# fish_motion_ctrl

**fish_motion_ctrl: logic cells by family**

Bar = 20 um.
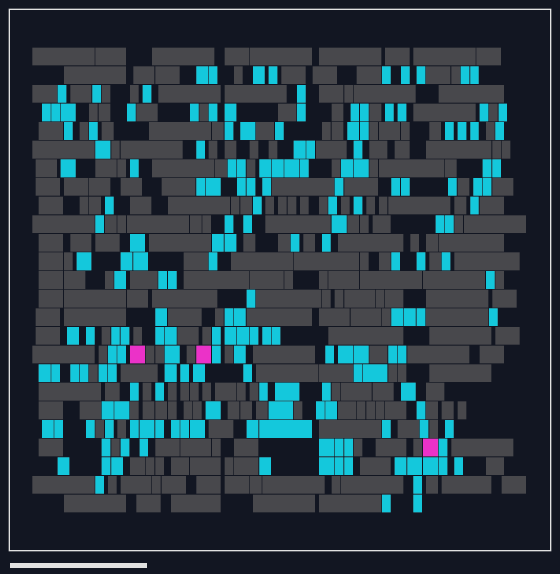

`src/rtl/fish_motion_ctrl.sv`:
```
// Per-frame fish sprite motion controller: spawns at the right edge on a pseudo-random row,
// moves left once per frame, respawns after a delay. Optional macro: FISH_WOBBLE_EN.
module fish_motion_ctrl #(
    parameter int          H_ACTIVE       = 640,
    parameter int          V_ACTIVE       = 480,
    parameter int          FISH_H         = 5,
    parameter int          RESPAWN_FRAMES = 30,
    parameter logic [15:0] LFSR_SEED      = 16'hACE1,
    parameter logic        VSYNC_ACTIVE   = 1'b0
) (
    input  logic       clk,
    input  logic       rst_n,
    input  logic       vsync,
    input  logic       run,
    input  logic [2:0] speed,
    output logic [9:0] fish_x,
    output logic [9:0] fish_y,
    output logic       fish_valid,
    output logic [7:0] lap_count,
    output logic       frame_tick
);

`ifdef FISH_WOBBLE_EN
    localparam int ROW_LIM = V_ACTIVE - FISH_H - 2;
`else
    localparam int ROW_LIM = V_ACTIVE - FISH_H;
`endif
    localparam logic [9:0] X_SPAWN = 10'(H_ACTIVE);
    localparam logic [9:0] Y_LIM   = 10'(ROW_LIM);
    localparam int         WCW     = (RESPAWN_FRAMES > 1) ? $clog2(RESPAWN_FRAMES) : 1;
    localparam logic [WCW-1:0] WAIT_LAST = WCW'(RESPAWN_FRAMES - 1);

    typedef enum logic [1:0] {ST_IDLE, ST_SPAWN, ST_SWIM, ST_WAIT} state_t;

    state_t         state_q, state_d;
    logic           vs_d1, vs_d2;
    logic [15:0]    lfsr_q, lfsr_d, lfsr_next;
    logic [9:0]     base_y_q, base_y_d, x_d, row_y, row_raw;
    logic           valid_d;
    logic [7:0]     lap_d;
    logic [WCW-1:0] wait_q, wait_d;
    logic [2:0]     spd;
    logic           step;

    // Two-stage vsync sampling; the tick fires on the inactive-to-active transition only.
    always_ff @(posedge clk or negedge rst_n) begin
        if (!rst_n) begin
            vs_d1      <= ~VSYNC_ACTIVE;
            vs_d2      <= ~VSYNC_ACTIVE;
            frame_tick <= 1'b0;
        end else begin
            // NOTE: sequential state uses <= so every register samples pre-edge values.
            vs_d1      <= vsync;
            vs_d2      <= vs_d1;
            frame_tick <= (vs_d1 == VSYNC_ACTIVE) && (vs_d2 != VSYNC_ACTIVE);
        end
    end

    assign lfsr_next = {lfsr_q[14:0], lfsr_q[15] ^ lfsr_q[13] ^ lfsr_q[12] ^ lfsr_q[10]};
    assign row_raw   = {1'b0, lfsr_next[8:0]};
    // One conditional subtract folds the 9-bit value into range without a divider.
    assign row_y     = (row_raw >= Y_LIM) ? (row_raw - Y_LIM) : row_raw;
    assign spd       = (speed == 3'd0) ? 3'd1 : speed;
    assign step      = frame_tick && run;

    always_comb begin
        // NOTE: every output of this block gets a default first, so no latch is inferred.
        state_d  = state_q;
        x_d      = fish_x;
        base_y_d = base_y_q;
        valid_d  = fish_valid;
        lap_d    = lap_count;
        wait_d   = wait_q;
        lfsr_d   = lfsr_q;
        case (state_q)
            ST_IDLE: begin
                valid_d = 1'b0;
                if (step) state_d = ST_SPAWN;
            end
            ST_SPAWN: begin
                lfsr_d   = lfsr_next;
                base_y_d = row_y;
                x_d      = X_SPAWN;
                valid_d  = 1'b1;
                state_d  = ST_SWIM;
            end
            ST_SWIM: begin
                if (step) begin
                    if (fish_x > {7'd0, spd}) begin
                        x_d = fish_x - {7'd0, spd};
                    end else begin
                        valid_d = 1'b0;
                        if (lap_count != 8'hFF) lap_d = lap_count + 8'd1;
                        wait_d  = '0;
                        state_d = ST_WAIT;
                    end
                end
            end
            ST_WAIT: begin
                if (step) begin
                    if (wait_q == WAIT_LAST) state_d = ST_SPAWN;
                    else                     wait_d  = wait_q + WCW'(1);
                end
            end
            default: state_d = ST_IDLE;
        endcase
    end

    always_ff @(posedge clk or negedge rst_n) begin
        if (!rst_n) begin
            state_q    <= ST_IDLE;
            fish_x     <= X_SPAWN;
            base_y_q   <= '0;
            fish_valid <= 1'b0;
            lap_count  <= '0;
            wait_q     <= '0;
            lfsr_q     <= LFSR_SEED;
        end else begin
            state_q    <= state_d;
            fish_x     <= x_d;
            base_y_q   <= base_y_d;
            fish_valid <= valid_d;
            lap_count  <= lap_d;
            wait_q     <= wait_d;
            lfsr_q     <= lfsr_d;
        end
    end

`ifdef FISH_WOBBLE_EN
    logic [3:0] fcnt_q;

    always_ff @(posedge clk or negedge rst_n) begin
        if (!rst_n)          fcnt_q <= '0;
        else if (frame_tick) fcnt_q <= fcnt_q + 4'd1;
    end

    assign fish_y = base_y_q + {8'd0, fcnt_q[3], 1'b0};
`else
    assign fish_y = base_y_q;
`endif

endmodule

```
`config.mk`:
```
export PLATFORM = sky130hd
export DESIGN_NAME = fish_motion_ctrl
export DESIGN_NICKNAME = d
export VERILOG_FILES = /design/src/rtl/fish_motion_ctrl.sv
export SDC_FILE = /design/constraint.sdc
export NUM_CORES = 1
export LEC_CHECK = 0
export ABC_AREA = 1
export CAP_MARGIN = 10
export CORE_MARGIN = 3
export CORE_UTILIZATION = 60
export DETAILED_ROUTE_END_ITERATION = 12
export GPL_TIMING_DRIVEN = 0
export HOLD_SLACK_MARGIN = 0.05
export PLACE_DENSITY = 0.84
export SLEW_MARGIN = 30
export SYNTH_ARGS = -nofsm -noshare
export SYNTH_HDL_FRONTEND = slang
export SYNTH_SLANG_ARGS = --single-unit
```
`constraint.sdc`:
```
create_clock -name clk -period 3.1 [get_ports clk]
set_input_delay 0.465 -clock clk [delete_from_list [all_inputs] [get_ports clk]]
set_output_delay 0.465 -clock clk [all_outputs]
set_load 0.005 [all_outputs]
```
# led_pattern_ctrl_flat

## src/rtl/led_pattern_ctrl_if.sv

```systemverilog
// led_pattern_ctrl_if: groups the user-facing signals of the LED pattern
// controller. The controller is the slave: it consumes the raw button and
// drives the LED and the current mode. The driver of the button (board glue
// or a testbench) uses the master modport.
interface led_pattern_ctrl_if;
   logic       btn;   // raw, asynchronous, bouncing button; 1 = pressed
   logic       led;   // registered LED drive; 1 = lit
   logic [1:0] mode;  // 0 OFF, 1 SLOW, 2 FAST, 3 BREATHE

   modport master (
      output btn,
      input  led,
      input  mode
   );

   modport slave (
      input  btn,
      output led,
      output mode
   );
endinterface

```

## src/rtl/led_pattern_ctrl.sv

```systemverilog
// led_pattern_ctrl: button-driven LED pattern generator.
//   btn is synchronized, debounced and its rising edge steps the mode
//   OFF -> SLOW -> FAST [-> BREATHE] -> OFF. A prescaler produces pattern
//   ticks; SLOW toggles the LED every 8 ticks, FAST every 2 ticks and
//   BREATHE drives a PWM whose duty ramps up and down one step per tick.
//   Every mode change restarts the pattern from a clean state.
// Optional feature: define LED_PATTERN_BREATHE_EN to build the BREATHE mode
// and its duty/PWM logic. Without it the mode sequence is 0 -> 1 -> 2 -> 0.
module led_pattern_ctrl #(
   parameter int DEBOUNCE_CYCLES = 500000,  // stable samples to accept a level change (>= 2)
   parameter int TICK_CYCLES     = 1250000  // clk cycles per pattern tick (>= 2)
) (
   input  logic                clk,
   input  logic                rst,
   led_pattern_ctrl_if.slave   bus
);

   localparam int DB_W = (DEBOUNCE_CYCLES > 2) ? $clog2(DEBOUNCE_CYCLES) : 1;
   localparam int TK_W = (TICK_CYCLES > 2) ? $clog2(TICK_CYCLES) : 1;

   localparam logic [DB_W-1:0] DB_LAST = DB_W'(DEBOUNCE_CYCLES - 1);
   localparam logic [TK_W-1:0] TK_LAST = TK_W'(TICK_CYCLES - 1);

   localparam logic [1:0] MODE_OFF     = 2'd0;
   localparam logic [1:0] MODE_SLOW    = 2'd1;
   localparam logic [1:0] MODE_FAST    = 2'd2;
   localparam logic [1:0] MODE_BREATHE = 2'd3;

   // Synchronizer and debouncer state
   logic            sync1_q;
   logic            sync2_q;
   logic            deb_q;
   logic            deb_d;
   logic            deb_prev_q;
   logic [DB_W-1:0] db_cnt_q;
   logic [DB_W-1:0] db_cnt_d;
   logic            press;

   // Mode FSM
   logic [1:0]      mode_q;
   logic [1:0]      mode_d;
   logic            mode_chg;
   logic            is_off;
   logic            is_slow;
   logic            is_fast;

   // Tick prescaler and pattern state
   logic [TK_W-1:0] presc_q;
   logic [TK_W-1:0] presc_d;
   logic            tick;
   logic [2:0]      phase_q;
   logic [2:0]      phase_d;
   logic            led_q;
   logic            led_d;

`ifdef LED_PATTERN_BREATHE_EN
   logic            is_breathe;
   logic [7:0]      duty_q;
   logic [7:0]      duty_d;
   logic            dir_up_q;
   logic            dir_up_d;
   logic [7:0]      pwm_q;
   logic [7:0]      pwm_d;
`endif

   // Two-flop synchronizer: the raw button is asynchronous to clk
   always_ff @(posedge clk or posedge rst) begin
      if (rst) begin
         sync1_q <= 1'b0;
         sync2_q <= 1'b0;
      end else begin
         sync1_q <= bus.btn;
         sync2_q <= sync1_q;
      end
   end

   // Debounce: count consecutive samples that disagree with the accepted level
   always_comb begin
      deb_d    = deb_q;
      db_cnt_d = db_cnt_q;
      if (sync2_q == deb_q) begin
         db_cnt_d = '0;
      end else if (db_cnt_q == DB_LAST) begin
         deb_d    = ~deb_q;
         db_cnt_d = '0;
      end else begin
         db_cnt_d = db_cnt_q + 1'b1;
      end
   end

   // Debounced level, its one-cycle-old copy and the disagreement counter
   always_ff @(posedge clk or posedge rst) begin
      if (rst) begin
         deb_q      <= 1'b0;
         deb_prev_q <= 1'b0;
         db_cnt_q   <= '0;
      end else begin
         deb_q      <= deb_d;
         deb_prev_q <= deb_q;
         db_cnt_q   <= db_cnt_d;
      end
   end

   // A press is the debounced 0->1 edge; release edges are ignored
   assign press    = deb_q & ~deb_prev_q;
   assign mode_chg = press;

   // Mode FSM state register
   always_ff @(posedge clk or posedge rst) begin
      if (rst) begin
         mode_q <= MODE_OFF;
      end else begin
         mode_q <= mode_d;
      end
   end

   // Mode FSM next state: step through the available modes on each press
   always_comb begin
      mode_d = mode_q;
      if (press) begin
`ifdef LED_PATTERN_BREATHE_EN
         mode_d = mode_q + 2'd1;
`else
         mode_d = (mode_q == MODE_FAST) ? MODE_OFF : mode_q + 2'd1;
`endif
      end
   end

   // Mode FSM output decode used by the pattern generators
   always_comb begin
      is_off  = (mode_q == MODE_OFF);
      is_slow = (mode_q == MODE_SLOW);
      is_fast = (mode_q == MODE_FAST);
`ifdef LED_PATTERN_BREATHE_EN
      is_breathe = (mode_q == MODE_BREATHE);
`endif
   end

   // Prescaler: tick on the cycle it wraps; a mode change restarts it
   assign tick = (presc_q == TK_LAST);

   always_comb begin
      if (mode_chg || tick) begin
         presc_d = '0;
      end else begin
         presc_d = presc_q + 1'b1;
      end
   end

   // Pattern next state; a mode change clears everything and overrides a tick
   always_comb begin
      phase_d = phase_q;
      led_d   = led_q;
`ifdef LED_PATTERN_BREATHE_EN
      duty_d   = duty_q;
      dir_up_d = dir_up_q;
      pwm_d    = pwm_q + 8'd1;
`endif
      if (mode_chg) begin
         phase_d = 3'd0;
         led_d   = 1'b0;
`ifdef LED_PATTERN_BREATHE_EN
         duty_d   = 8'd0;
         dir_up_d = 1'b1;
`endif
      end else if (is_off) begin
         led_d = 1'b0;
      end else if (is_slow) begin
         if (tick) begin
            phase_d = phase_q + 3'd1;
            if (phase_q == 3'd7) begin
               led_d = ~led_q;
            end
         end
      end else if (is_fast) begin
         if (tick) begin
            phase_d = phase_q + 3'd1;
            if (phase_q[0]) begin
               led_d = ~led_q;
            end
         end
`ifdef LED_PATTERN_BREATHE_EN
      end else if (is_breathe) begin
         led_d = (pwm_q < duty_q);
         if (tick) begin
            // Reverse on reaching a limit so the limit value is not repeated
            if (dir_up_q) begin
               duty_d = duty_q + 8'd1;
               if (duty_q == 8'd254) begin
                  dir_up_d = 1'b0;
               end
            end else begin
               duty_d = duty_q - 8'd1;
               if (duty_q == 8'd1) begin
                  dir_up_d = 1'b1;
               end
            end
         end
`endif
      end else begin
         led_d = 1'b0;
      end
   end

   // Prescaler, phase and LED registers
   always_ff @(posedge clk or posedge rst) begin
      if (rst) begin
         presc_q <= '0;
         phase_q <= 3'd0;
         led_q   <= 1'b0;
      end else begin
         presc_q <= presc_d;
         phase_q <= phase_d;
         led_q   <= led_d;
      end
   end

`ifdef LED_PATTERN_BREATHE_EN
   // Breathe duty, ramp direction and free-running PWM counter
   always_ff @(posedge clk or posedge rst) begin
      if (rst) begin
         duty_q   <= 8'd0;
         dir_up_q <= 1'b1;
         pwm_q    <= 8'd0;
      end else begin
         duty_q   <= duty_d;
         dir_up_q <= dir_up_d;
         pwm_q    <= pwm_d;
      end
   end
`endif

   assign bus.led  = led_q;
   assign bus.mode = mode_q;

endmodule

```

## src/flat_wrapper.sv

```systemverilog
// flat-port wrapper written by rule: the top's interface ports become plain ports
module led_pattern_ctrl_flat 
#(
   parameter int DEBOUNCE_CYCLES = 500000,                                                   
   parameter int TICK_CYCLES     = 1250000                                       
)
  (clk, rst, bus_btn, bus_led, bus_mode);
  led_pattern_ctrl_if bus_i ();
  input  logic clk;
  input  logic rst;
  input wire logic [$bits(bus_i.btn)-1:0] bus_btn;
  output wire logic [$bits(bus_i.led)-1:0] bus_led;
  output wire logic [$bits(bus_i.mode)-1:0] bus_mode;
  assign bus_i.btn = bus_btn;
  assign bus_led = bus_i.led;
  assign bus_mode = bus_i.mode;
  led_pattern_ctrl #(.DEBOUNCE_CYCLES(DEBOUNCE_CYCLES), .TICK_CYCLES(TICK_CYCLES)) u_core (.clk(clk), .rst(rst), .bus(bus_i));
endmodule
```

## config.mk

```make
export PLATFORM = sky130hd
export DESIGN_NAME = led_pattern_ctrl_flat
export DESIGN_NICKNAME = d
export VERILOG_FILES = /design/src/rtl/led_pattern_ctrl_if.sv /design/src/rtl/led_pattern_ctrl.sv /design/src/flat_wrapper.sv
export SDC_FILE = /design/constraint.sdc
export NUM_CORES = 1
export LEC_CHECK = 0
export CAP_MARGIN = 20
export CORE_MARGIN = 2
export CORE_UTILIZATION = 55
export CTS_BUF_LIST = sky130_fd_sc_hd__clkbuf_8
export DETAILED_ROUTE_END_ITERATION = 12
export GPL_TIMING_DRIVEN = 0
export PLACE_DENSITY = 0.72
export SLEW_MARGIN = 20
export SYNTH_ARGS = -nofsm -noshare
export SYNTH_HDL_FRONTEND = slang
export SYNTH_SLANG_ARGS = --single-unit
export TNS_END_PERCENT = 5
```

## constraint.sdc

```tcl
create_clock -name clk -period 2.15 [get_ports clk]
set_input_delay 0.215 -clock clk [delete_from_list [all_inputs] [get_ports clk]]
set_output_delay 0.215 -clock clk [all_outputs]
set_load 0.05 [all_outputs]
```

# apb_regfile_slave

**src/rtl/apb_slave_pkg.sv**
```systemverilog
// Shared types and helpers for the APB register-file slave: FSM encoding,
// default geometry and the byte-strobe merge used by the register array.
package apb_slave_pkg;

  typedef enum logic [1:0] {
    IDLE = 2'b00,
    WAIT = 2'b01,
    DONE = 2'b10
  } state_t;

  localparam int DEF_ADDR_WIDTH  = 6;
  localparam int DEF_DATA_WIDTH  = 32;
  localparam int DEF_DEPTH       = 32;
  localparam int DEF_WAIT_STATES = 0;

  // The merge works on the widest supported word; callers zero-extend and
  // truncate, which keeps one function usable for every DATA_WIDTH.
  localparam int MAX_DATA_WIDTH = 1024;
  localparam int MAX_STRB_WIDTH = MAX_DATA_WIDTH / 8;

  function automatic logic [MAX_DATA_WIDTH-1:0] strb_merge(
    input logic [MAX_DATA_WIDTH-1:0] old_word,
    input logic [MAX_DATA_WIDTH-1:0] new_word,
    input logic [MAX_STRB_WIDTH-1:0] strb
  );
    logic [MAX_DATA_WIDTH-1:0] merged;
    merged = old_word;
    for (int i = 0; i < MAX_STRB_WIDTH; i++) begin
      if (strb[i]) merged[i*8 +: 8] = new_word[i*8 +: 8];
    end
    return merged;
  endfunction

endpackage

```
**src/rtl/apb_regfile_mem.sv**
```systemverilog
// DEPTH x DATA_WIDTH register array with a byte-strobed write port, a
// combinational read port and a view of the post-merge write word.
module apb_regfile_mem
  import apb_slave_pkg::*;
#(
  parameter int ADDR_WIDTH = DEF_ADDR_WIDTH,
  parameter int DATA_WIDTH = DEF_DATA_WIDTH,
  parameter int DEPTH      = DEF_DEPTH
) (
  input  logic                    pclk,
  input  logic                    preset_n,
  input  logic                    we,
  input  logic [ADDR_WIDTH-1:0]   wr_idx,
  input  logic [DATA_WIDTH-1:0]   wdata,
  input  logic [DATA_WIDTH/8-1:0] wstrb,
  input  logic [ADDR_WIDTH-1:0]   rd_idx,
  output logic [DATA_WIDTH-1:0]   rd_data,
  output logic [DATA_WIDTH-1:0]   wr_word
);

  logic [DATA_WIDTH-1:0]     mem_q [DEPTH];
  logic [DATA_WIDTH-1:0]     mem_d [DEPTH];
  logic [DATA_WIDTH-1:0]     old_word;
  logic [MAX_DATA_WIDTH-1:0] old_ext;
  logic [MAX_DATA_WIDTH-1:0] new_ext;
  logic [MAX_STRB_WIDTH-1:0] strb_ext;
  logic [MAX_DATA_WIDTH-1:0] merged_ext;

  // Index decode by comparison so an index wider than the array needs no
  // out-of-range select; indices >= DEPTH simply match nothing.
  always_comb begin
    old_word = '0;
    rd_data  = '0;
    for (int i = 0; i < DEPTH; i++) begin
      if (wr_idx == ADDR_WIDTH'(i)) old_word = mem_q[i];
      if (rd_idx == ADDR_WIDTH'(i)) rd_data  = mem_q[i];
    end
  end

  always_comb begin
    old_ext  = '0;
    new_ext  = '0;
    strb_ext = '0;
    old_ext[DATA_WIDTH-1:0]    = old_word;
    new_ext[DATA_WIDTH-1:0]    = wdata;
    strb_ext[DATA_WIDTH/8-1:0] = wstrb;
    merged_ext = strb_merge(old_ext, new_ext, strb_ext);
    wr_word    = merged_ext[DATA_WIDTH-1:0];
  end

  if (DATA_WIDTH < MAX_DATA_WIDTH) begin : g_hi
    logic unused_merge_hi;
    assign unused_merge_hi = ^merged_ext[MAX_DATA_WIDTH-1:DATA_WIDTH];
  end

  always_comb begin
    for (int i = 0; i < DEPTH; i++) begin
      mem_d[i] = (we && (wr_idx == ADDR_WIDTH'(i))) ? wr_word : mem_q[i];
    end
  end

  always_ff @(posedge pclk or negedge preset_n) begin
    if (!preset_n) begin
      for (int i = 0; i < DEPTH; i++) mem_q[i] <= '0;
    end else begin
      for (int i = 0; i < DEPTH; i++) mem_q[i] <= mem_d[i];
    end
  end

endmodule

```
**src/rtl/apb_regfile_slave.sv**
```systemverilog
// APB register-file slave: setup/wait/done FSM, wait counter, range error and
// write-notify port. Define APB_SLV_PSTRB_EN to add the pstrb byte-lane port.
module apb_regfile_slave
  import apb_slave_pkg::*;
#(
  parameter int ADDR_WIDTH  = DEF_ADDR_WIDTH,
  parameter int DATA_WIDTH  = DEF_DATA_WIDTH,
  parameter int DEPTH       = DEF_DEPTH,
  parameter int WAIT_STATES = DEF_WAIT_STATES
) (
  input  logic                    pclk,
  input  logic                    preset_n,
  input  logic                    psel,
  input  logic                    penable,
  input  logic                    pwrite,
  input  logic [ADDR_WIDTH-1:0]   paddr,
  input  logic [DATA_WIDTH-1:0]   pwdata,
`ifdef APB_SLV_PSTRB_EN
  input  logic [DATA_WIDTH/8-1:0] pstrb,
`endif
  output logic [DATA_WIDTH-1:0]   prdata,
  output logic                    pready,
  output logic                    pslverr,
  output logic                    wr_pulse,
  output logic [ADDR_WIDTH-1:0]   wr_idx,
  output logic [DATA_WIDTH-1:0]   wr_data,
  output logic [1:0]              dbg_state
);

  // Handshake: a transfer starts with a setup cycle (psel=1, penable=0) and
  // completes in the cycle pready=1; pslverr and read data are only
  // meaningful in that cycle. Dropping psel during wait cycles aborts it.

  localparam logic [ADDR_WIDTH:0] DEPTH_L = (ADDR_WIDTH + 1)'(DEPTH);
  localparam logic [3:0] WS_LOAD = (WAIT_STATES == 0) ? 4'd0 : 4'(WAIT_STATES - 1);

  state_t                  state_q, state_d;
  logic [ADDR_WIDTH-1:0]   addr_q, addr_d;
  logic                    write_q, write_d;
  logic                    err_q, err_d;
  logic [3:0]              cnt_q, cnt_d;
  logic [DATA_WIDTH-1:0]   prdata_q, prdata_d;
  logic                    pready_q, pready_d;
  logic                    pslverr_q, pslverr_d;
  logic                    wr_pulse_q, wr_pulse_d;
  logic [ADDR_WIDTH-1:0]   wr_idx_q, wr_idx_d;
  logic [DATA_WIDTH-1:0]   wr_data_q, wr_data_d;

  logic                    setup;
  logic                    setup_err;
  logic                    commit;
  logic [ADDR_WIDTH-1:0]   rd_idx;
  logic [DATA_WIDTH-1:0]   mem_rd_data;
  logic [DATA_WIDTH-1:0]   mem_wr_word;
  logic [DATA_WIDTH/8-1:0] wstrb;

`ifdef APB_SLV_PSTRB_EN
  assign wstrb = pstrb;
`else
  assign wstrb = '1;
`endif

  assign setup     = psel & ~penable;
  assign setup_err = {1'b0, paddr} >= DEPTH_L;
  assign commit    = (state_q == DONE) & write_q & ~err_q & psel & penable;
  // With no wait states the read happens on the setup edge, before the latch.
  assign rd_idx    = (state_q == IDLE) ? paddr : addr_q;

  apb_regfile_mem #(
    .ADDR_WIDTH(ADDR_WIDTH),
    .DATA_WIDTH(DATA_WIDTH),
    .DEPTH     (DEPTH)
  ) u_mem (
    .pclk    (pclk),
    .preset_n(preset_n),
    .we      (commit),
    .wr_idx  (addr_q),
    .wdata   (pwdata),
    .wstrb   (wstrb),
    .rd_idx  (rd_idx),
    .rd_data (mem_rd_data),
    .wr_word (mem_wr_word)
  );

  always_comb begin
    state_d    = state_q;
    addr_d     = addr_q;
    write_d    = write_q;
    err_d      = err_q;
    cnt_d      = cnt_q;
    prdata_d   = prdata_q;
    pready_d   = 1'b0;
    pslverr_d  = 1'b0;
    wr_pulse_d = 1'b0;
    wr_idx_d   = wr_idx_q;
    wr_data_d  = wr_data_q;
    case (state_q)
      IDLE: begin
        if (setup) begin
          addr_d  = paddr;
          write_d = pwrite;
          err_d   = setup_err;
          if (WAIT_STATES == 0) begin
            state_d   = DONE;
            pready_d  = 1'b1;
            pslverr_d = setup_err;
            prdata_d  = setup_err ? '0 : mem_rd_data;
          end else begin
            state_d = WAIT;
            cnt_d   = WS_LOAD;
          end
        end
      end
      WAIT: begin
        if (!psel) begin
          state_d = IDLE;
        end else if (cnt_q == 4'd0) begin
          state_d   = DONE;
          pready_d  = 1'b1;
          pslverr_d = err_q;
          prdata_d  = err_q ? '0 : mem_rd_data;
        end else begin
          cnt_d = cnt_q - 4'd1;
        end
      end
      DONE: begin
        state_d = IDLE;
        if (commit) begin
          wr_pulse_d = 1'b1;
          wr_idx_d   = addr_q;
          wr_data_d  = mem_wr_word;
        end
      end
      default: state_d = IDLE;
    endcase
  end

  always_ff @(posedge pclk or negedge preset_n) begin
    if (!preset_n) begin
      state_q    <= IDLE;
      addr_q     <= '0;
      write_q    <= 1'b0;
      err_q      <= 1'b0;
      cnt_q      <= '0;
      prdata_q   <= '0;
      pready_q   <= 1'b0;
      pslverr_q  <= 1'b0;
      wr_pulse_q <= 1'b0;
      wr_idx_q   <= '0;
      wr_data_q  <= '0;
    end else begin
      state_q    <= state_d;
      addr_q     <= addr_d;
      write_q    <= write_d;
      err_q      <= err_d;
      cnt_q      <= cnt_d;
      prdata_q   <= prdata_d;
      pready_q   <= pready_d;
      pslverr_q  <= pslverr_d;
      wr_pulse_q <= wr_pulse_d;
      wr_idx_q   <= wr_idx_d;
      wr_data_q  <= wr_data_d;
    end
  end

  assign prdata    = prdata_q;
  assign pready    = pready_q;
  assign pslverr   = pslverr_q;
  assign wr_pulse  = wr_pulse_q;
  assign wr_idx    = wr_idx_q;
  assign wr_data   = wr_data_q;
  assign dbg_state = state_q;

endmodule

```
**config.mk**
```make
export PLATFORM = sky130hd
export DESIGN_NAME = apb_regfile_slave
export DESIGN_NICKNAME = d
export VERILOG_FILES = /design/src/rtl/apb_slave_pkg.sv /design/src/rtl/apb_regfile_mem.sv /design/src/rtl/apb_regfile_slave.sv
export SDC_FILE = /design/constraint.sdc
export NUM_CORES = 2
export LEC_CHECK = 0
export CORE_MARGIN = 2
export CORE_UTILIZATION = 42
export CTS_CLUSTER_SIZE = 16
export DETAILED_ROUTE_END_ITERATION = 7
export DONT_BUFFER_PORTS = 1
export GPL_TIMING_DRIVEN = 0
export PLACE_DENSITY_LB_ADDON = 0.05
export SYNTH_ARGS = -nofsm -noshare
export SYNTH_HDL_FRONTEND = slang
export SYNTH_SLANG_ARGS = --single-unit
```
**constraint.sdc**
```tcl
create_clock -name pclk -period 4.8 [get_ports pclk]
set_input_delay 0.96 -clock pclk [delete_from_list [all_inputs] [get_ports pclk]]
set_output_delay 0.96 -clock pclk [all_outputs]
set_load 0.02 [all_outputs]
```
# lmsm_sequencer_flat

===== config.mk =====
export PLATFORM = sky130hd
export DESIGN_NAME = lmsm_sequencer_flat
export DESIGN_NICKNAME = d
export VERILOG_FILES = /design/src/rtl/lmsm_sequencer_if.sv /design/src/rtl/lmsm_sequencer.sv /design/src/flat_wrapper.sv
export SDC_FILE = /design/constraint.sdc
export NUM_CORES = 1
export LEC_CHECK = 0
export CORE_ASPECT_RATIO = 1.75
export CORE_MARGIN = 2
export CORE_UTILIZATION = 46
export DETAILED_ROUTE_END_ITERATION = 6
export GPL_TIMING_DRIVEN = 0
export PLACE_DENSITY = 0.81
export SLEW_MARGIN = 10
export SYNTH_ARGS = -nofsm -noshare
export SYNTH_HDL_FRONTEND = slang
export SYNTH_SLANG_ARGS = --single-unit
export TNS_END_PERCENT = 100

===== constraint.sdc =====
create_clock -name clk -period 2.6 [get_ports clk]
set_input_delay 0.26 -clock clk [delete_from_list [all_inputs] [get_ports clk]]
set_output_delay 0.26 -clock clk [all_outputs]
set_load 0.005 [all_outputs]

===== src/rtl/lmsm_sequencer_if.sv =====
// Handshake bundle between the pipeline and the LM/SM micro-sequencer.
// Latency: n/a (wires only).
// Backpressure: uop_ready from the MEM stage, stall_out back to IF/ID/RR.
//   master : pipeline side, drives the instruction, flush and uop_ready
//   slave  : sequencer side, drives the stall, micro-op and done signals
interface lmsm_sequencer_if #(
    parameter int ADDR_W = 16
);
    logic              valid_in;
    logic [15:0]       IR_in;
    logic [ADDR_W-1:0] base_val;
    logic              flush;
    logic              uop_ready;
    logic              stall_out;
    logic              uop_valid;
    logic              uop_is_load;
    logic [ADDR_W-1:0] uop_mem_addr;
    logic [2:0]        uop_reg_add;
    logic              uop_reg_wr_en;
    logic              uop_mem_wr_en;
    logic [3:0]        uop_cnt;
    logic              done;

    modport master (
        output valid_in, IR_in, base_val, flush, uop_ready,
        input  stall_out, uop_valid, uop_is_load, uop_mem_addr, uop_reg_add,
               uop_reg_wr_en, uop_mem_wr_en, uop_cnt, done
    );

    modport slave (
        input  valid_in, IR_in, base_val, flush, uop_ready,
        output stall_out, uop_valid, uop_is_load, uop_mem_addr, uop_reg_add,
               uop_reg_wr_en, uop_mem_wr_en, uop_cnt, done
    );
endinterface


===== src/rtl/lmsm_sequencer.sv =====
// Expands one LM/SM instruction into one memory micro-op per set mask bit.
// Latency: first micro-op 1 cycle after start; N uops in N cycles, then 1 done cycle.
// Backpressure: uop_ready=0 holds the current micro-op; stall_out freezes upstream.
//   clk, rst : clock and asynchronous active-high reset
//   bus      : slave modport; instruction in, micro-op / stall / done out
module lmsm_sequencer #(
    parameter int         ADDR_W    = 16,
    parameter int         ADDR_STEP = 1,
    parameter logic [3:0] LM_OPCODE = 4'b0110,
    parameter logic [3:0] SM_OPCODE = 4'b0111
) (
    input  logic               clk,
    input  logic               rst,
    lmsm_sequencer_if.slave    bus
);
    typedef enum logic [1:0] {
        S_IDLE = 2'd0,
        S_RUN  = 2'd1,
        S_DONE = 2'd2
    } state_t;

    state_t            r_state;
    logic [7:0]        r_rem_mask;
    logic [ADDR_W-1:0] r_addr;
    logic              r_is_load;
    logic [3:0]        r_cnt;

    logic [3:0]        w_opcode;
    logic              w_is_lmsm;
    logic              w_start;
    logic              w_run;
    logic [7:0]        w_low_bit;
    logic [7:0]        w_mask_next;
    logic [2:0]        w_low_idx;
    logic [3:0]        w_unused_ir;

    assign w_opcode  = bus.IR_in[15:12];
    assign w_is_lmsm = (w_opcode == LM_OPCODE) || (w_opcode == SM_OPCODE);
    // New instructions are only looked at while idle.
    assign w_start   = bus.valid_in && (r_state == S_IDLE) && w_is_lmsm;
    assign w_run     = (r_state == S_RUN);

    // Base register field and bit 8 are resolved upstream; only opcode and mask matter here.
    assign w_unused_ir = bus.IR_in[11:8];

    // Isolate the lowest set bit (two's-complement trick) and the mask left after it.
    assign w_low_bit   = r_rem_mask & 8'(~r_rem_mask + 8'd1);
    assign w_mask_next = r_rem_mask & ~w_low_bit;

    always_comb begin
        w_low_idx = 3'd0;
        for (int i = 7; i >= 0; i--) begin
            if (r_rem_mask[i]) begin
                w_low_idx = 3'(i);
            end
        end
    end

    always_ff @(posedge clk or posedge rst) begin
        if (rst) begin
            r_state    <= S_IDLE;
            r_rem_mask <= 8'd0;
            r_addr     <= '0;
            r_is_load  <= 1'b0;
            r_cnt      <= 4'd0;
        end else if (bus.flush) begin
            // Abort without a done pulse; a uop accepted this cycle is not re-issued.
            r_state    <= S_IDLE;
            r_rem_mask <= 8'd0;
            r_cnt      <= 4'd0;
        end else begin
            case (r_state)
                S_IDLE: begin
                    if (w_start) begin
                        r_rem_mask <= bus.IR_in[7:0];
                        r_addr     <= bus.base_val;
                        r_is_load  <= (w_opcode == LM_OPCODE);
                        r_cnt      <= 4'd0;
                        // An empty mask issues nothing and goes straight to done.
                        r_state    <= (bus.IR_in[7:0] != 8'd0) ? S_RUN : S_DONE;
                    end
                end
                S_RUN: begin
                    if (bus.uop_ready) begin
                        r_rem_mask <= w_mask_next;
                        r_addr     <= r_addr + ADDR_W'(ADDR_STEP);
                        r_cnt      <= r_cnt + 4'd1;
                        if (w_mask_next == 8'd0) begin
                            r_state <= S_DONE;
                        end
                    end
                end
                S_DONE: begin
                    r_state <= S_IDLE;
                end
                default: begin
                    r_state <= S_IDLE;
                end
            endcase
        end
    end

    // Micro-op outputs depend only on registered state; uop_ready never reaches them.
    assign bus.uop_valid     = w_run;
    assign bus.uop_is_load   = w_run & r_is_load;
    assign bus.uop_mem_addr  = w_run ? r_addr : '0;
    assign bus.uop_reg_add   = w_run ? w_low_idx : 3'd0;
    assign bus.uop_reg_wr_en = w_run & r_is_load;
    assign bus.uop_mem_wr_en = w_run & ~r_is_load;
    assign bus.uop_cnt       = r_cnt;
    assign bus.done          = (r_state == S_DONE);
    // Low in DONE so the next instruction can advance while done pulses.
    assign bus.stall_out     = w_start | w_run;
endmodule


===== src/flat_wrapper.sv =====
// flat-port wrapper written by rule: the top's interface ports become plain ports
module lmsm_sequencer_flat 
#(
    parameter int         ADDR_W    = 16,
    parameter int         ADDR_STEP = 1,
    parameter logic [3:0] LM_OPCODE = 4'b0110,
    parameter logic [3:0] SM_OPCODE = 4'b0111
)
  (clk, rst, bus_valid_in, bus_IR_in, bus_base_val, bus_flush, bus_uop_ready, bus_stall_out, bus_uop_valid, bus_uop_is_load, bus_uop_mem_addr, bus_uop_reg_add, bus_uop_reg_wr_en, bus_uop_mem_wr_en, bus_uop_cnt, bus_done);
  lmsm_sequencer_if #(.ADDR_W(ADDR_W)) bus_i ();
  input  logic clk;
  input  logic rst;
  input wire logic [$bits(bus_i.valid_in)-1:0] bus_valid_in;
  input wire logic [$bits(bus_i.IR_in)-1:0] bus_IR_in;
  input wire logic [$bits(bus_i.base_val)-1:0] bus_base_val;
  input wire logic [$bits(bus_i.flush)-1:0] bus_flush;
  input wire logic [$bits(bus_i.uop_ready)-1:0] bus_uop_ready;
  output wire logic [$bits(bus_i.stall_out)-1:0] bus_stall_out;
  output wire logic [$bits(bus_i.uop_valid)-1:0] bus_uop_valid;
  output wire logic [$bits(bus_i.uop_is_load)-1:0] bus_uop_is_load;
  output wire logic [$bits(bus_i.uop_mem_addr)-1:0] bus_uop_mem_addr;
  output wire logic [$bits(bus_i.uop_reg_add)-1:0] bus_uop_reg_add;
  output wire logic [$bits(bus_i.uop_reg_wr_en)-1:0] bus_uop_reg_wr_en;
  output wire logic [$bits(bus_i.uop_mem_wr_en)-1:0] bus_uop_mem_wr_en;
  output wire logic [$bits(bus_i.uop_cnt)-1:0] bus_uop_cnt;
  output wire logic [$bits(bus_i.done)-1:0] bus_done;
  assign bus_i.valid_in = bus_valid_in;
  assign bus_i.IR_in = bus_IR_in;
  assign bus_i.base_val = bus_base_val;
  assign bus_i.flush = bus_flush;
  assign bus_i.uop_ready = bus_uop_ready;
  assign bus_stall_out = bus_i.stall_out;
  assign bus_uop_valid = bus_i.uop_valid;
  assign bus_uop_is_load = bus_i.uop_is_load;
  assign bus_uop_mem_addr = bus_i.uop_mem_addr;
  assign bus_uop_reg_add = bus_i.uop_reg_add;
  assign bus_uop_reg_wr_en = bus_i.uop_reg_wr_en;
  assign bus_uop_mem_wr_en = bus_i.uop_mem_wr_en;
  assign bus_uop_cnt = bus_i.uop_cnt;
  assign bus_done = bus_i.done;
  lmsm_sequencer #(.ADDR_W(ADDR_W), .ADDR_STEP(ADDR_STEP), .LM_OPCODE(LM_OPCODE), .SM_OPCODE(SM_OPCODE)) u_core (.clk(clk), .rst(rst), .bus(bus_i));
endmodule

**led_pattern_ctrl_flat: cell density map**

The die is cut into 7 by 7 equal tiles; black is low, pale yellow is high, 0 to 100% covered.
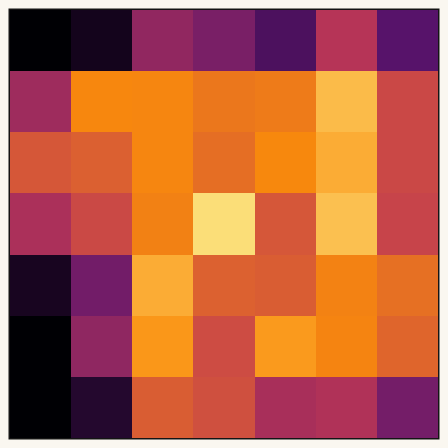
fullest tile: 93%
mean over tiles: 53%
tiles over 75% full: 14%
nearly empty tiles: 6.1%
emptiest ninth of the die: bottom left
Util after Layout: 63.8%
fp_density: 57.8%
core area: 4380 um2

**led_pattern_ctrl_flat: I/O nets highlighted**

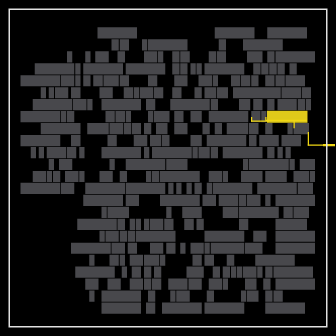
[bus_led] yellow | bits: 1 | direction: output | end cells: 1 | wire: 22.6 um

==> deck_impl_summary.md, led_pattern_ctrl_flat <==
Key Metrics from the Run

Placement
  – Pre-CTS setup slack: -0.00217 ns
  – RePlAce Congestion: 0.824

Cells and area
  – Logic area: 1220 um2
  – Multi-In Gates: 191
  – Leading cell kind: sequential cells
  – Seq area share: 44.7%
  – FF+latch area: 1250 um2
  – Non-filler cells, final: 324
  – Most numerous logic cells after layout: dfrtp_1, nor2_1, xnor2_1, nand3_1

Timing
  – Clock skew: 0.00973 ns
  – RSZ-0062 raised after global routing: false
  – Slew Viols, Final: 0

Floorplan
  – I/O pin count: 6

Clocking
  – CTS tree: built
  – CTS Buf Count: 5
  – Worst-path clk slew: 0.08 ns
  – Clock sinks: 50

Drt
  – Post-route DRC: 0
  – Pre-Repair DR Iteration Count: 4

Yosys
  – Chip Area, Yosys: 2530 um2
  – Mux share: 0.840%
  – Syn Std Cell Area: 2530 um2
  – Yosys cell count: 259
  – Synth Area per Inst: 9.78 um2

Outcome
  – Outcome: completed
==> led_pattern_ctrl_flat: registers in the layout (all words and copies together) (netlist names) <==
signal	cells
u_core.bus.mode	2
u_core.presc_q	21
u_core.bus.led	1
u_core.db_cnt_q	19
u_core.deb_q	1
u_core.deb_prev_q	1
u_core.sync2_q	1
u_core.phase_q	3
u_core.sync1_q	1
**apb_regfile_slave: cell density map**

The die is cut into 35 by 35 equal tiles; black is low, pale yellow is high, 0 to 100% covered.
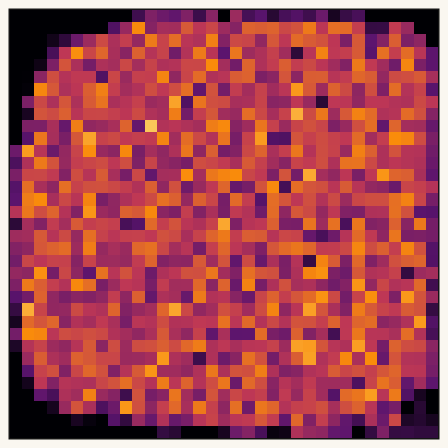
tiles over 75% full: 2.7%
nearly empty tiles: 6.3%
mean over tiles: 45%

**apb_regfile_slave: logic cells by family**

Bar = 100 um.
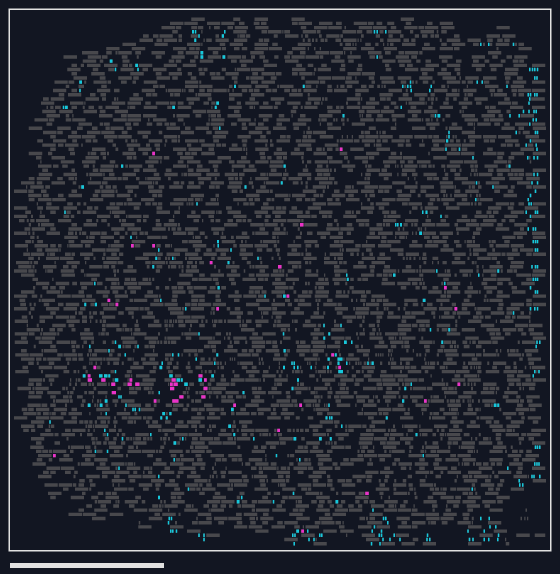
[nand cells] cyan | cells: 338 | where: spread over the die
[and/or cells] magenta | cells: 43

==> deck_impl_summary.md, apb_regfile_slave <==
Key Metrics from the Run

Outcome
  – Outcome: finished, violations left
  – Failing checks: capacitance limit, slew limit, setup timing

Yosys
  – Xor+xnor area frac: 0%
  – Basic Gates by Area: 5.85%

Cells and area
  – Non-filler cells, final: 5858
  – NumNets Final: 4199

Setup path
  – Kind of critical path: flop to flop
  – CP Launch Type: flop
  – Crit-path slowest cell: o221ai_1
  – Max FO, Critical Path: 10
  – Crit-path leading delay family: simple AND/OR/NAND/NOR gates
  – Critical path arrival: 5.69 ns

Job
  – Max Cap Viol: 1

Power
  – Clock share of power: 47.2%
  – Worst vdd ir: 0.387 mV

Timing
  – Worst setup margin: -0.254 ns
  – Setup violations, final: 10
  – Slew Viols, Final: 10
  – Slew @ Worst Pin: 1.50 ns
  – Cycle use final: 105%

Floorplan
  – Site row count: 126

Global route
  – Vias in the first global route: 36300
  – Initial antenna violation count: 14

Drt
  – Drt total wl: 220000 um
  – Pre-Repair DR Iteration Count: 6

Clocking
  – Worst-path clk slew: 0.06 ns
==> apb_regfile_slave: flip-flops by register name, indices dropped and copies added, names as in the netlist <==
name	cells
pready	1
wr_pulse	1
dbg_state	1
addr_q	6
u_mem.mem_q	1024
prdata	32
err_q	1
pslverr	1
wr_idx	6
write_q	1
wr_data	32
==> apb_regfile_slave: per-stage QoR <==
stage	setup TNS [ns]	utilization, %	hold slack, ns
5_1_grt	0	48.2	0.0264
2_1_floorplan	0	-	0.438
6_report	-0.703	48.3	0.0284
4_1_cts	0	48.0	-0.104
3_5_place_dp	-11.06	44.3	0.465
3_3_place_gp	-20.37	44.2	0.463
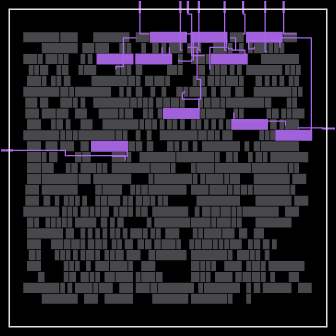
**Above:** fish_motion_ctrl (I/O nets highlighted).
[fish_y] purple | bits: 10 | direction: output | end cells: 10 | wire: 268 um

**fish_motion_ctrl: placed standard cells**

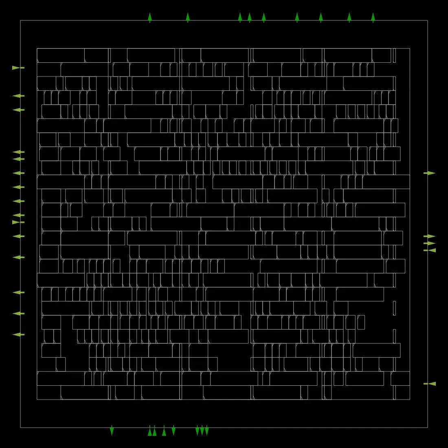
tap cells: 67
site row count: 25

Notes on 'logic cells by family' of fish_motion_ctrl above:
[and/or cells] magenta | cells: 3
[nand cells] cyan | cells: 186 | where: spread over the die
Top cell excl fill/tap: nand2_1
non-filler cells, final: 524
combinational fraction of the cell area: 40.5%

==> deck_impl_summary.md, fish_motion_ctrl <==
Key Metrics from the Run

Yosys
  – Aoi share: 7.07%
  – Post-synthesis cell count: 411
  – Basic Gates by Area: 32.5%
  – Synth Area per Inst: 7.75 um2
  – Count of state elements after synthesis: 55
  – Asr flop ratio synth: 100%
  – Main area contributors: dfrtp_1, nand2_1, dfstp_2
  – Leading area contributor after synthesis: dfrtp_1
  – Mux share: 0%
  – Synth top cells by count: nand2_1, inv_1, dfrtp_1, nand3_1, nor2_1
  – Syn Std Cell Area: 3190 um2
  – Top FF cell, synth: dfrtp_1

Timing
  – Slew headroom: 67.3%
  – Slew @ Worst Pin: 0.491 ns
  – Max frequency: 409 MHz
  – Minimum clock period: 2.44 ns
  – Slew Viols, Final: 0
  – Setup_tns: 0 ns

Clocking
  – CTS tree: built
  – Worst-path clk slew: 0.10 ns
  – Post-CTS setup buffers: 0
  – Root Driver: clkbuf_8
  – Longest Clk Path Bufs: 2

Global route
  – First-pass GRT wire length: 12400 um
  – Grt peak-use layer: met2
  – GRT Overall Usage: 25.0%
  – Met3 usage: 5.78%
  – Total global routing overflow: 0

Outcome
  – Outcome: completed

Setup path
  – R2R setup slack: 0.98 ns
  – CP Launch Type: input port
  – R2r startpoint: fish_x[0]
  – Worst stage delay on the critical path: 0.54 ns

Power
  – Largest power group: combinational logic
  – Gate power share: 48.7%
  – Power in sequential cells: 1.21 mW
  – Net Sw Power: 1.41 mW
  – Clock share of power: 14.6%

Placement
  – HPWL Detailed: 5040 um
  – Placed cell area: 3650 um2
  – RePlAce Congestion: 0.875

Min path
  – Hold path cells: 0

Floorplan
  – Core area: 4910 um2
  – I/O pin count: 37

Drt
  – Drt wl/cell: 13.3 um
  – Pre-Repair DR Iteration Count: 4

Cells and area
  – FF+latch area: 1390 um2
  – Buffering overhead: 12.0%
  – Layout area overhead: 18.3%

Job
  – Max Cap Viol: 0
==> fish_motion_ctrl: sequential cells by signal, summed over array words and instances (netlist names) <==
register,cells
frame_tick,1
vs_d2,1
fish_x,10
lfsr_q,16
wait_q,5
state_q,2
fish_valid,1
lap_count,8
fish_y,10
vs_d1,1
==> fish_motion_ctrl: critical path, delay by kind of cell <==
| kind | cells | cell delay [ns] |
|---|---|---|
| compound gates | 1 | 0.08 |
| buf+inv | 2 | 0.65 |
| fa+ha+maj | 2 | 0.60 |
| simple gates | 8 | 0.89 |
**lmsm_sequencer_flat: the metal 3 layer**

Bar = 20 um.
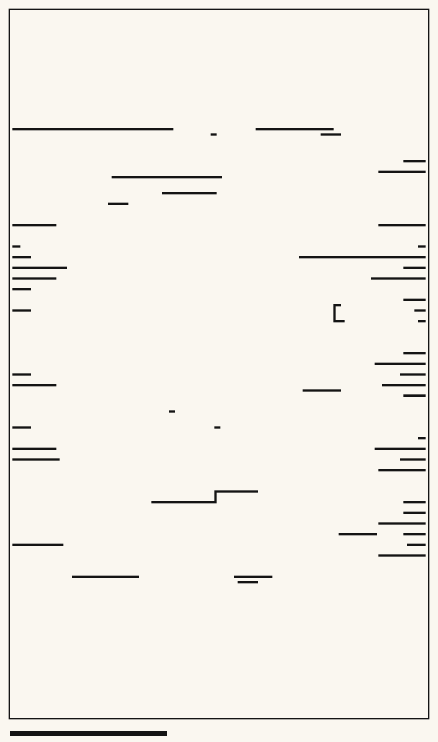
nets with wire on the layer: 50
share of all routed wire: 4.5%
main direction: horizontal

**lmsm_sequencer_flat: I/O nets highlighted**

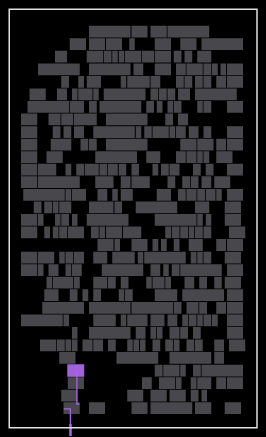
[bus_valid_in] purple | bits: 1 | direction: input | end cells: 1 | wire: 12.6 um
PortBufs: 61
I/O pin count: 66

==> deck_impl_summary.md, lmsm_sequencer_flat <==
Key Metrics from the Run

Outcome
  – Outcome: completed

Cells and area
  – FF+latch area: 776 um2
  – Diode count: 0
  – Flop Count: 31
  – Seq area share: 28.6%
  – Reg with most FFs: u_core.r_addr
  – Logic area: 1090 um2
  – Layout cell share with drive strength beyond 1: 7.44%
  – Layout area overhead: 38.4%
  – Fill count: 366
  – Multi-In Gates: 187
  – Design area: 2710 um2
  – Largest register FFs: 16
  – Util after Layout: 66.0%

Power
  – PD cells: 625 nW/um2
  – Switching share of total power: 35.7%
  – Pleak: 1.13 nW
  – Net Sw Power: 606 uW
  – Largest power group: sequential cells
  – Power in sequential cells: 778 uW
  – Combinational power: 554 uW

Drt
  – Initial DRC count: 59
  – Drt total wl: 5620 um
  – ANT nets after route: 0
  – Met2 WL post-DR: 3110 um
  – Via Count: 2067

Yosys
  – Yosys warns: 0
  – Count of state elements after synthesis: 31
  – Post-synthesis cell count: 241
  – Leading area contributor after synthesis: dfrtp_1
  – Adder Share, Synth: 2.36%
  – Seq/Total Area, Yosys: 39.6%
  – Xor+xnor area frac: 0%
  – Top FF cell, synth: dfrtp_1
  – Yosys cell count: 241
  – Synth top cells by count: dfrtp_1, a21oi_1, nor2_1, nand2_1, o21ai_0

Floorplan
  – Core area: 4110 um2
  – Chip area: 4820 um2
  – Site row count: 31

Job
  – Max Cap Viol: 0

Setup path
  – Worst stage delay on the critical path: 0.52 ns
  – Worst endpoint required time: 2.34 ns
  – Crit path capture type: output port
  – CP most frequent cell: clkbuf_2
  – RR Endpoint: u_core.r_addr[7]
  – Kind of critical path: flop to output port
  – CP Launch Type: flop

Global route
  – Met3 usage: 3.48%
  – First-pass GRT wire length: 9030 um
  – Total global routing overflow: 0
  – Largest net degree at the start of global routing: 32

Timing
  – Slew Viols, Final: 0
  – Cycle use final: 96.0%

Clocking
  – CTS tree: built
  – Clock sinks: 31

Placement
  – Placed cells: 351
  – Placed cell area: 2630 um2
==> lmsm_sequencer_flat: layout by cell type, fill, tap and decap left out, drive strengths merged, types with 4 or more instances in the layout <==
cell / synthesis / routed
inv: 10 / 10
clkdlybuf4s50: 0 / 61
and2: 15 / 15
nor3: 11 / 11
nand3: 11 / 11
nand2: 23 / 23
a2bb2oi: 4 / 4
nor2: 26 / 26
clkbuf: 11 / 17
o21ai: 17 / 17
dfrtp: 31 / 31
a21oi: 27 / 27
o22ai: 5 / 5
a22o: 7 / 7

# inv_toggle_seq

**inv_toggle_seq: cell density map**

The die is cut into 7 by 7 equal tiles; black is low, pale yellow is high, 0 to 100% covered.
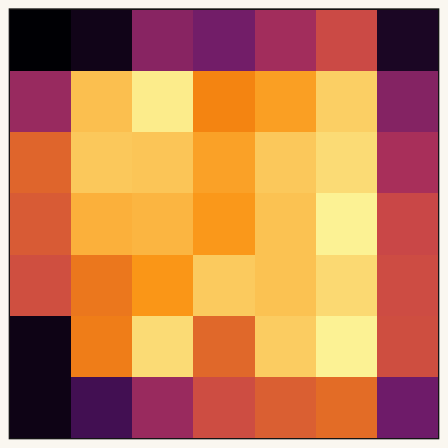

<file path="src/rtl/inv_seq_pkg.sv">
// Shared definitions for the inverter toggle sequencer.
// Holds the sequencer state encoding and the default field widths.
// Imported by inv_toggle_seq.
package inv_seq_pkg;

   localparam int HALF_W_DEF = 8;
   localparam int CNT_W_DEF  = 8;
   localparam int MIS_W_DEF  = 8;

   typedef enum logic [1:0] {
      ST_IDLE = 2'd0,
      ST_HOLD = 2'd1,
      ST_DONE = 2'd2
   } state_e;

endpackage

</file>
<file path="src/rtl/inv_toggle_seq_hold_timer.sv">
// hold_timer: loadable down-counter with a zero flag; load wins over dec.
// Ports: clk, rst_n (async active-low), load/load_val, dec, zero.
// Latency: zero reflects the registered count; stops at zero, no backpressure.
module hold_timer #(
   parameter int W = 8
) (
   input  logic         clk,
   input  logic         rst_n,
   input  logic         load,
   input  logic [W-1:0] load_val,
   input  logic         dec,
   output logic         zero
);

   logic [W-1:0] cnt_q;
   logic [W-1:0] cnt_d;

   always_comb begin
      cnt_d = cnt_q;
      if (load) begin
         cnt_d = load_val;
      end else if (dec && (cnt_q != '0)) begin
         cnt_d = cnt_q - W'(1);
      end
   end

   always_ff @(posedge clk or negedge rst_n) begin
      if (!rst_n) begin
         cnt_q <= '0;
      end else begin
         cnt_q <= cnt_d;
      end
   end

   assign zero = (cnt_q == '0);

endmodule

</file>
<file path="src/rtl/inv_toggle_seq.sv">
// inv_toggle_seq: drives an inverter under test with a timed toggle train and
// counts responses that are not the complement of the driven level.
// Ports: start/abort/half_period/num_toggles in, dut_in/dut_out to the DUT,
// busy/done/mismatch_cnt status. Toggle k lands k*max(half_period,1) edges
// after the accepted start; done is a one-cycle pulse; no backpressure.
module inv_toggle_seq
   import inv_seq_pkg::*;
#(
   parameter int HALF_W = HALF_W_DEF,
   parameter int CNT_W  = CNT_W_DEF,
   parameter int MIS_W  = MIS_W_DEF
) (
   input  logic              clk,
   input  logic              rst_n,
   input  logic              start,
   input  logic              abort,
   input  logic [HALF_W-1:0] half_period,
   input  logic [CNT_W-1:0]  num_toggles,
   output logic              dut_in,
   input  logic              dut_out,
   output logic              busy,
   output logic              done,
   output logic [MIS_W-1:0]  mismatch_cnt
);

   state_e             state_q, state_d;
   logic               dut_in_q, dut_in_d;
   logic [MIS_W-1:0]   mis_q, mis_d;
   logic [CNT_W-1:0]   rem_q, rem_d;
   logic [HALF_W-1:0]  half_q, half_d;

   logic               tmr_load;
   logic [HALF_W-1:0]  tmr_load_val;
   logic               tmr_dec;
   logic               tmr_zero;

   // Timer reload is max(h,1)-1, so half_period 0 behaves as 1.
   logic [HALF_W-1:0]  reload_new;
   logic [HALF_W-1:0]  reload_run;

   assign reload_new = (half_period == '0) ? '0 : half_period - HALF_W'(1);
   assign reload_run = (half_q == '0)      ? '0 : half_q - HALF_W'(1);

   hold_timer #(
      .W (HALF_W)
   ) u_hold_timer (
      .clk      (clk),
      .rst_n    (rst_n),
      .load     (tmr_load),
      .load_val (tmr_load_val),
      .dec      (tmr_dec),
      .zero     (tmr_zero)
   );

   always_comb begin
      state_d      = state_q;
      dut_in_d     = dut_in_q;
      mis_d        = mis_q;
      rem_d        = rem_q;
      half_d       = half_q;
      tmr_load     = 1'b0;
      tmr_load_val = reload_run;
      tmr_dec      = 1'b0;

      case (state_q)
         ST_IDLE: begin
            if (start) begin
               mis_d = '0;
               if (num_toggles != '0) begin
                  half_d       = half_period;
                  rem_d        = num_toggles;
                  tmr_load     = 1'b1;
                  tmr_load_val = reload_new;
                  state_d      = ST_HOLD;
               end else begin
                  state_d = ST_DONE;
               end
            end
         end

         ST_HOLD: begin
            if (abort) begin
               // Abort beats a toggle due on the same edge: no compare, no toggle.
               dut_in_d = 1'b0;
               state_d  = ST_IDLE;
            end else if (!tmr_zero) begin
               tmr_dec = 1'b1;
            end else begin
               // A healthy inverter output is the complement of the level held.
               if ((dut_out == dut_in_q) && (mis_q != {MIS_W{1'b1}})) begin
                  mis_d = mis_q + MIS_W'(1);
               end
               dut_in_d = ~dut_in_q;
               rem_d    = rem_q - CNT_W'(1);
               if (rem_q == CNT_W'(1)) begin
                  state_d = ST_DONE;
               end else begin
                  tmr_load = 1'b1;
               end
            end
         end

         ST_DONE: begin
            state_d = ST_IDLE;
         end

         default: begin
            state_d = ST_IDLE;
         end
      endcase
   end

   always_ff @(posedge clk or negedge rst_n) begin
      if (!rst_n) begin
         state_q  <= ST_IDLE;
         dut_in_q <= 1'b0;
         mis_q    <= '0;
         rem_q    <= '0;
         half_q   <= '0;
      end else begin
         state_q  <= state_d;
         dut_in_q <= dut_in_d;
         mis_q    <= mis_d;
         rem_q    <= rem_d;
         half_q   <= half_d;
      end
   end

   assign dut_in       = dut_in_q;
   assign busy         = (state_q == ST_HOLD);
   assign done         = (state_q == ST_DONE);
   assign mismatch_cnt = mis_q;

endmodule

</file>
<file path="config.mk">
export PLATFORM = sky130hd
export DESIGN_NAME = inv_toggle_seq
export DESIGN_NICKNAME = d
export VERILOG_FILES = /design/src/rtl/inv_seq_pkg.sv /design/src/rtl/inv_toggle_seq_hold_timer.sv /design/src/rtl/inv_toggle_seq.sv
export SDC_FILE = /design/constraint.sdc
export NUM_CORES = 1
export LEC_CHECK = 0
export CORE_MARGIN = 2
export CORE_UTILIZATION = 59
export CTS_CLUSTER_DIAMETER = 150
export CTS_CLUSTER_SIZE = 25
export DETAILED_ROUTE_END_ITERATION = 10
export PLACE_DENSITY = 0.89
export SYNTH_ARGS = -nofsm -noshare
export SYNTH_HDL_FRONTEND = slang
export SYNTH_SLANG_ARGS = --single-unit
</file>
<file path="constraint.sdc">
create_clock -name clk -period 2.6 [get_ports clk]
set_input_delay 0.39 -clock clk [delete_from_list [all_inputs] [get_ports clk]]
set_output_delay 0.39 -clock clk [all_outputs]
set_load 0.1 [all_outputs]
</file>
# reg_write_queue_flat

File: config.mk
export PLATFORM = sky130hd
export DESIGN_NAME = reg_write_queue_flat
export DESIGN_NICKNAME = d
export VERILOG_FILES = /design/src/rtl/reg_write_queue_if.sv /design/src/rtl/reg_write_queue.sv /design/src/flat_wrapper.sv
export SDC_FILE = /design/constraint.sdc
export NUM_CORES = 1
export LEC_CHECK = 0
export ABC_AREA = 1
export CORE_ASPECT_RATIO = 1.1
export CORE_MARGIN = 4
export CORE_UTILIZATION = 30
export CTS_CLUSTER_DIAMETER = 80
export DETAILED_ROUTE_END_ITERATION = 8
export PLACE_DENSITY = 0.49
export SYNTH_ARGS = -nofsm -noshare
export SYNTH_HDL_FRONTEND = slang
export SYNTH_SLANG_ARGS = --single-unit
File: constraint.sdc
create_clock -name CLK -period 3.05 [get_ports CLK]
set_input_delay 0.915 -clock CLK [delete_from_list [all_inputs] [get_ports CLK]]
set_output_delay 0.915 -clock CLK [all_outputs]
set_load 0.02 [all_outputs]
File: src/rtl/reg_write_queue_if.sv
// ---------------------------------------------------------------------------
// reg_write_queue_if
// Bundles the write-queue signals: request handshake (IN_*), drain control,
// the register-file write port (A3/WE3/WD3), the two read ports with their
// raw and forwarded data, and the occupancy status.
//   slave  : the view used by the queue itself
//   master : the view used by whatever drives requests and hosts the
//            register file (core pipeline or testbench)
// Parameters:
//   DEPTH  buffered entries (power of two, >= 2)
//   AW     register address width
//   DW     register data width
// ---------------------------------------------------------------------------
interface reg_write_queue_if #(
  parameter int DEPTH = 4,
  parameter int AW    = 5,
  parameter int DW    = 32
);
  localparam int CW = $clog2(DEPTH) + 1;

  // request side
  logic          IN_VALID;
  logic          IN_READY;
  logic [AW-1:0] IN_ADDR;
  logic [DW-1:0] IN_DATA;

  // drain / register-file write port
  logic          DRAIN_EN;
  logic [AW-1:0] A3;
  logic          WE3;
  logic [DW-1:0] WD3;

  // read ports
  logic [AW-1:0] A1;
  logic [AW-1:0] A2;
  logic [DW-1:0] RF_RD1;
  logic [DW-1:0] RF_RD2;
  logic [DW-1:0] RD1;
  logic [DW-1:0] RD2;

  // status
  logic [CW-1:0] COUNT;
  logic          EMPTY;

  modport slave (
    input  IN_VALID, IN_ADDR, IN_DATA, DRAIN_EN, A1, A2, RF_RD1, RF_RD2,
    output IN_READY, A3, WE3, WD3, RD1, RD2, COUNT, EMPTY
  );

  modport master (
    output IN_VALID, IN_ADDR, IN_DATA, DRAIN_EN, A1, A2, RF_RD1, RF_RD2,
    input  IN_READY, A3, WE3, WD3, RD1, RD2, COUNT, EMPTY
  );
endinterface

File: src/rtl/reg_write_queue.sv
// ---------------------------------------------------------------------------
// reg_write_queue
// Write-side initiator for the register file. Register writebacks are
// accepted on a valid/ready handshake, held in an in-order circular buffer
// of DEPTH entries, and drained one per cycle onto the write port
// (A3/WE3/WD3). While an entry is pending, its data is forwarded onto the
// read ports so consumers never observe a stale register value.
//
// Ports:
//   CLK    clock, all state changes on the rising edge
//   RESET  synchronous active-high reset; empties the queue and blocks WE3
//   bus    reg_write_queue_if.slave:
//            IN_VALID/IN_READY/IN_ADDR/IN_DATA  write request handshake
//            DRAIN_EN                           register file may be written
//            A3/WE3/WD3                         register file write port
//            A1/A2, RF_RD1/RF_RD2               read addresses, raw RF data
//            RD1/RD2                            forwarded read data
//            COUNT/EMPTY                        occupancy
// ---------------------------------------------------------------------------
module reg_write_queue #(
  parameter int DEPTH = 4,
  parameter int AW    = 5,
  parameter int DW    = 32
) (
  input logic               CLK,
  input logic               RESET,
  reg_write_queue_if.slave  bus
);
  localparam int PW = $clog2(DEPTH);
  localparam int CW = PW + 1;

  // entry storage; contents are never cleared, validity comes from count_q
  logic [AW-1:0] addr_mem [DEPTH];
  logic [DW-1:0] data_mem [DEPTH];

  logic [PW-1:0] head_q, head_d;
  logic [PW-1:0] tail_q, tail_d;
  logic [CW-1:0] count_q, count_d;

  logic full;
  logic empty;
  logic push;
  logic pop;

  assign full  = (count_q == CW'(DEPTH));
  assign empty = (count_q == '0);

  // Ready looks only at occupancy, so a full queue refuses even when it is
  // popping this cycle; this keeps IN_READY free of any DRAIN_EN path.
  assign push = bus.IN_VALID & ~full;
  assign pop  = bus.WE3;

  // ------------------------------------------------------------------------
  // Drain side: the head entry is presented combinationally.
  // ------------------------------------------------------------------------
  assign bus.WE3   = ~empty & bus.DRAIN_EN & ~RESET;
  assign bus.A3    = empty ? '0 : addr_mem[head_q];
  assign bus.WD3   = empty ? '0 : data_mem[head_q];

  assign bus.IN_READY = ~full;
  assign bus.COUNT    = count_q;
  assign bus.EMPTY    = empty;

  // ------------------------------------------------------------------------
  // Pointer / count next state. DEPTH is a power of two so the pointers
  // wrap naturally at their width.
  // ------------------------------------------------------------------------
  always_comb begin
    head_d  = head_q;
    tail_d  = tail_q;
    count_d = count_q;

    if (pop) begin
      head_d = head_q + PW'(1);
    end
    if (push) begin
      tail_d = tail_q + PW'(1);
    end

    unique case ({push, pop})
      2'b10:   count_d = count_q + CW'(1);
      2'b01:   count_d = count_q - CW'(1);
      default: count_d = count_q;
    endcase
  end

  always_ff @(posedge CLK) begin
    if (RESET) begin
      head_q  <= '0;
      tail_q  <= '0;
      count_q <= '0;
    end else begin
      head_q  <= head_d;
      tail_q  <= tail_d;
      count_q <= count_d;
    end
  end

  // Storage write. A write landing during reset is harmless because the
  // pointers and count are cleared on the same edge.
  always_ff @(posedge CLK) begin
    if (push) begin
      addr_mem[tail_q] <= bus.IN_ADDR;
      data_mem[tail_q] <= bus.IN_DATA;
    end
  end

  // ------------------------------------------------------------------------
  // Forwarding. Entries are examined by age: age 0 is the head (oldest),
  // age count-1 is the youngest. A later (younger) hit overrides an earlier
  // one, which gives "youngest matching entry wins". The head entry being
  // drained this cycle still counts, since the register file only updates
  // at the edge. The current IN_* request is not yet stored, so it is not
  // forwarded.
  // ------------------------------------------------------------------------
  logic [PW-1:0]    slot_of_age [DEPTH];
  logic [DEPTH-1:0] live;
  logic [DEPTH-1:0] hit1;
  logic [DEPTH-1:0] hit2;

  genvar gi;
  generate
    for (gi = 0; gi < DEPTH; gi++) begin : g_age
      assign slot_of_age[gi] = head_q + PW'(gi);
      assign live[gi]        = (CW'(gi) < count_q);
      assign hit1[gi]        = live[gi] && (addr_mem[slot_of_age[gi]] == bus.A1);
      assign hit2[gi]        = live[gi] && (addr_mem[slot_of_age[gi]] == bus.A2);
    end
  endgenerate

  logic [DW-1:0] rd1_fwd;
  logic [DW-1:0] rd2_fwd;

  always_comb begin
    rd1_fwd = bus.RF_RD1;
    rd2_fwd = bus.RF_RD2;
    for (int k = 0; k < DEPTH; k++) begin
      if (hit1[k]) begin
        rd1_fwd = data_mem[slot_of_age[k]];
      end
      if (hit2[k]) begin
        rd2_fwd = data_mem[slot_of_age[k]];
      end
    end
  end

  assign bus.RD1 = rd1_fwd;
  assign bus.RD2 = rd2_fwd;

endmodule

File: src/flat_wrapper.sv
// flat-port wrapper written by rule: the top's interface ports become plain ports
module reg_write_queue_flat 
#(
  parameter int DEPTH = 4,
  parameter int AW    = 5,
  parameter int DW    = 32
)
  (CLK, RESET, bus_IN_VALID, bus_IN_ADDR, bus_IN_DATA, bus_DRAIN_EN, bus_A1, bus_A2, bus_RF_RD1, bus_RF_RD2, bus_IN_READY, bus_A3, bus_WE3, bus_WD3, bus_RD1, bus_RD2, bus_COUNT, bus_EMPTY);
  reg_write_queue_if #(.DEPTH(DEPTH), .AW(AW), .DW(DW)) bus_i ();
  input logic CLK;
  input logic RESET;
  input wire logic [$bits(bus_i.IN_VALID)-1:0] bus_IN_VALID;
  input wire logic [$bits(bus_i.IN_ADDR)-1:0] bus_IN_ADDR;
  input wire logic [$bits(bus_i.IN_DATA)-1:0] bus_IN_DATA;
  input wire logic [$bits(bus_i.DRAIN_EN)-1:0] bus_DRAIN_EN;
  input wire logic [$bits(bus_i.A1)-1:0] bus_A1;
  input wire logic [$bits(bus_i.A2)-1:0] bus_A2;
  input wire logic [$bits(bus_i.RF_RD1)-1:0] bus_RF_RD1;
  input wire logic [$bits(bus_i.RF_RD2)-1:0] bus_RF_RD2;
  output wire logic [$bits(bus_i.IN_READY)-1:0] bus_IN_READY;
  output wire logic [$bits(bus_i.A3)-1:0] bus_A3;
  output wire logic [$bits(bus_i.WE3)-1:0] bus_WE3;
  output wire logic [$bits(bus_i.WD3)-1:0] bus_WD3;
  output wire logic [$bits(bus_i.RD1)-1:0] bus_RD1;
  output wire logic [$bits(bus_i.RD2)-1:0] bus_RD2;
  output wire logic [$bits(bus_i.COUNT)-1:0] bus_COUNT;
  output wire logic [$bits(bus_i.EMPTY)-1:0] bus_EMPTY;
  assign bus_i.IN_VALID = bus_IN_VALID;
  assign bus_i.IN_ADDR = bus_IN_ADDR;
  assign bus_i.IN_DATA = bus_IN_DATA;
  assign bus_i.DRAIN_EN = bus_DRAIN_EN;
  assign bus_i.A1 = bus_A1;
  assign bus_i.A2 = bus_A2;
  assign bus_i.RF_RD1 = bus_RF_RD1;
  assign bus_i.RF_RD2 = bus_RF_RD2;
  assign bus_IN_READY = bus_i.IN_READY;
  assign bus_A3 = bus_i.A3;
  assign bus_WE3 = bus_i.WE3;
  assign bus_WD3 = bus_i.WD3;
  assign bus_RD1 = bus_i.RD1;
  assign bus_RD2 = bus_i.RD2;
  assign bus_COUNT = bus_i.COUNT;
  assign bus_EMPTY = bus_i.EMPTY;
  reg_write_queue #(.DEPTH(DEPTH), .AW(AW), .DW(DW)) u_core (.CLK(CLK), .RESET(RESET), .bus(bus_i));
endmodule
# cpu_run_ctrl_flat

--- config.mk ---
export PLATFORM = sky130hd
export DESIGN_NAME = cpu_run_ctrl_flat
export DESIGN_NICKNAME = d
export VERILOG_FILES = /design/src/rtl/cpu_run_ctrl_if.sv /design/src/rtl/cpu_run_ctrl.sv /design/src/flat_wrapper.sv
export SDC_FILE = /design/constraint.sdc
export NUM_CORES = 1
export LEC_CHECK = 0
export CORE_MARGIN = 1.5
export CORE_UTILIZATION = 54
export CTS_BUF_LIST = sky130_fd_sc_hd__clkbuf_4 sky130_fd_sc_hd__clkbuf_8
export CTS_CLUSTER_DIAMETER = 80
export CTS_CLUSTER_SIZE = 28
export DETAILED_ROUTE_END_ITERATION = 6
export GPL_TIMING_DRIVEN = 0
export PLACE_DENSITY_LB_ADDON = 0.3
export SETUP_SLACK_MARGIN = 0.2
export SLEW_MARGIN = 10
export SYNTH_ARGS = -nofsm -noshare
export SYNTH_HDL_FRONTEND = slang
export SYNTH_SLANG_ARGS = --single-unit
export TNS_END_PERCENT = 5
--- constraint.sdc ---
create_clock -name clk -period 2.7 [get_ports clk]
set_input_delay 0.27 -clock clk [delete_from_list [all_inputs] [get_ports clk]]
set_output_delay 0.27 -clock clk [all_outputs]
set_load 0.01 [all_outputs]
--- src/rtl/cpu_run_ctrl_if.sv ---
// cpu_run_ctrl_if: groups the data-memory debug read port and the dump stream.
//   master side (controller): drives mem_rd_en, mem_addr, dump_valid,
//                             dump_data and dump_last; receives mem_rdata
//                             and dump_ready.
//   slave side (memory + sink): the mirror image.
interface cpu_run_ctrl_if #(
  parameter int ADDR_W = 9
);
  logic              mem_rd_en;
  logic [ADDR_W-1:0] mem_addr;
  logic [31:0]       mem_rdata;
  logic              dump_valid;
  logic              dump_ready;
  logic [31:0]       dump_data;
  logic              dump_last;

  modport master (
    output mem_rd_en, mem_addr, dump_valid, dump_data, dump_last,
    input  mem_rdata, dump_ready
  );

  modport slave (
    input  mem_rd_en, mem_addr, dump_valid, dump_data, dump_last,
    output mem_rdata, dump_ready
  );
endinterface

--- src/rtl/cpu_run_ctrl.sv ---
// cpu_run_ctrl: runs a CPU until it sees a halt word in ID, lets the pipeline
// drain for DRAIN_CYCLES, then streams the whole data memory out over a
// valid/ready port and parks in DONE until reset.
//   clk         rising-edge system clock
//   reset       asynchronous, active-low
//   start       one-cycle run request, honoured only in IDLE
//   instr_id    instruction currently in the CPU ID stage
//   cpu_en      CPU clock-enable (RUN and DRAIN)
//   done        run and dump complete
//   cycle_count cpu_en=1 cycles since start, saturating
//   bus         memory read port + dump stream (cpu_run_ctrl_if.master)
module cpu_run_ctrl #(
  parameter logic [31:0] HALT_INSTR   = 32'hFFFF_FFFF,
  parameter int          DRAIN_CYCLES = 10,
  parameter int          MEM_DEPTH    = 512,
  parameter int          ADDR_W       = 9
) (
  input  logic           clk,
  input  logic           reset,
  input  logic           start,
  input  logic [31:0]    instr_id,
  output logic           cpu_en,
  output logic           done,
  output logic [31:0]    cycle_count,
  cpu_run_ctrl_if.master bus
);

  localparam int               CNT_W      = ADDR_W + 1;
  localparam logic [CNT_W-1:0] DEPTH_CNT  = CNT_W'(MEM_DEPTH);
  localparam logic [CNT_W-1:0] LAST_IDX   = CNT_W'(MEM_DEPTH - 1);
  localparam logic [7:0]       DRAIN_LOAD = 8'(DRAIN_CYCLES);
  // Words that may be owed to the sink at once: output register + 2 skid slots.
  localparam logic [1:0]       CREDIT_MAX = 2'd3;

  typedef enum logic [2:0] {
    ST_IDLE  = 3'd0,
    ST_RUN   = 3'd1,
    ST_DRAIN = 3'd2,
    ST_DUMP  = 3'd3,
    ST_DONE  = 3'd4
  } state_t;

  state_t             state_r, state_s;
  logic [7:0]         drain_r, drain_s;
  logic               cpu_en_r;
  logic               done_r;
  logic [31:0]        cycle_r;

  logic               rd_en_r;
  logic [ADDR_W-1:0]  addr_r;
  logic               rd_last_r;
  logic               pend_r;
  logic               pend_last_r;
  logic [CNT_W-1:0]   rd_cnt_r;
  logic [1:0]         cred_r;

  logic               out_valid_r;
  logic [31:0]        out_data_r;
  logic               out_last_r;
  logic [31:0]        sk_data_r [0:1];
  logic               sk_last_r [0:1];
  logic               sk_wp_r;
  logic               sk_rp_r;
  logic [1:0]         sk_cnt_r;

  logic               hs_s;
  logic               out_free_s;
  logic [1:0]         cred_avail_s;
  logic               issue_s;
  logic               pop_s;
  logic               push_s;

  // Dump-path handshake, read-issue decision and skid push/pop.
  always_comb begin
    hs_s         = out_valid_r & bus.dump_ready;
    out_free_s   = ~out_valid_r | hs_s;
    cred_avail_s = cred_r - {1'b0, hs_s};
    issue_s      = 1'b0;
    // A read is only launched when every word it could add still has a slot,
    // assuming the sink stalls from now on; this keeps the stream lossless.
    if ((state_r == ST_DUMP) && (rd_cnt_r != DEPTH_CNT) && (cred_avail_s < CREDIT_MAX)) begin
      issue_s = 1'b1;
    end else begin
      issue_s = 1'b0;
    end
    pop_s  = out_free_s & (sk_cnt_r != 2'd0);
    // Returning data bypasses the skid only when the skid is empty and the
    // output register is free this cycle.
    push_s = pend_r & ~(out_free_s & (sk_cnt_r == 2'd0));
  end

  // Next-state logic for the run/drain/dump sequence.
  always_comb begin
    state_s = state_r;
    drain_s = drain_r;
    case (state_r)
      ST_IDLE: begin
        if (start) begin
          state_s = ST_RUN;
        end else begin
          state_s = ST_IDLE;
        end
      end
      ST_RUN: begin
        if (instr_id == HALT_INSTR) begin
          state_s = ST_DRAIN;
          drain_s = DRAIN_LOAD;
        end else begin
          state_s = ST_RUN;
        end
      end
      ST_DRAIN: begin
        // instr_id is deliberately not looked at here.
        if (drain_r <= 8'd1) begin
          state_s = ST_DUMP;
          drain_s = 8'd0;
        end else begin
          drain_s = drain_r - 8'd1;
        end
      end
      ST_DUMP: begin
        if (hs_s && out_last_r) begin
          state_s = ST_DONE;
        end else begin
          state_s = ST_DUMP;
        end
      end
      ST_DONE: begin
        state_s = ST_DONE;
      end
      default: begin
        state_s = ST_IDLE;
        drain_s = 8'd0;
      end
    endcase
  end

  // State register, registered run outputs and the saturating cycle counter.
  always_ff @(posedge clk or negedge reset) begin
    if (!reset) begin
      state_r  <= ST_IDLE;
      drain_r  <= 8'd0;
      cpu_en_r <= 1'b0;
      done_r   <= 1'b0;
      cycle_r  <= 32'd0;
    end else begin
      state_r  <= state_s;
      drain_r  <= drain_s;
      cpu_en_r <= (state_s == ST_RUN) || (state_s == ST_DRAIN);
      done_r   <= (state_s == ST_DONE);
      if ((state_r == ST_IDLE) && start) begin
        cycle_r <= 32'd0;
      end else if (cpu_en_r && (cycle_r != 32'hFFFF_FFFF)) begin
        cycle_r <= cycle_r + 32'd1;
      end else begin
        cycle_r <= cycle_r;
      end
    end
  end

  // Read strobe/address generation and in-flight tracking.
  always_ff @(posedge clk or negedge reset) begin
    if (!reset) begin
      rd_en_r     <= 1'b0;
      addr_r      <= '0;
      rd_last_r   <= 1'b0;
      pend_r      <= 1'b0;
      pend_last_r <= 1'b0;
      rd_cnt_r    <= '0;
      cred_r      <= 2'd0;
    end else begin
      rd_en_r     <= issue_s;
      pend_r      <= rd_en_r;
      pend_last_r <= rd_last_r;
      cred_r      <= cred_avail_s + {1'b0, issue_s};
      if (state_r == ST_IDLE) begin
        rd_cnt_r  <= '0;
        rd_last_r <= 1'b0;
      end else if (issue_s) begin
        addr_r    <= rd_cnt_r[ADDR_W-1:0];
        rd_last_r <= (rd_cnt_r == LAST_IDX);
        rd_cnt_r  <= rd_cnt_r + {{(CNT_W-1){1'b0}}, 1'b1};
      end else begin
        rd_last_r <= 1'b0;
      end
    end
  end

  // Output register plus two-entry skid buffer for words returning while the
  // sink stalls; the output register only changes when it is free.
  always_ff @(posedge clk or negedge reset) begin
    if (!reset) begin
      out_valid_r  <= 1'b0;
      out_data_r   <= 32'd0;
      out_last_r   <= 1'b0;
      sk_data_r[0] <= 32'd0;
      sk_data_r[1] <= 32'd0;
      sk_last_r[0] <= 1'b0;
      sk_last_r[1] <= 1'b0;
      sk_wp_r      <= 1'b0;
      sk_rp_r      <= 1'b0;
      sk_cnt_r     <= 2'd0;
    end else begin
      if (out_free_s) begin
        if (sk_cnt_r != 2'd0) begin
          out_valid_r <= 1'b1;
          out_data_r  <= sk_data_r[sk_rp_r];
          out_last_r  <= sk_last_r[sk_rp_r];
        end else if (pend_r) begin
          out_valid_r <= 1'b1;
          out_data_r  <= bus.mem_rdata;
          out_last_r  <= pend_last_r;
        end else begin
          out_valid_r <= 1'b0;
          out_last_r  <= 1'b0;
        end
      end else begin
        out_valid_r <= out_valid_r;
      end
      if (push_s) begin
        sk_data_r[sk_wp_r] <= bus.mem_rdata;
        sk_last_r[sk_wp_r] <= pend_last_r;
        sk_wp_r            <= ~sk_wp_r;
      end else begin
        sk_wp_r <= sk_wp_r;
      end
      if (pop_s) begin
        sk_rp_r <= ~sk_rp_r;
      end else begin
        sk_rp_r <= sk_rp_r;
      end
      sk_cnt_r <= sk_cnt_r + {1'b0, push_s} - {1'b0, pop_s};
    end
  end

  assign cpu_en         = cpu_en_r;
  assign done           = done_r;
  assign cycle_count    = cycle_r;
  assign bus.mem_rd_en  = rd_en_r;
  assign bus.mem_addr   = addr_r;
  assign bus.dump_valid = out_valid_r;
  assign bus.dump_data  = out_data_r;
  assign bus.dump_last  = out_last_r;

endmodule

--- src/flat_wrapper.sv ---
// flat-port wrapper written by rule: the top's interface ports become plain ports
module cpu_run_ctrl_flat 
#(
  parameter logic [31:0] HALT_INSTR   = 32'hFFFF_FFFF,
  parameter int          DRAIN_CYCLES = 10,
  parameter int          MEM_DEPTH    = 512,
  parameter int          ADDR_W       = 9
)
  (clk, reset, start, instr_id, cpu_en, done, cycle_count, bus_mem_rd_en, bus_mem_addr, bus_dump_valid, bus_dump_data, bus_dump_last, bus_mem_rdata, bus_dump_ready);
  cpu_run_ctrl_if #(.ADDR_W(ADDR_W)) bus_i ();
  input  logic clk;
  input  logic reset;
  input  logic start;
  input  logic [31:0] instr_id;
  output logic cpu_en;
  output logic done;
  output logic [31:0] cycle_count;
  output wire logic [$bits(bus_i.mem_rd_en)-1:0] bus_mem_rd_en;
  output wire logic [$bits(bus_i.mem_addr)-1:0] bus_mem_addr;
  output wire logic [$bits(bus_i.dump_valid)-1:0] bus_dump_valid;
  output wire logic [$bits(bus_i.dump_data)-1:0] bus_dump_data;
  output wire logic [$bits(bus_i.dump_last)-1:0] bus_dump_last;
  input wire logic [$bits(bus_i.mem_rdata)-1:0] bus_mem_rdata;
  input wire logic [$bits(bus_i.dump_ready)-1:0] bus_dump_ready;
  assign bus_mem_rd_en = bus_i.mem_rd_en;
  assign bus_mem_addr = bus_i.mem_addr;
  assign bus_dump_valid = bus_i.dump_valid;
  assign bus_dump_data = bus_i.dump_data;
  assign bus_dump_last = bus_i.dump_last;
  assign bus_i.mem_rdata = bus_mem_rdata;
  assign bus_i.dump_ready = bus_dump_ready;
  cpu_run_ctrl #(.HALT_INSTR(HALT_INSTR), .DRAIN_CYCLES(DRAIN_CYCLES), .MEM_DEPTH(MEM_DEPTH), .ADDR_W(ADDR_W)) u_core (.clk(clk), .reset(reset), .start(start), .instr_id(instr_id), .cpu_en(cpu_en), .done(done), .cycle_count(cycle_count), .bus(bus_i));
endmodule
**inv_toggle_seq: the metal 3 layer**

Bar = 20 um.
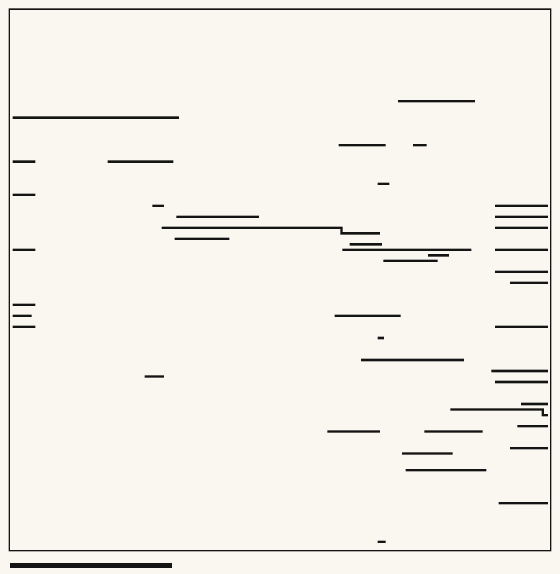
longest straight run: 22.1 um
wire length on this layer: 269 um
main direction: horizontal
Via Count: 1955
met3 usage: 4.39%

About 'cell density map' of inv_toggle_seq:
mean over tiles: 62%
tiles over 75% full: 43%
densest ninth of the die: middle
fullest tile: 97%

==> deck_impl_summary.md, inv_toggle_seq <==
Key Metrics from the Run

Power
  – Switching share of total power: 38.0%
  – Power Total: 2.36 mW
  – PD cells: 837 nW/um2
  – Power in the clock group: 579 uW
  – Largest power group: sequential cells
  – Pleak: 1.14 nW

Yosys
  – Xor+xnor area frac: 9.45%
  – Chip Area, Yosys: 2320 um2
  – Seq/Total Area, Yosys: 37.8%
  – Asr flop ratio synth: 100%
  – Aoi share: 15.4%
  – Distinct lib cells: 48
  – Main area contributors: dfrtp_1, xnor2_1, mux2_2
  – Yosys cell count: 242
  – Floorplan Nets: 272
  – Post-synthesis cell count: 242
  – Count of state elements after synthesis: 35

Timing
  – Max frequency: 463 MHz
  – RSZ-0062 raised after global routing: false
  – Setup violations, final: 0
  – Slew Viols, Final: 0
  – Worst Hold Slack: 0.519 ns

Global route
  – GRT Overall Usage: 25.4%
  – GR Util met1: 32.9%
  – Initial antenna violation count: 0
  – Largest net degree at the start of global routing: 36
  – Grt peak-use layer: met2

Placement
  – Pre-CTS setup slack: 0.167 ns
  – HPWL Detailed: 3600 um

Cells and area
  – Top cell excl fill/tap: dfrtp_1
  – Design area: 2820 um2
  – Layout cell share with drive strength beyond 1: 17.8%

Setup path
  – CP Launch Type: flop
  – Critical path arrival: 1.77 ns
  – CP Buf/Inv Count: 2
  – R2r startpoint: u_hold_timer.cnt_q[0]
  – Number of cells on the critical path: 3
  – Worst stage delay on the critical path: 0.63 ns

Drt
  – Initial DRC count: 197
  – Metal-1 WL: 2180 um
  – Drt total wl: 5040 um
  – Max layer used: met4
  – Met2 WL post-DR: 2530 um

Clocking
  – Clock sinks: 35
  – CTS Buf Count: 5

Floorplan
  – Fp_density: 62.4%
  – Die height: 66.7 um
  – I/O pin count: 32

Outcome
  – Outcome: completed
inv_toggle_seq: final cells by class:
| type | instances | area, um2 |
|---|---|---|
| clock buffer | 6 | 72.6 |
| clock inverter | 2 | 60.1 |
| fill | 249 | 897 |
| inverter | 12 | 45.0 |
| multi-input combinational | 190 | 1370 |
| sequential | 35 | 876 |
| tap | 48 | 60.1 |
| timing repair buffer | 36 | 333 |
inv_toggle_seq: flip-flops by register name, indices dropped and copies added, names as in the netlist:
register	flops
mismatch_cnt	8
dut_in	1
rem_q	8
u_hold_timer.cnt_q	8
half_q	8
state_q	2
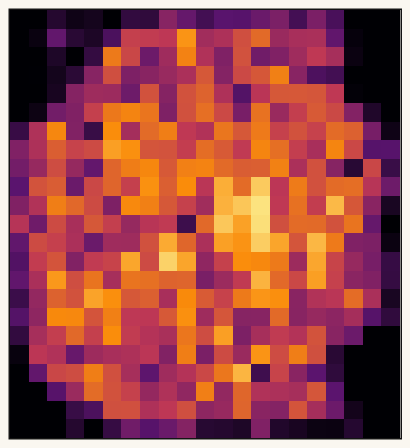
**Above:** reg_write_queue_flat (cell density map).
The die is cut into 21 by 23 equal tiles; black is low, pale yellow is high, 0 to 100% covered.
mean over tiles: 43%
tiles over 75% full: 7.9%
nearly empty tiles: 11%
fullest tile: 94%
densest ninth of the die: middle

==> deck_impl_summary.md, reg_write_queue_flat <==
Key Metrics from the Run

Power
  – PD cells: 500 nW/um2

Cells and area
  – Inverters: 192
  – Fill count: 4366
  – Non-clk bufs: 512
  – Top cell excl fill/tap: nand2_1

Setup path
  – Worst stage delay on the critical path: 0.41 ns
  – R2r startpoint: u_core.bus.COUNT[0]
  – Number of cells on the critical path: 19

Placement
  – Placed cell area: 17700 um2
  – Pre-CTS setup slack: -1.25 ns

Outcome
  – Outcome: finished, violations left
  – Failing checks: setup timing

Timing
  – Worst setup margin: -0.693 ns
  – Slew @ Worst Pin: 0.617 ns
  – Setup violations, final: 65

Yosys
  – EDFF count, synth: 148

Floorplan
  – Fp_density: 30.5%

Min path
  – HP Class: flop to flop
-- reg_write_queue_flat: state kept, by name, summed over array words and instances (netlist names), named ones only --
signal and cells:
u_core.addr_mem 20, u_core.tail_q 2, u_core.head_q 2, u_core.data_mem 128, u_core.bus.COUNT 3
-- reg_write_queue_flat: report_power, final --
| part | leakage [nW] | total, mW | switching (mW) | internal [mW] |
|---|---|---|---|---|
| registers | 1.44 | 2.57 | 0.0798 | 2.49 |
| logic | 8.03 | 5.70 | 3.51 | 2.20 |
| clock network | 0.288 | 2.23 | 0.990 | 1.24 |
**cpu_run_ctrl_flat: cell density map**

The die is cut into 12 by 12 equal tiles; black is low, pale yellow is high, 0 to 100% covered.
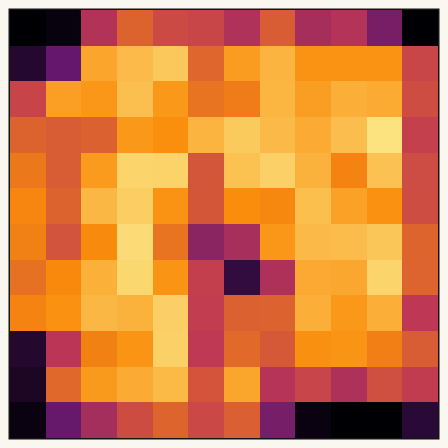
mean over tiles: 64%
nearly empty tiles: 2.8%
tiles over 75% full: 44%
fullest tile: 94%
fp_density: 55.3%
Util after Layout: 70.6%

**cpu_run_ctrl_flat: logic cells by family**

Bar = 50 um.
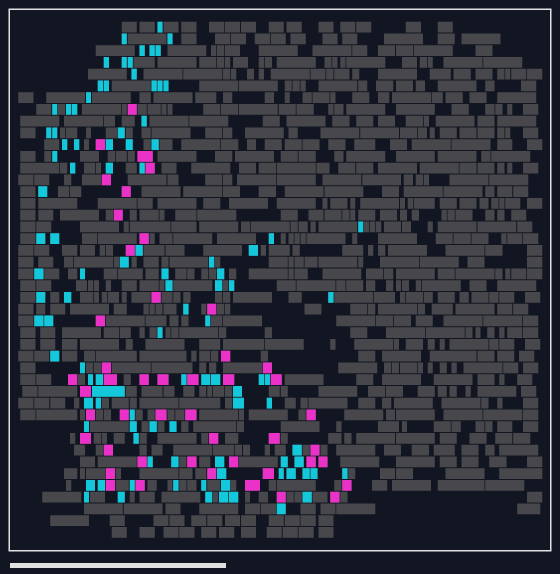
[nand cells] cyan | cells: 102
[and/or cells] magenta | cells: 47
combinational fraction of the cell area: 34.3%
Top cell excl fill/tap: dfrtp_1
non-filler cells, final: 1106

==> deck_impl_summary.md, cpu_run_ctrl_flat <==
Key Metrics from the Run

Yosys
  – EDFF count, synth: 0
  – Post-synthesis cell count: 742
  – Chip Area, Yosys: 8040 um2
  – Xor+xnor area frac: 1.53%
  – Top FF cell, synth: dfrtp_1
  – Asr flop ratio synth: 100%
  – Mux share: 14.5%
  – Top non-seq family: simple AND/OR/NAND/NOR gates
  – Top-count cell post-synth: dfrtp_1
  – Aoi share: 11.2%
  – Syn Std Cell Area: 8040 um2
  – Main area contributors: dfrtp_1, mux2_2, a21oi_1

Job
  – Log Warnings: 32

Setup path
  – CP Buf/Inv Count: 2
  – CP most frequent cell: buf_2
  – Worst endpoint required time: 3.09 ns
  – Crit-path slowest cell: or4_1
  – Kind of critical path: flop to flop
  – Crit path capture type: flop
  – Number of cells on the critical path: 7
  – Setup crit end: u_core.cycle_count[26]
  – Reg2reg path depth: 7

Timing
  – Clock skew: 0.0106 ns
  – Minimum clock period: 2.52 ns
  – Max frequency: 398 MHz
  – Hold Vio Cnt, Final: 0
  – Setup violations, final: 0
  – Slew Viols, Final: 0

Power
  – Net Sw Power: 1.34 mW
  – Power Total: 5.31 mW
  – Largest power group: sequential cells
  – PD cells: 517 nW/um2
  – Power in sequential cells: 2.84 mW
  – Pleak: 4.65 nW

Floorplan
  – Core area: 14500 um2
  – Chip area: 15600 um2
  – I/O pin count: 146

Drt
  – Met2 WL post-DR: 9090 um
  – Post-route DRC: 0
  – Met3 wire len: 1180 um
  – Drt via density: 5.87
  – Max layer used: met4

Clocking
  – Longest Clk Path Bufs: 2
  – Resized Gates After CTS: 15
  – Post-CTS setup buffers: 4
  – Root Driver: clkbuf_8
  – Hold-fix buffers at CTS: 1
  – Clock sinks: 174

Cells and area
  – Fill count: 1078
  – Logic area: 3520 um2
  – Most numerous logic cells after layout: dfrtp_1, clkdlybuf4s50_1, mux2_2, a21oi_1, nor2_1
  – Layout area overhead: 27.6%

Global route
  – Largest net degree at the start of global routing: 114
  – Vias in the first global route: 6417
  – Grt peak-use layer: met2

Placement
  – HPWL Detailed: 12700 um

Outcome
  – Outcome: completed
cpu_run_ctrl_flat: cell type report:
cell class	count	area share [%]
timing repair buffer	153	15.0
tap	184	2.24
clock buffer	20	2.50
sequential	174	42.5
multi-input combinational	511	34.3
inverter	16	0.586
buffer	40	1.71
clock inverter	8	1.17
cpu_run_ctrl_flat: through the flow:
step / TNS, ns / instances / instance area (um2)
CTS: 0 / 1105 / 10200
finish: 0 / 1106 / 10300
global placement: -1009.06 / 1071 / 9720
floorplan: 0 / 742 / 8040
global route: 0 / 1106 / 10300
detailed placement: -18.00 / 1072 / 9750

# alu_rr_arbiter

**alu_rr_arbiter: placed standard cells**

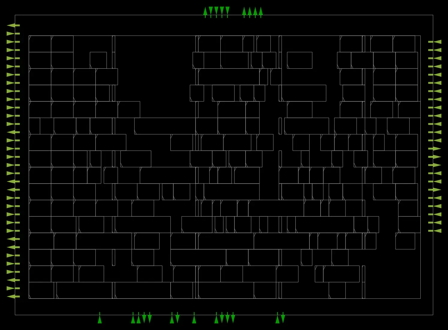

## src/rtl/alu_rr_arbiter.sv

```systemverilog
// alu_rr_arbiter: round-robin sharing of one external 4-bit ALU with a registered, id-tagged response slot.
// Define ALU_RR_ARBITER_STATS_EN to add saturating per-requester grant counters on grant_cnt.
module alu_rr_arbiter #(
    parameter int NUM_REQ = 4,
    localparam int IDW = $clog2(NUM_REQ)
) (
    input  logic                 clk,
    input  logic                 rst,
    input  logic [NUM_REQ-1:0]   req_valid,
    output logic [NUM_REQ-1:0]   req_ready,
    input  logic [4*NUM_REQ-1:0] req_a,
    input  logic [4*NUM_REQ-1:0] req_b,
    input  logic [3*NUM_REQ-1:0] req_sel,
    output logic [3:0]           alu_a,
    output logic [3:0]           alu_b,
    output logic [2:0]           alu_sel,
    input  logic [3:0]           alu_result,
    input  logic                 alu_carry,
    input  logic                 alu_zero,
`ifdef ALU_RR_ARBITER_STATS_EN
    output logic [8*NUM_REQ-1:0] grant_cnt,
`endif
    output logic                 rsp_valid,
    input  logic                 rsp_ready,
    output logic [IDW-1:0]       rsp_id,
    output logic [3:0]           rsp_result,
    output logic                 rsp_carry,
    output logic                 rsp_zero
);
    logic [IDW-1:0] ptr_q, ptr_d, win, idx, rsp_id_q, rsp_id_d;
    logic [IDW:0]   sum;
    logic [3:0]     rsp_result_q, rsp_result_d;
    logic           rsp_valid_q, rsp_valid_d, rsp_carry_q, rsp_carry_d, rsp_zero_q, rsp_zero_d;
    logic           found, can_accept, grant;

    // Scan from the highest offset down so the offset closest to the pointer wins.
    always_comb begin
        found = 1'b0;
        win   = '0;
        sum   = '0;
        idx   = '0;
        for (int k = NUM_REQ - 1; k >= 0; k--) begin
            sum = {1'b0, ptr_q} + (IDW+1)'(k);
            if (sum >= (IDW+1)'(NUM_REQ)) sum = sum - (IDW+1)'(NUM_REQ);
            idx = sum[IDW-1:0];
            if (req_valid[idx]) begin
                found = 1'b1;
                win   = idx;
            end
        end
    end

    assign can_accept = !rsp_valid_q || rsp_ready;
    assign grant      = found && can_accept;
    assign req_ready  = grant ? NUM_REQ'(1) << win : '0;
    assign alu_a      = grant ? req_a[4*win +: 4] : '0;
    assign alu_b      = grant ? req_b[4*win +: 4] : '0;
    assign alu_sel    = grant ? req_sel[3*win +: 3] : '0;

    always_comb begin
        rsp_valid_d  = grant || (rsp_valid_q && !rsp_ready);
        rsp_id_d     = grant ? win : rsp_id_q;
        rsp_result_d = grant ? alu_result : rsp_result_q;
        rsp_carry_d  = grant ? alu_carry : rsp_carry_q;
        rsp_zero_d   = grant ? alu_zero : rsp_zero_q;
        ptr_d        = !grant ? ptr_q : (win == IDW'(NUM_REQ - 1)) ? '0 : win + 1'b1;
    end

    always_ff @(posedge clk or posedge rst) begin
        if (rst) begin
            rsp_valid_q  <= 1'b0;
            rsp_id_q     <= '0;
            rsp_result_q <= '0;
            rsp_carry_q  <= 1'b0;
            rsp_zero_q   <= 1'b0;
            ptr_q        <= '0;
        end else begin
            rsp_valid_q  <= rsp_valid_d;
            rsp_id_q     <= rsp_id_d;
            rsp_result_q <= rsp_result_d;
            rsp_carry_q  <= rsp_carry_d;
            rsp_zero_q   <= rsp_zero_d;
            ptr_q        <= ptr_d;
        end
    end

    assign rsp_valid  = rsp_valid_q;
    assign rsp_id     = rsp_id_q;
    assign rsp_result = rsp_result_q;
    assign rsp_carry  = rsp_carry_q;
    assign rsp_zero   = rsp_zero_q;

`ifdef ALU_RR_ARBITER_STATS_EN
    logic [NUM_REQ-1:0][7:0] cnt_q, cnt_d;

    always_comb begin
        cnt_d = cnt_q;
        for (int i = 0; i < NUM_REQ; i++)
            if (grant && win == IDW'(i) && cnt_q[i] != 8'hff) cnt_d[i] = cnt_q[i] + 8'd1;
    end

    always_ff @(posedge clk or posedge rst) begin
        if (rst) cnt_q <= '0;
        else     cnt_q <= cnt_d;
    end

    assign grant_cnt = cnt_q;
`endif
endmodule

```

## config.mk

```make
export PLATFORM = sky130hd
export DESIGN_NAME = alu_rr_arbiter
export DESIGN_NICKNAME = d
export VERILOG_FILES = /design/src/rtl/alu_rr_arbiter.sv
export SDC_FILE = /design/constraint.sdc
export NUM_CORES = 1
export LEC_CHECK = 0
export CAP_MARGIN = 5
export CORE_ASPECT_RATIO = 0.7
export CORE_MARGIN = 2
export CORE_UTILIZATION = 31
export DETAILED_ROUTE_END_ITERATION = 6
export HOLD_SLACK_MARGIN = 0.12
export PLACE_DENSITY = 0.88
export SLEW_MARGIN = 10
export SYNTH_ARGS = -nofsm -noshare
export SYNTH_HDL_FRONTEND = slang
export SYNTH_SLANG_ARGS = --single-unit
```

## constraint.sdc

```tcl
create_clock -name clk -period 2.7 [get_ports clk]
set_input_delay 0.54 -clock clk [delete_from_list [all_inputs] [get_ports clk]]
set_output_delay 0.54 -clock clk [all_outputs]
set_load 0.02 [all_outputs]
```

# btn_press_classifier_flat

`config.mk`:
```
export PLATFORM = sky130hd
export DESIGN_NAME = btn_press_classifier_flat
export DESIGN_NICKNAME = d
export VERILOG_FILES = /design/src/rtl/btn_press_classifier_if.sv /design/src/rtl/btn_press_classifier.sv /design/src/flat_wrapper.sv
export SDC_FILE = /design/constraint.sdc
export NUM_CORES = 1
export LEC_CHECK = 0
export CAP_MARGIN = 20
export CORE_MARGIN = 4
export CORE_UTILIZATION = 61
export DETAILED_ROUTE_END_ITERATION = 8
export HOLD_SLACK_MARGIN = 0.1
export PLACE_DENSITY = 0.77
export SYNTH_ARGS = -nofsm -noshare
export SYNTH_HDL_FRONTEND = slang
export SYNTH_SLANG_ARGS = --single-unit
```
`constraint.sdc`:
```
create_clock -name clk -period 3.1 [get_ports clk]
set_clock_uncertainty 0.05 [all_clocks]
set_input_delay 0.775 -clock clk [delete_from_list [all_inputs] [get_ports clk]]
set_output_delay 0.775 -clock clk [all_outputs]
set_load 0.02 [all_outputs]
```
`src/rtl/btn_press_classifier_if.sv`:
```
// -----------------------------------------------------------------------------
// btn_press_classifier_if
//   Groups the debounced button level and the classified press events for one
//   button. The classifier drives the events; the consumer (stopwatch control
//   FSM or a testbench) drives the button level.
//
//   Signals:
//     i_btn    debounced button level, 1 = pressed
//     o_short  one-cycle pulse: press released before the long threshold
//     o_long   one-cycle pulse: long threshold reached (and each auto-repeat)
//     o_held   level: button is in the long-held state
//
//   Modports:
//     master  drives i_btn, observes the events
//     slave   the classifier side
// -----------------------------------------------------------------------------
interface btn_press_classifier_if;
    logic i_btn;
    logic o_short;
    logic o_long;
    logic o_held;

    modport master (
        output i_btn,
        input  o_short,
        input  o_long,
        input  o_held
    );

    modport slave (
        input  i_btn,
        output o_short,
        output o_long,
        output o_held
    );
endinterface

```
`src/rtl/btn_press_classifier.sv`:
```
// -----------------------------------------------------------------------------
// btn_press_classifier
//   Turns a debounced button level into single-cycle press events for the
//   stopwatch control FSM. A press released before LONG_CYCLES is a short press
//   (o_short pulse on release); a press held past LONG_CYCLES gives an o_long
//   pulse and o_held stays high until release, which is silent. All outputs are
//   registered.
//
//   Optional feature, macro BTN_AUTO_REPEAT_EN: while long-held, o_long repeats
//   every REPEAT_CYCLES cycles. Without the macro the repeat counter does not
//   exist and exactly one o_long is produced per press.
//
//   Parameters:
//     LONG_CYCLES    cycles of continuous press classified as long (>= 2)
//     REPEAT_CYCLES  auto-repeat period while long-held (>= 1, macro builds)
//
//   Ports:
//     clk     system clock, rising edge
//     reset   synchronous, active-high reset
//     io_bus  btn_press_classifier_if.slave: i_btn in; o_short/o_long/o_held out
// -----------------------------------------------------------------------------
module btn_press_classifier #(
    parameter int unsigned LONG_CYCLES   = 100_000_000,
    parameter int unsigned REPEAT_CYCLES = 20_000_000
) (
    input  logic                         clk,
    input  logic                         reset,
    btn_press_classifier_if.slave        io_bus
);

    localparam int unsigned CntW = $clog2(LONG_CYCLES + 1);
    localparam logic [CntW-1:0] CntOne  = CntW'(1);
    localparam logic [CntW-1:0] CntLong = CntW'(LONG_CYCLES);

    // Reject illegal configurations at elaboration.
    if ((LONG_CYCLES < 2) || (REPEAT_CYCLES < 1)) begin : g_bad_params
        $error("btn_press_classifier: LONG_CYCLES must be >= 2, REPEAT_CYCLES >= 1");
    end

    typedef enum logic [1:0] {
        StIdle,
        StPressed,
        StLongHeld
    } state_e;

    state_e          r_state;
    state_e          w_state_nxt;
    logic [CntW-1:0] r_cnt;
    logic [CntW-1:0] w_cnt_nxt;
    logic            r_btn;
    logic            r_short;
    logic            w_short_nxt;
    logic            r_long;
    logic            w_long_nxt;
    logic            r_held;
    logic            w_held_nxt;

`ifdef BTN_AUTO_REPEAT_EN
    localparam int unsigned RcntW = $clog2(REPEAT_CYCLES + 1);
    localparam logic [RcntW-1:0] RcntOne  = RcntW'(1);
    localparam logic [RcntW-1:0] RcntLast = RcntW'(REPEAT_CYCLES - 1);

    logic [RcntW-1:0] r_rcnt;
    logic [RcntW-1:0] w_rcnt_nxt;
`endif

    // Next-state and output decode. The FSM only ever looks at the registered
    // button level r_btn.
    always_comb begin
        w_state_nxt = r_state;
        w_cnt_nxt   = r_cnt;
        w_short_nxt = 1'b0;
        w_long_nxt  = 1'b0;
`ifdef BTN_AUTO_REPEAT_EN
        w_rcnt_nxt  = r_rcnt;
`endif

        unique case (r_state)
            StIdle: begin
                if (r_btn) begin
                    w_state_nxt = StPressed;
                    w_cnt_nxt   = CntOne;
                end
            end

            StPressed: begin
                if (!r_btn) begin
                    w_state_nxt = StIdle;
                    w_cnt_nxt   = '0;
                    w_short_nxt = 1'b1;
                end else if (r_cnt == CntLong) begin
                    w_state_nxt = StLongHeld;
                    w_long_nxt  = 1'b1;
`ifdef BTN_AUTO_REPEAT_EN
                    w_rcnt_nxt  = '0;
`endif
                end else begin
                    // Saturates at CntLong because the branch above leaves.
                    w_cnt_nxt = r_cnt + CntOne;
                end
            end

            StLongHeld: begin
                if (!r_btn) begin
                    // Release after a long press is silent.
                    w_state_nxt = StIdle;
                    w_cnt_nxt   = '0;
`ifdef BTN_AUTO_REPEAT_EN
                    w_rcnt_nxt  = '0;
`endif
                end else begin
`ifdef BTN_AUTO_REPEAT_EN
                    if (r_rcnt == RcntLast) begin
                        w_long_nxt = 1'b1;
                        w_rcnt_nxt = '0;
                    end else begin
                        w_rcnt_nxt = r_rcnt + RcntOne;
                    end
`endif
                end
            end

            default: begin
                w_state_nxt = StIdle;
                w_cnt_nxt   = '0;
            end
        endcase

        w_held_nxt = (w_state_nxt == StLongHeld);
    end

    always_ff @(posedge clk) begin
        if (reset) begin
            r_state <= StIdle;
            r_cnt   <= '0;
            r_btn   <= 1'b0;
            r_short <= 1'b0;
            r_long  <= 1'b0;
            r_held  <= 1'b0;
        end else begin
            r_state <= w_state_nxt;
            r_cnt   <= w_cnt_nxt;
            r_btn   <= io_bus.i_btn;
            r_short <= w_short_nxt;
            r_long  <= w_long_nxt;
            r_held  <= w_held_nxt;
        end
    end

`ifdef BTN_AUTO_REPEAT_EN
    always_ff @(posedge clk) begin
        if (reset) begin
            r_rcnt <= '0;
        end else begin
            r_rcnt <= w_rcnt_nxt;
        end
    end
`endif

    assign io_bus.o_short = r_short;
    assign io_bus.o_long  = r_long;
    assign io_bus.o_held  = r_held;

endmodule

```
`src/flat_wrapper.sv`:
```
// flat-port wrapper written by rule: the top's interface ports become plain ports
module btn_press_classifier_flat 
#(
    parameter int unsigned LONG_CYCLES   = 100_000_000,
    parameter int unsigned REPEAT_CYCLES = 20_000_000
)
  (clk, reset, io_bus_i_btn, io_bus_o_short, io_bus_o_long, io_bus_o_held);
  btn_press_classifier_if io_bus_i ();
  input  logic clk;
  input  logic reset;
  input wire logic [$bits(io_bus_i.i_btn)-1:0] io_bus_i_btn;
  output wire logic [$bits(io_bus_i.o_short)-1:0] io_bus_o_short;
  output wire logic [$bits(io_bus_i.o_long)-1:0] io_bus_o_long;
  output wire logic [$bits(io_bus_i.o_held)-1:0] io_bus_o_held;
  assign io_bus_i.i_btn = io_bus_i_btn;
  assign io_bus_o_short = io_bus_i.o_short;
  assign io_bus_o_long = io_bus_i.o_long;
  assign io_bus_o_held = io_bus_i.o_held;
  btn_press_classifier #(.LONG_CYCLES(LONG_CYCLES), .REPEAT_CYCLES(REPEAT_CYCLES)) u_core (.clk(clk), .reset(reset), .io_bus(io_bus_i));
endmodule
```
# mat_mul_sequencer

`src/rtl/mat_seq_pkg.sv`:
```
// mat_seq_pkg
// Shared definitions for the matrix-multiply sequencer: default sizes,
// the sequencer state encoding and the dimension legality check.
package mat_seq_pkg;

  localparam int DIM_MAX  = 16;
  localparam int IDX_BITS = 4;
  localparam int DATA_W   = 32;
  localparam int DIM_BITS = IDX_BITS + 1;

  typedef enum logic [2:0] {
    ST_IDLE,
    ST_CHECK,
    ST_CLEAR,
    ST_RUN,
    ST_DRAIN,
    ST_WRITE,
    ST_FINISH
  } state_t;

  // True when A (h_a x w_a) times B (h_b x w_b) is a legal product that
  // fits the buffers.
  function automatic logic dims_ok(input logic [DIM_BITS-1:0] wa,
                                   input logic [DIM_BITS-1:0] ha,
                                   input logic [DIM_BITS-1:0] wb,
                                   input logic [DIM_BITS-1:0] hb);
    logic [DIM_BITS-1:0] lim;
    lim = DIM_BITS'(DIM_MAX);
    return (wa == hb) &&
           (wa != '0) && (ha != '0) && (wb != '0) && (hb != '0) &&
           (wa <= lim) && (ha <= lim) && (wb <= lim) && (hb <= lim);
  endfunction

endpackage

```
`src/rtl/mac_unit.sv`:
```
// mac_unit
// Single multiply-accumulate lane. Multiplies two's complement operands,
// keeps the low W bits of the product and accumulates modulo 2^W.
// Ports:
//   i_clk, i_rst  clock, async active-high reset
//   i_clr         zero the accumulator (wins over i_en)
//   i_en          add i_a*i_b to the accumulator
//   i_a, i_b      operands
//   o_acc         registered accumulator value
module mac_unit #(
  parameter int W = 32
) (
  input  logic         i_clk,
  input  logic         i_rst,
  input  logic         i_clr,
  input  logic         i_en,
  input  logic [W-1:0] i_a,
  input  logic [W-1:0] i_b,
  output logic [W-1:0] o_acc
);

  logic [W-1:0] w_prod;
  logic [W-1:0] r_acc;

  // Only the low W bits of the product are kept; those bits are identical
  // for a signed and an unsigned multiply, so a W-bit multiply suffices.
  assign w_prod = i_a * i_b;

  always_ff @(posedge i_clk or posedge i_rst) begin
    if (i_rst) begin
      r_acc <= '0;
    end else if (i_clr) begin
      r_acc <= '0;
    end else if (i_en) begin
      r_acc <= r_acc + w_prod;
    end
  end

  assign o_acc = r_acc;

endmodule

```
`src/rtl/mat_mul_sequencer.sv`:
```
// mat_mul_sequencer
// Walks every C[i][j] of C = A x B, streaming A[i][k]/B[k][j] from the
// operand buffers into one MAC and writing each finished sum to C.
// Ports:
//   wb_clk_i, wb_rst_i        clock, async active-high reset
//   start, abort              one-cycle go request / return to idle
//   w_a, h_a, w_b, h_b        dimensions, sampled on an accepted start
//   a_rd_*, b_rd_*            operand read strobes, addresses, data (1-cycle latency)
//   c_wr_*                    result write strobe, address, data
//   busy, done, err           status: running, completion pulse, sticky dim error
//
// state  | meaning
// IDLE   | waiting for start
// CHECK  | validate the sampled dimensions
// CLEAR  | zero accumulator, k = 0, launch first read
// RUN    | one operand read per cycle, accumulate previous product
// DRAIN  | accumulate last product
// WRITE  | C[i][j] strobe, advance j/i
// FINISH | done pulse
module mat_mul_sequencer
  import mat_seq_pkg::*;
(
  input  logic                wb_clk_i,
  input  logic                wb_rst_i,
  input  logic                start,
  input  logic                abort,
  input  logic [DIM_BITS-1:0] w_a,
  input  logic [DIM_BITS-1:0] h_a,
  input  logic [DIM_BITS-1:0] w_b,
  input  logic [DIM_BITS-1:0] h_b,
  output logic                a_rd_en,
  output logic                b_rd_en,
  output logic [IDX_BITS-1:0] a_rd_row,
  output logic [IDX_BITS-1:0] a_rd_col,
  output logic [IDX_BITS-1:0] b_rd_row,
  output logic [IDX_BITS-1:0] b_rd_col,
  input  logic [DATA_W-1:0]   a_rd_data,
  input  logic [DATA_W-1:0]   b_rd_data,
  output logic                c_wr_en,
  output logic [IDX_BITS-1:0] c_wr_row,
  output logic [IDX_BITS-1:0] c_wr_col,
  output logic [DATA_W-1:0]   c_wr_data,
  output logic                busy,
  output logic                done,
  output logic                err
);

  state_t              r_state;
  logic [DIM_BITS-1:0] r_w_a, r_h_a, r_w_b, r_h_b;
  logic [IDX_BITS-1:0] r_i, r_j, r_k;
  logic                r_rd_en;
  logic [IDX_BITS-1:0] r_a_rd_row, r_a_rd_col, r_b_rd_row, r_b_rd_col;
  logic                r_c_wr_en;
  logic [IDX_BITS-1:0] r_c_wr_row, r_c_wr_col;
  logic                r_busy, r_done, r_err;

  logic                w_k_last, w_j_last, w_i_last;
  logic                w_mac_clr, w_mac_en;
  logic [DATA_W-1:0]   w_acc;

  assign w_k_last = ({1'b0, r_k} == (r_w_a - 1'b1));
  assign w_j_last = ({1'b0, r_j} == (r_w_b - 1'b1));
  assign w_i_last = ({1'b0, r_i} == (r_h_a - 1'b1));

  // Read data lags its strobe by one cycle, so the first RUN cycle has
  // nothing to add yet and DRAIN picks up the final operand pair.
  assign w_mac_clr = (r_state == ST_CLEAR);
  assign w_mac_en  = ((r_state == ST_RUN) && (r_k != '0)) || (r_state == ST_DRAIN);

  mac_unit #(.W(DATA_W)) u_mac (
    .i_clk (wb_clk_i),
    .i_rst (wb_rst_i),
    .i_clr (w_mac_clr),
    .i_en  (w_mac_en),
    .i_a   (a_rd_data),
    .i_b   (b_rd_data),
    .o_acc (w_acc)
  );

  always_ff @(posedge wb_clk_i or posedge wb_rst_i) begin
    if (wb_rst_i) begin
      r_state    <= ST_IDLE;
      r_w_a      <= '0;
      r_h_a      <= '0;
      r_w_b      <= '0;
      r_h_b      <= '0;
      r_i        <= '0;
      r_j        <= '0;
      r_k        <= '0;
      r_rd_en    <= 1'b0;
      r_a_rd_row <= '0;
      r_a_rd_col <= '0;
      r_b_rd_row <= '0;
      r_b_rd_col <= '0;
      r_c_wr_en  <= 1'b0;
      r_c_wr_row <= '0;
      r_c_wr_col <= '0;
      r_busy     <= 1'b0;
      r_done     <= 1'b0;
      r_err      <= 1'b0;
    end else if (abort && (r_state != ST_IDLE)) begin
      r_state   <= ST_IDLE;
      r_rd_en   <= 1'b0;
      r_c_wr_en <= 1'b0;
      r_busy    <= 1'b0;
      r_done    <= 1'b0;
    end else begin
      case (r_state)
        ST_IDLE: begin
          r_done <= 1'b0;
          if (start && !abort) begin
            r_w_a   <= w_a;
            r_h_a   <= h_a;
            r_w_b   <= w_b;
            r_h_b   <= h_b;
            r_err   <= 1'b0;
            r_busy  <= 1'b1;
            r_state <= ST_CHECK;
          end
        end
        ST_CHECK: begin
          if (!dims_ok(r_w_a, r_h_a, r_w_b, r_h_b)) begin
            r_err   <= 1'b1;
            r_busy  <= 1'b0;
            r_done  <= 1'b1;
            r_state <= ST_FINISH;
          end else begin
            r_i     <= '0;
            r_j     <= '0;
            r_state <= ST_CLEAR;
          end
        end
        ST_CLEAR: begin
          r_k        <= '0;
          r_rd_en    <= 1'b1;
          r_a_rd_row <= r_i;
          r_a_rd_col <= '0;
          r_b_rd_row <= '0;
          r_b_rd_col <= r_j;
          r_state    <= ST_RUN;
        end
        ST_RUN: begin
          if (w_k_last) begin
            r_rd_en <= 1'b0;
            r_state <= ST_DRAIN;
          end else begin
            r_k        <= r_k + 1'b1;
            r_a_rd_col <= r_k + 1'b1;
            r_b_rd_row <= r_k + 1'b1;
          end
        end
        ST_DRAIN: begin
          r_c_wr_en  <= 1'b1;
          r_c_wr_row <= r_i;
          r_c_wr_col <= r_j;
          r_state    <= ST_WRITE;
        end
        ST_WRITE: begin
          r_c_wr_en <= 1'b0;
          if (w_j_last) begin
            r_j <= '0;
            r_i <= r_i + 1'b1;
          end else begin
            r_j <= r_j + 1'b1;
          end
          if (w_i_last && w_j_last) begin
            r_busy  <= 1'b0;
            r_done  <= 1'b1;
            r_state <= ST_FINISH;
          end else begin
            r_state <= ST_CLEAR;
          end
        end
        ST_FINISH: begin
          r_done  <= 1'b0;
          r_state <= ST_IDLE;
        end
        default: r_state <= ST_IDLE;
      endcase
    end
  end

  assign a_rd_en   = r_rd_en;
  assign b_rd_en   = r_rd_en;
  assign a_rd_row  = r_a_rd_row;
  assign a_rd_col  = r_a_rd_col;
  assign b_rd_row  = r_b_rd_row;
  assign b_rd_col  = r_b_rd_col;
  assign c_wr_en   = r_c_wr_en;
  assign c_wr_row  = r_c_wr_row;
  assign c_wr_col  = r_c_wr_col;
  // The accumulator is itself a register and holds the finished sum
  // throughout WRITE.
  assign c_wr_data = w_acc;
  assign busy      = r_busy;
  assign done      = r_done;
  assign err       = r_err;

endmodule
```
`config.mk`:
```
export PLATFORM = sky130hd
export DESIGN_NAME = mat_mul_sequencer
export DESIGN_NICKNAME = d
export VERILOG_FILES = /design/src/rtl/mat_seq_pkg.sv /design/src/rtl/mac_unit.sv /design/src/rtl/mat_mul_sequencer.sv
export SDC_FILE = /design/constraint.sdc
export NUM_CORES = 1
export LEC_CHECK = 0
export ABC_CLOCK_PERIOD_IN_PS = 8600
export CAP_MARGIN = 0
export CORE_MARGIN = 2
export CORE_UTILIZATION = 50
export DETAILED_ROUTE_END_ITERATION = 8
export PLACE_DENSITY = 0.72
export SYNTH_ARGS = -nofsm -noshare
export SYNTH_HDL_FRONTEND = slang
export SYNTH_HIERARCHICAL = 1
export SYNTH_SLANG_ARGS = --single-unit
```
`constraint.sdc`:
```
create_clock -name wb_clk_i -period 8.6 [get_ports wb_clk_i]
set_input_delay 1.29 -clock wb_clk_i [delete_from_list [all_inputs] [get_ports wb_clk_i]]
set_output_delay 1.29 -clock wb_clk_i [all_outputs]
set_load 0.05 [all_outputs]
```

==> screenshots <==
Logic cells by family.
panel A
Bar = 50 um.
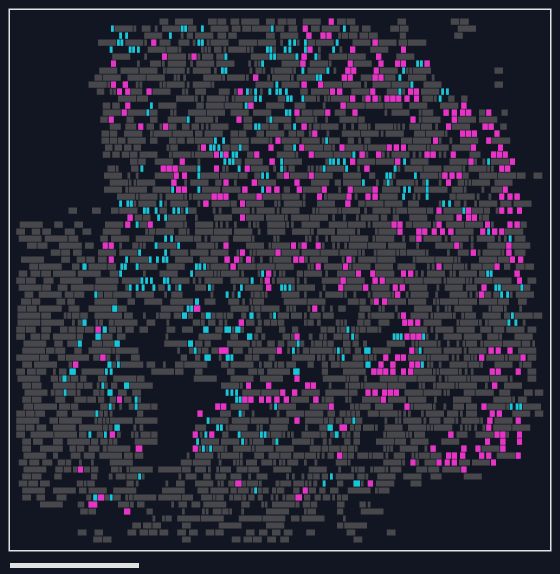
panel B
Bar = 20 um.
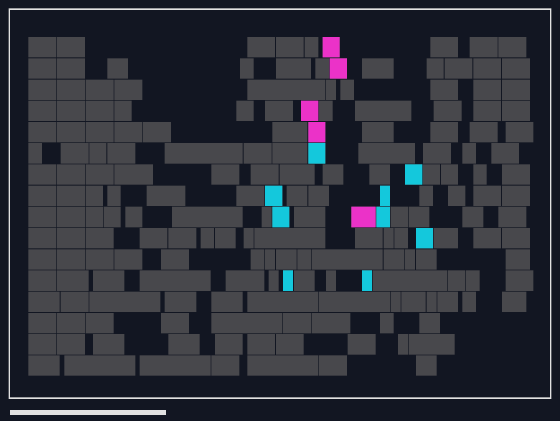
panel C
Bar = 20 um.
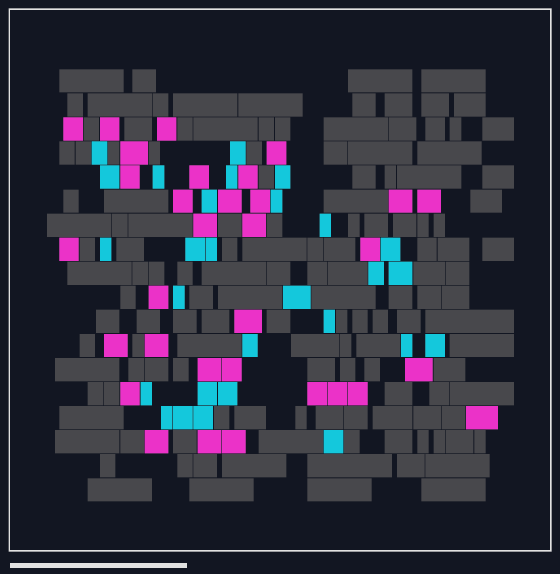
Panel A comes from mat_mul_sequencer.
Panel C comes from btn_press_classifier_flat.
Panel B comes from alu_rr_arbiter.

Key to panel B:
[nand cells] cyan | cells: 9
[and/or cells] magenta | cells: 5

**alu_rr_arbiter: the metal 3 layer**

Bar = 20 um.
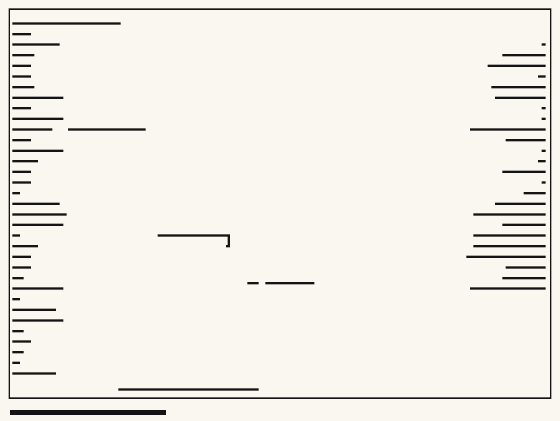
main direction: horizontal
longest straight run: 17.7 um
nets with wire on the layer: 61
wire length on this layer: 285 um
met3 usage: 4.91%
drt total wl: 3130 um

**alu_rr_arbiter: I/O nets highlighted**

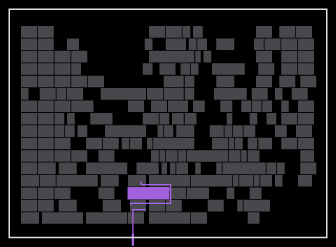
[rsp_zero] purple | bits: 1 | direction: output | end cells: 1 | wire: 29.1 um
PortBufs: 80
I/O pin count: 81

Notes on 'placed standard cells' of alu_rr_arbiter above:
Util after Layout: 68.9%
non-filler cells, final: 228
site row count: 16

==> deck_impl_summary.md, alu_rr_arbiter <==
Key Metrics from the Run

Drt
  – Pre-Repair DR Iteration Count: 4

Clocking
  – Longest Clk Path Bufs: 2
  – Worst-path clk slew: 0.05 ns
  – Clock sinks: 11
  – Latency at later pin: 0.24 ns

Job
  – Max Cap Viol: 0

Yosys
  – Asr flop ratio synth: 100%
  – Top-count cell post-synth: mux2i_1
  – Leading area contributor after synthesis: dfrtp_1
  – Xor+xnor area frac: 0%
  – Synth Area per Inst: 9.72 um2
  – Count of state elements after synthesis: 11

Timing
  – Setup_tns: 0 ns
  – Setup violations, final: 0
  – Slew @ Worst Pin: 0.413 ns
  – Minimum clock period: 2.63 ns

Cells and area
  – Seq area share: 14.2%
  – Diode count: 0
  – Multi-In Gates: 72
  – NumNets Final: 254
  – Buffering overhead: 48.2%
  – Design area: 1940 um2

Setup path
  – CP Launch Type: input port
  – CP Cell Sequence: dlygate4sd2_1 > nor2b_2 > a221oi_4 > buf_6 > buf_12 > mux2i_1 > o22ai_1 > clkdlybuf4s15_2
  – Worst stage delay on the critical path: 0.27 ns
  – Kind of critical path: input port to output port
  – Max FO, Critical Path: 5

Min path
  – HP Class: flop to flop
  – Hold Crit Start: rsp_result[2]

Floorplan
  – Die Wd: 69.2 um
  – Core area: 2820 um2
  – Tap cells: 36
  – Fp_density: 32.7%

Placement
  – HPWL Detailed: 2420 um

Outcome
  – Outcome: completed
alu_rr_arbiter: worst paths after layout:
check | slack, ns | to | cells after the start
max | 0.07 | alu_a[2] | 8
min | 0.51 | rsp_result[2] | 1
max reg2reg | 0.86 | ptr_q[1] | 9
min reg2reg | 0.51 | rsp_result[2] | 1
max in group asynchronous | 1.80 | rsp_valid | 2
min in group asynchronous | 0.61 | rsp_zero | 2
alu_rr_arbiter: per-layer routing:
metal	wire (um)	vias to the layer above	GRT usage, %
met5	0	-	0
met4	13	0	3.92
met3	285	2	4.91
met2	1520	66	33.3
met1	1310	494	23.2
li1	-	539	-
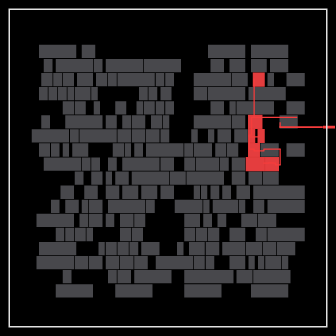
**Above:** btn_press_classifier_flat (I/O nets highlighted).
[reset] red | bits: 1 | direction: input | end cells: 7 | wire: 47.6 um
PortBufs: 5
I/O pin count: 6

**btn_press_classifier_flat: the metal 3 layer**

Bar = 20 um.
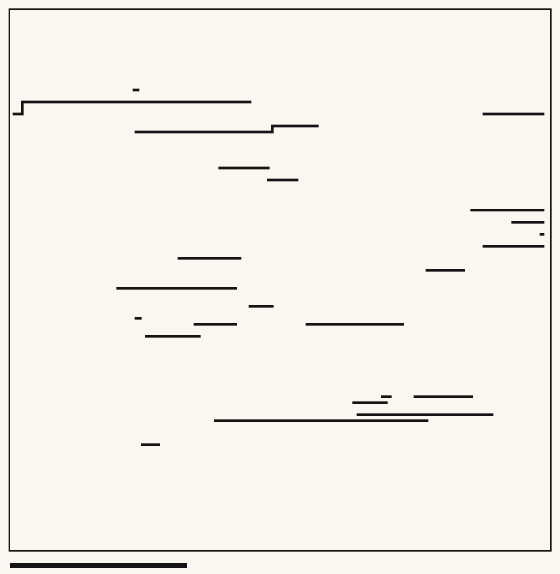
share of all routed wire: 5.2%
nets with wire on the layer: 20
met3 usage: 6.92%
Via Count: 1516

==> deck_impl_summary.md, btn_press_classifier_flat <==
Key Metrics from the Run

Outcome
  – Outcome: completed

Cells and area
  – Util after Layout: 70.0%
  – Design area: 1810 um2
  – Layout cell share with drive strength beyond 1: 7.61%
  – Non-filler cells, final: 227

Min path
  – Hold path cells: 2
  – WHS Endpoint: u_core.r_cnt[26]

Timing
  – Worst Hold Slack: 0.439 ns
  – Max frequency: 456 MHz
  – Cycle use final: 70.7%

Yosys
  – Xor+xnor area frac: 4.66%
  – Synth top cells by count: dfxtp_1, a21oi_1, nand2_1, o21ai_0, or3_1
  – Yosys cell count: 193
  – Seq/Total Area, Yosys: 38.5%
  – Aoi share: 22.4%
  – Yosys top cell area share: 38.5%
  – Adder Share, Synth: 1.46%
  – Yosys warns: 0
  – Top non-seq family: simple AND/OR/NAND/NOR gates
  – Leading area contributor after synthesis: dfxtp_1
  – Main area contributors: dfxtp_1, a21oi_1, o31ai_1
  – Count of state elements after synthesis: 33
  – EDFF count, synth: 0

Job
  – Max Cap Viol: 0

Setup path
  – CP Launch Type: flop
  – R2R setup slack: 0.91 ns
  – CP Buf/Inv Count: 0
  – RR Endpoint: u_core.r_cnt[22]
  – Worst endpoint required time: 3.32 ns
  – Reg2reg path depth: 4
  – Worst stage delay on the critical path: 0.61 ns

Clocking
  – CTS tree: built
  – Root Driver: clkbuf_4
  – Latency at later pin: 0.34 ns
  – Clock sinks: 33
  – Post-CTS setup buffers: 0
  – CTS Buf Count: 5
  – H-tree levels: 2
  – Worst-path clk slew: 0.09 ns

Floorplan
  – Chip area: 3730 um2
  – Die height: 61.1 um

Global route
  – First-pass GRT wire length: 6110 um
  – Vias in the first global route: 1368
  – Largest net degree at the start of global routing: 25

Drt
  – Drt total wl: 3550 um
  – Drt wl/cell: 15.6 um
  – ANT nets after route: 0
[btn_press_classifier_flat: metal layers]
| metal | share of wire [%] | track usage, % |
|---|---|---|
| met1 | 44 | 26.8 |
| met2 | 49 | 36.1 |
| met3 | 5.2 | 6.92 |
| met4 | 2.0 | 9.29 |
| met5 | 0 | 0 |
[btn_press_classifier_flat: layout make-up]
cell class	count	area, um2
Multi-Input combinational cell	147	987
Sequential cell	33	661
Inverter	4	15.0
Tap cell	30	37.5
Fill cell	217	777
Timing Repair Buffer	6	57.6
Clock buffer	7	55.1
**mat_mul_sequencer: the metal 3 layer**

Bar = 50 um.
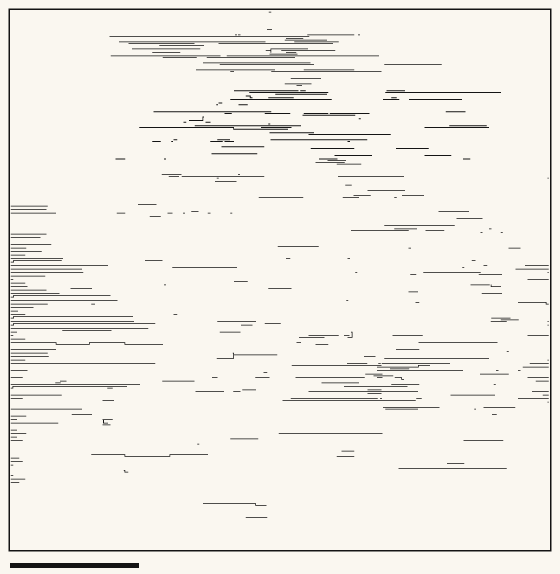
nets with wire on the layer: 207
longest straight run: 77.3 um
main direction: horizontal
share of all routed wire: 7.1%
wire length on this layer: 3870 um
met3 usage: 4.76%
Via Count: 15600
drt total wl: 54600 um

==> deck_impl_summary.md, mat_mul_sequencer <==
Key Metrics from the Run

Outcome
  – Outcome: completed

Setup path
  – R2r startpoint: u_mac/o_acc[18]
  – CP Cell Sequence: clkdlybuf4s50_1 > buf_4 > and2_1 > fa_1 > fa_1 > fa_1 > fa_1 > ha_1 > ha_1 > inv_1 > fa_1 > fa_1 > inv_1 > ha_1 > a211oi_1 > o211ai_1 > a211oi_1 > buf_4 > o21ai_0 > a21oi_1 > o41ai_1 > a2111oi_0
  – R2R setup slack: 1.75 ns
  – Crit-path leading delay family: adder cells
  – RR Endpoint: u_mac/o_acc[25]
  – Critical path arrival: 8.47 ns
  – Crit path capture type: flop
  – CP Buf/Inv Count: 5

Cells and area
  – Buffering overhead: 9.56%
  – Most numerous logic cells after layout: inv_1, fa_1, and2_1, nand2_1, clkdlybuf4s50_1
  – Non-filler cells, final: 2968
  – Util after Layout: 57.4%
  – Logic area: 16600 um2
  – Layout cell share with drive strength beyond 1: 6.75%

Min path
  – Hold Crit Start: a_rd_row[2]
  – HP Class: flop to flop

Timing
  – Worst setup margin: 0.357 ns
  – Slew headroom: 41.5%
  – Max frequency: 121 MHz
  – Worst Hold Slack: 0.510 ns

Yosys
  – Aoi share: 4.82%
  – Yosys cell count: 2286
  – Adder Share, Synth: 49.2%
  – Asr flop ratio synth: 100%
  – Chip Area, Yosys: 21200 um2

Placement
  – HPWL Detailed: 46300 um

Drt
  – Metal-1 WL: 22600 um
  – Met2 WL post-DR: 26400 um
  – Pre-Repair DR Iteration Count: 5

Floorplan
  – Tap cells: 539
  – Die Wd: 210 um

Clocking
  – Resized Gates After CTS: 0
  – Latency at later pin: 0.35 ns
  – Clock sinks: 88

Global route
  – Initial antenna violation count: 1
==> mat_mul_sequencer: layer usage <==
layer	track usage (%)	up-vias
met5	0	-
met4	7.68	0
met3	4.76	88
met2	43.1	483
met1	35.3	7954
li1	-	7048
==> mat_mul_sequencer: sequential cells by signal (all words and copies together) (netlist names), 4 cells and up <==
name and flops:
a_rd_row 4, b_rd_col 4, b_rd_row 4, c_wr_col 4, c_wr_row 4, r_h_a 5
r_h_b 5, r_i 4, r_j 4, r_w_a 5, r_w_b 5, u_mac/o_acc 32


==> notes/layouts.md <==
Pictures saved along the way, in no particular order.

I/O nets highlighted.
picture 1
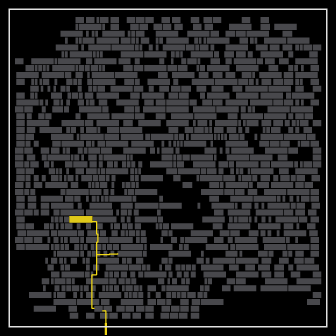
picture 2
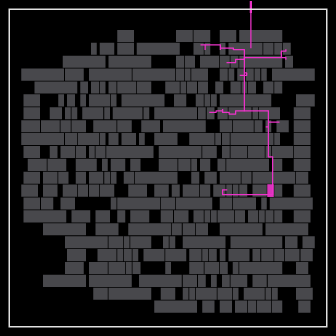
picture 3
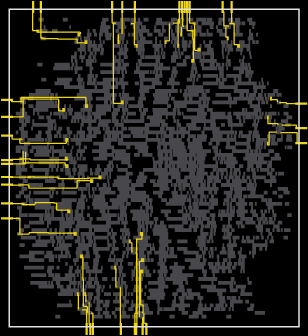
picture 4
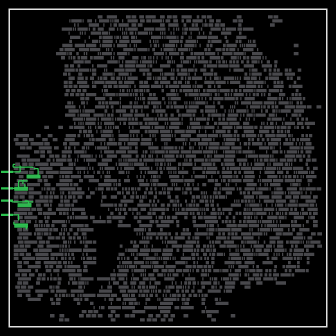
picture 5
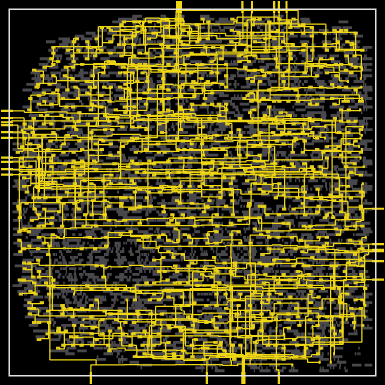
inv_toggle_seq is picture 2.
reg_write_queue_flat is picture 3.
cpu_run_ctrl_flat is picture 1.
apb_regfile_slave is picture 5.
mat_mul_sequencer is picture 4.


==> gallery <==
The metal 3 layer.
Plate I
Bar = 20 um.
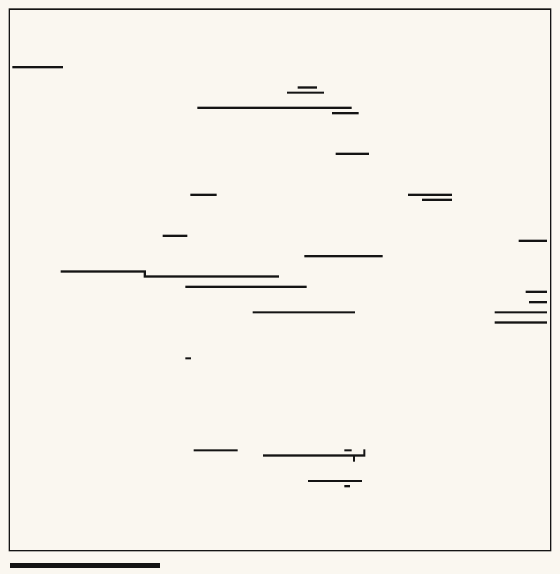
Plate II
Bar = 50 um.
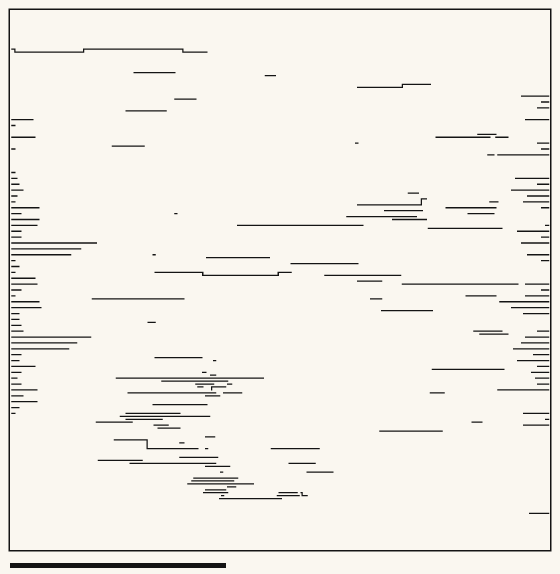
Plate III
Bar = 100 um.
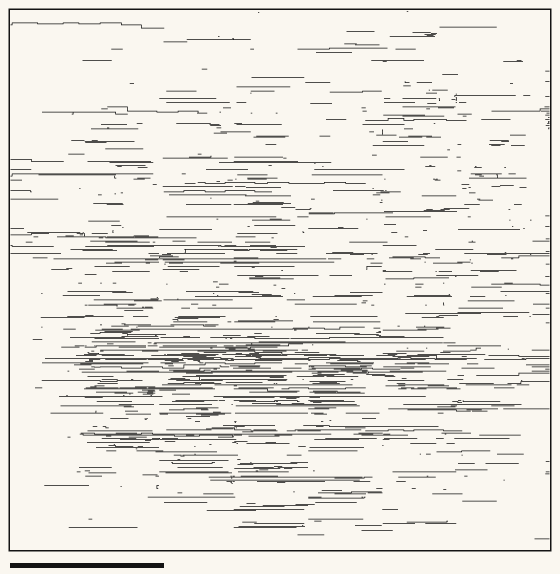
Plate IV
Bar = 20 um.
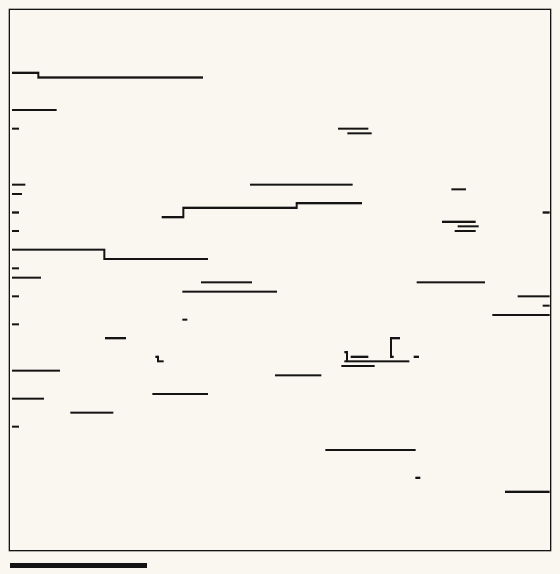
Plate V
Bar = 50 um.
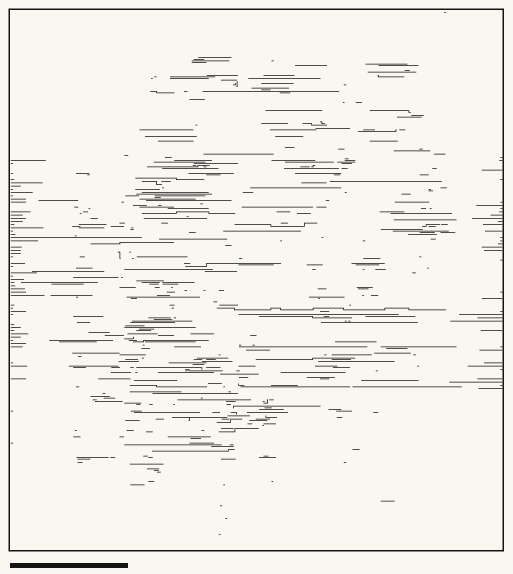
| from | picture |
|---|---|
| cpu_run_ctrl_flat | Plate II |
| led_pattern_ctrl_flat | Plate I |
| apb_regfile_slave | Plate III |
| reg_write_queue_flat | Plate V |
| fish_motion_ctrl | Plate IV |
Of these, smallest die: Plate I
Of these, largest die: Plate III

No activity file was given, so power comes from the tool's default toggle rates.
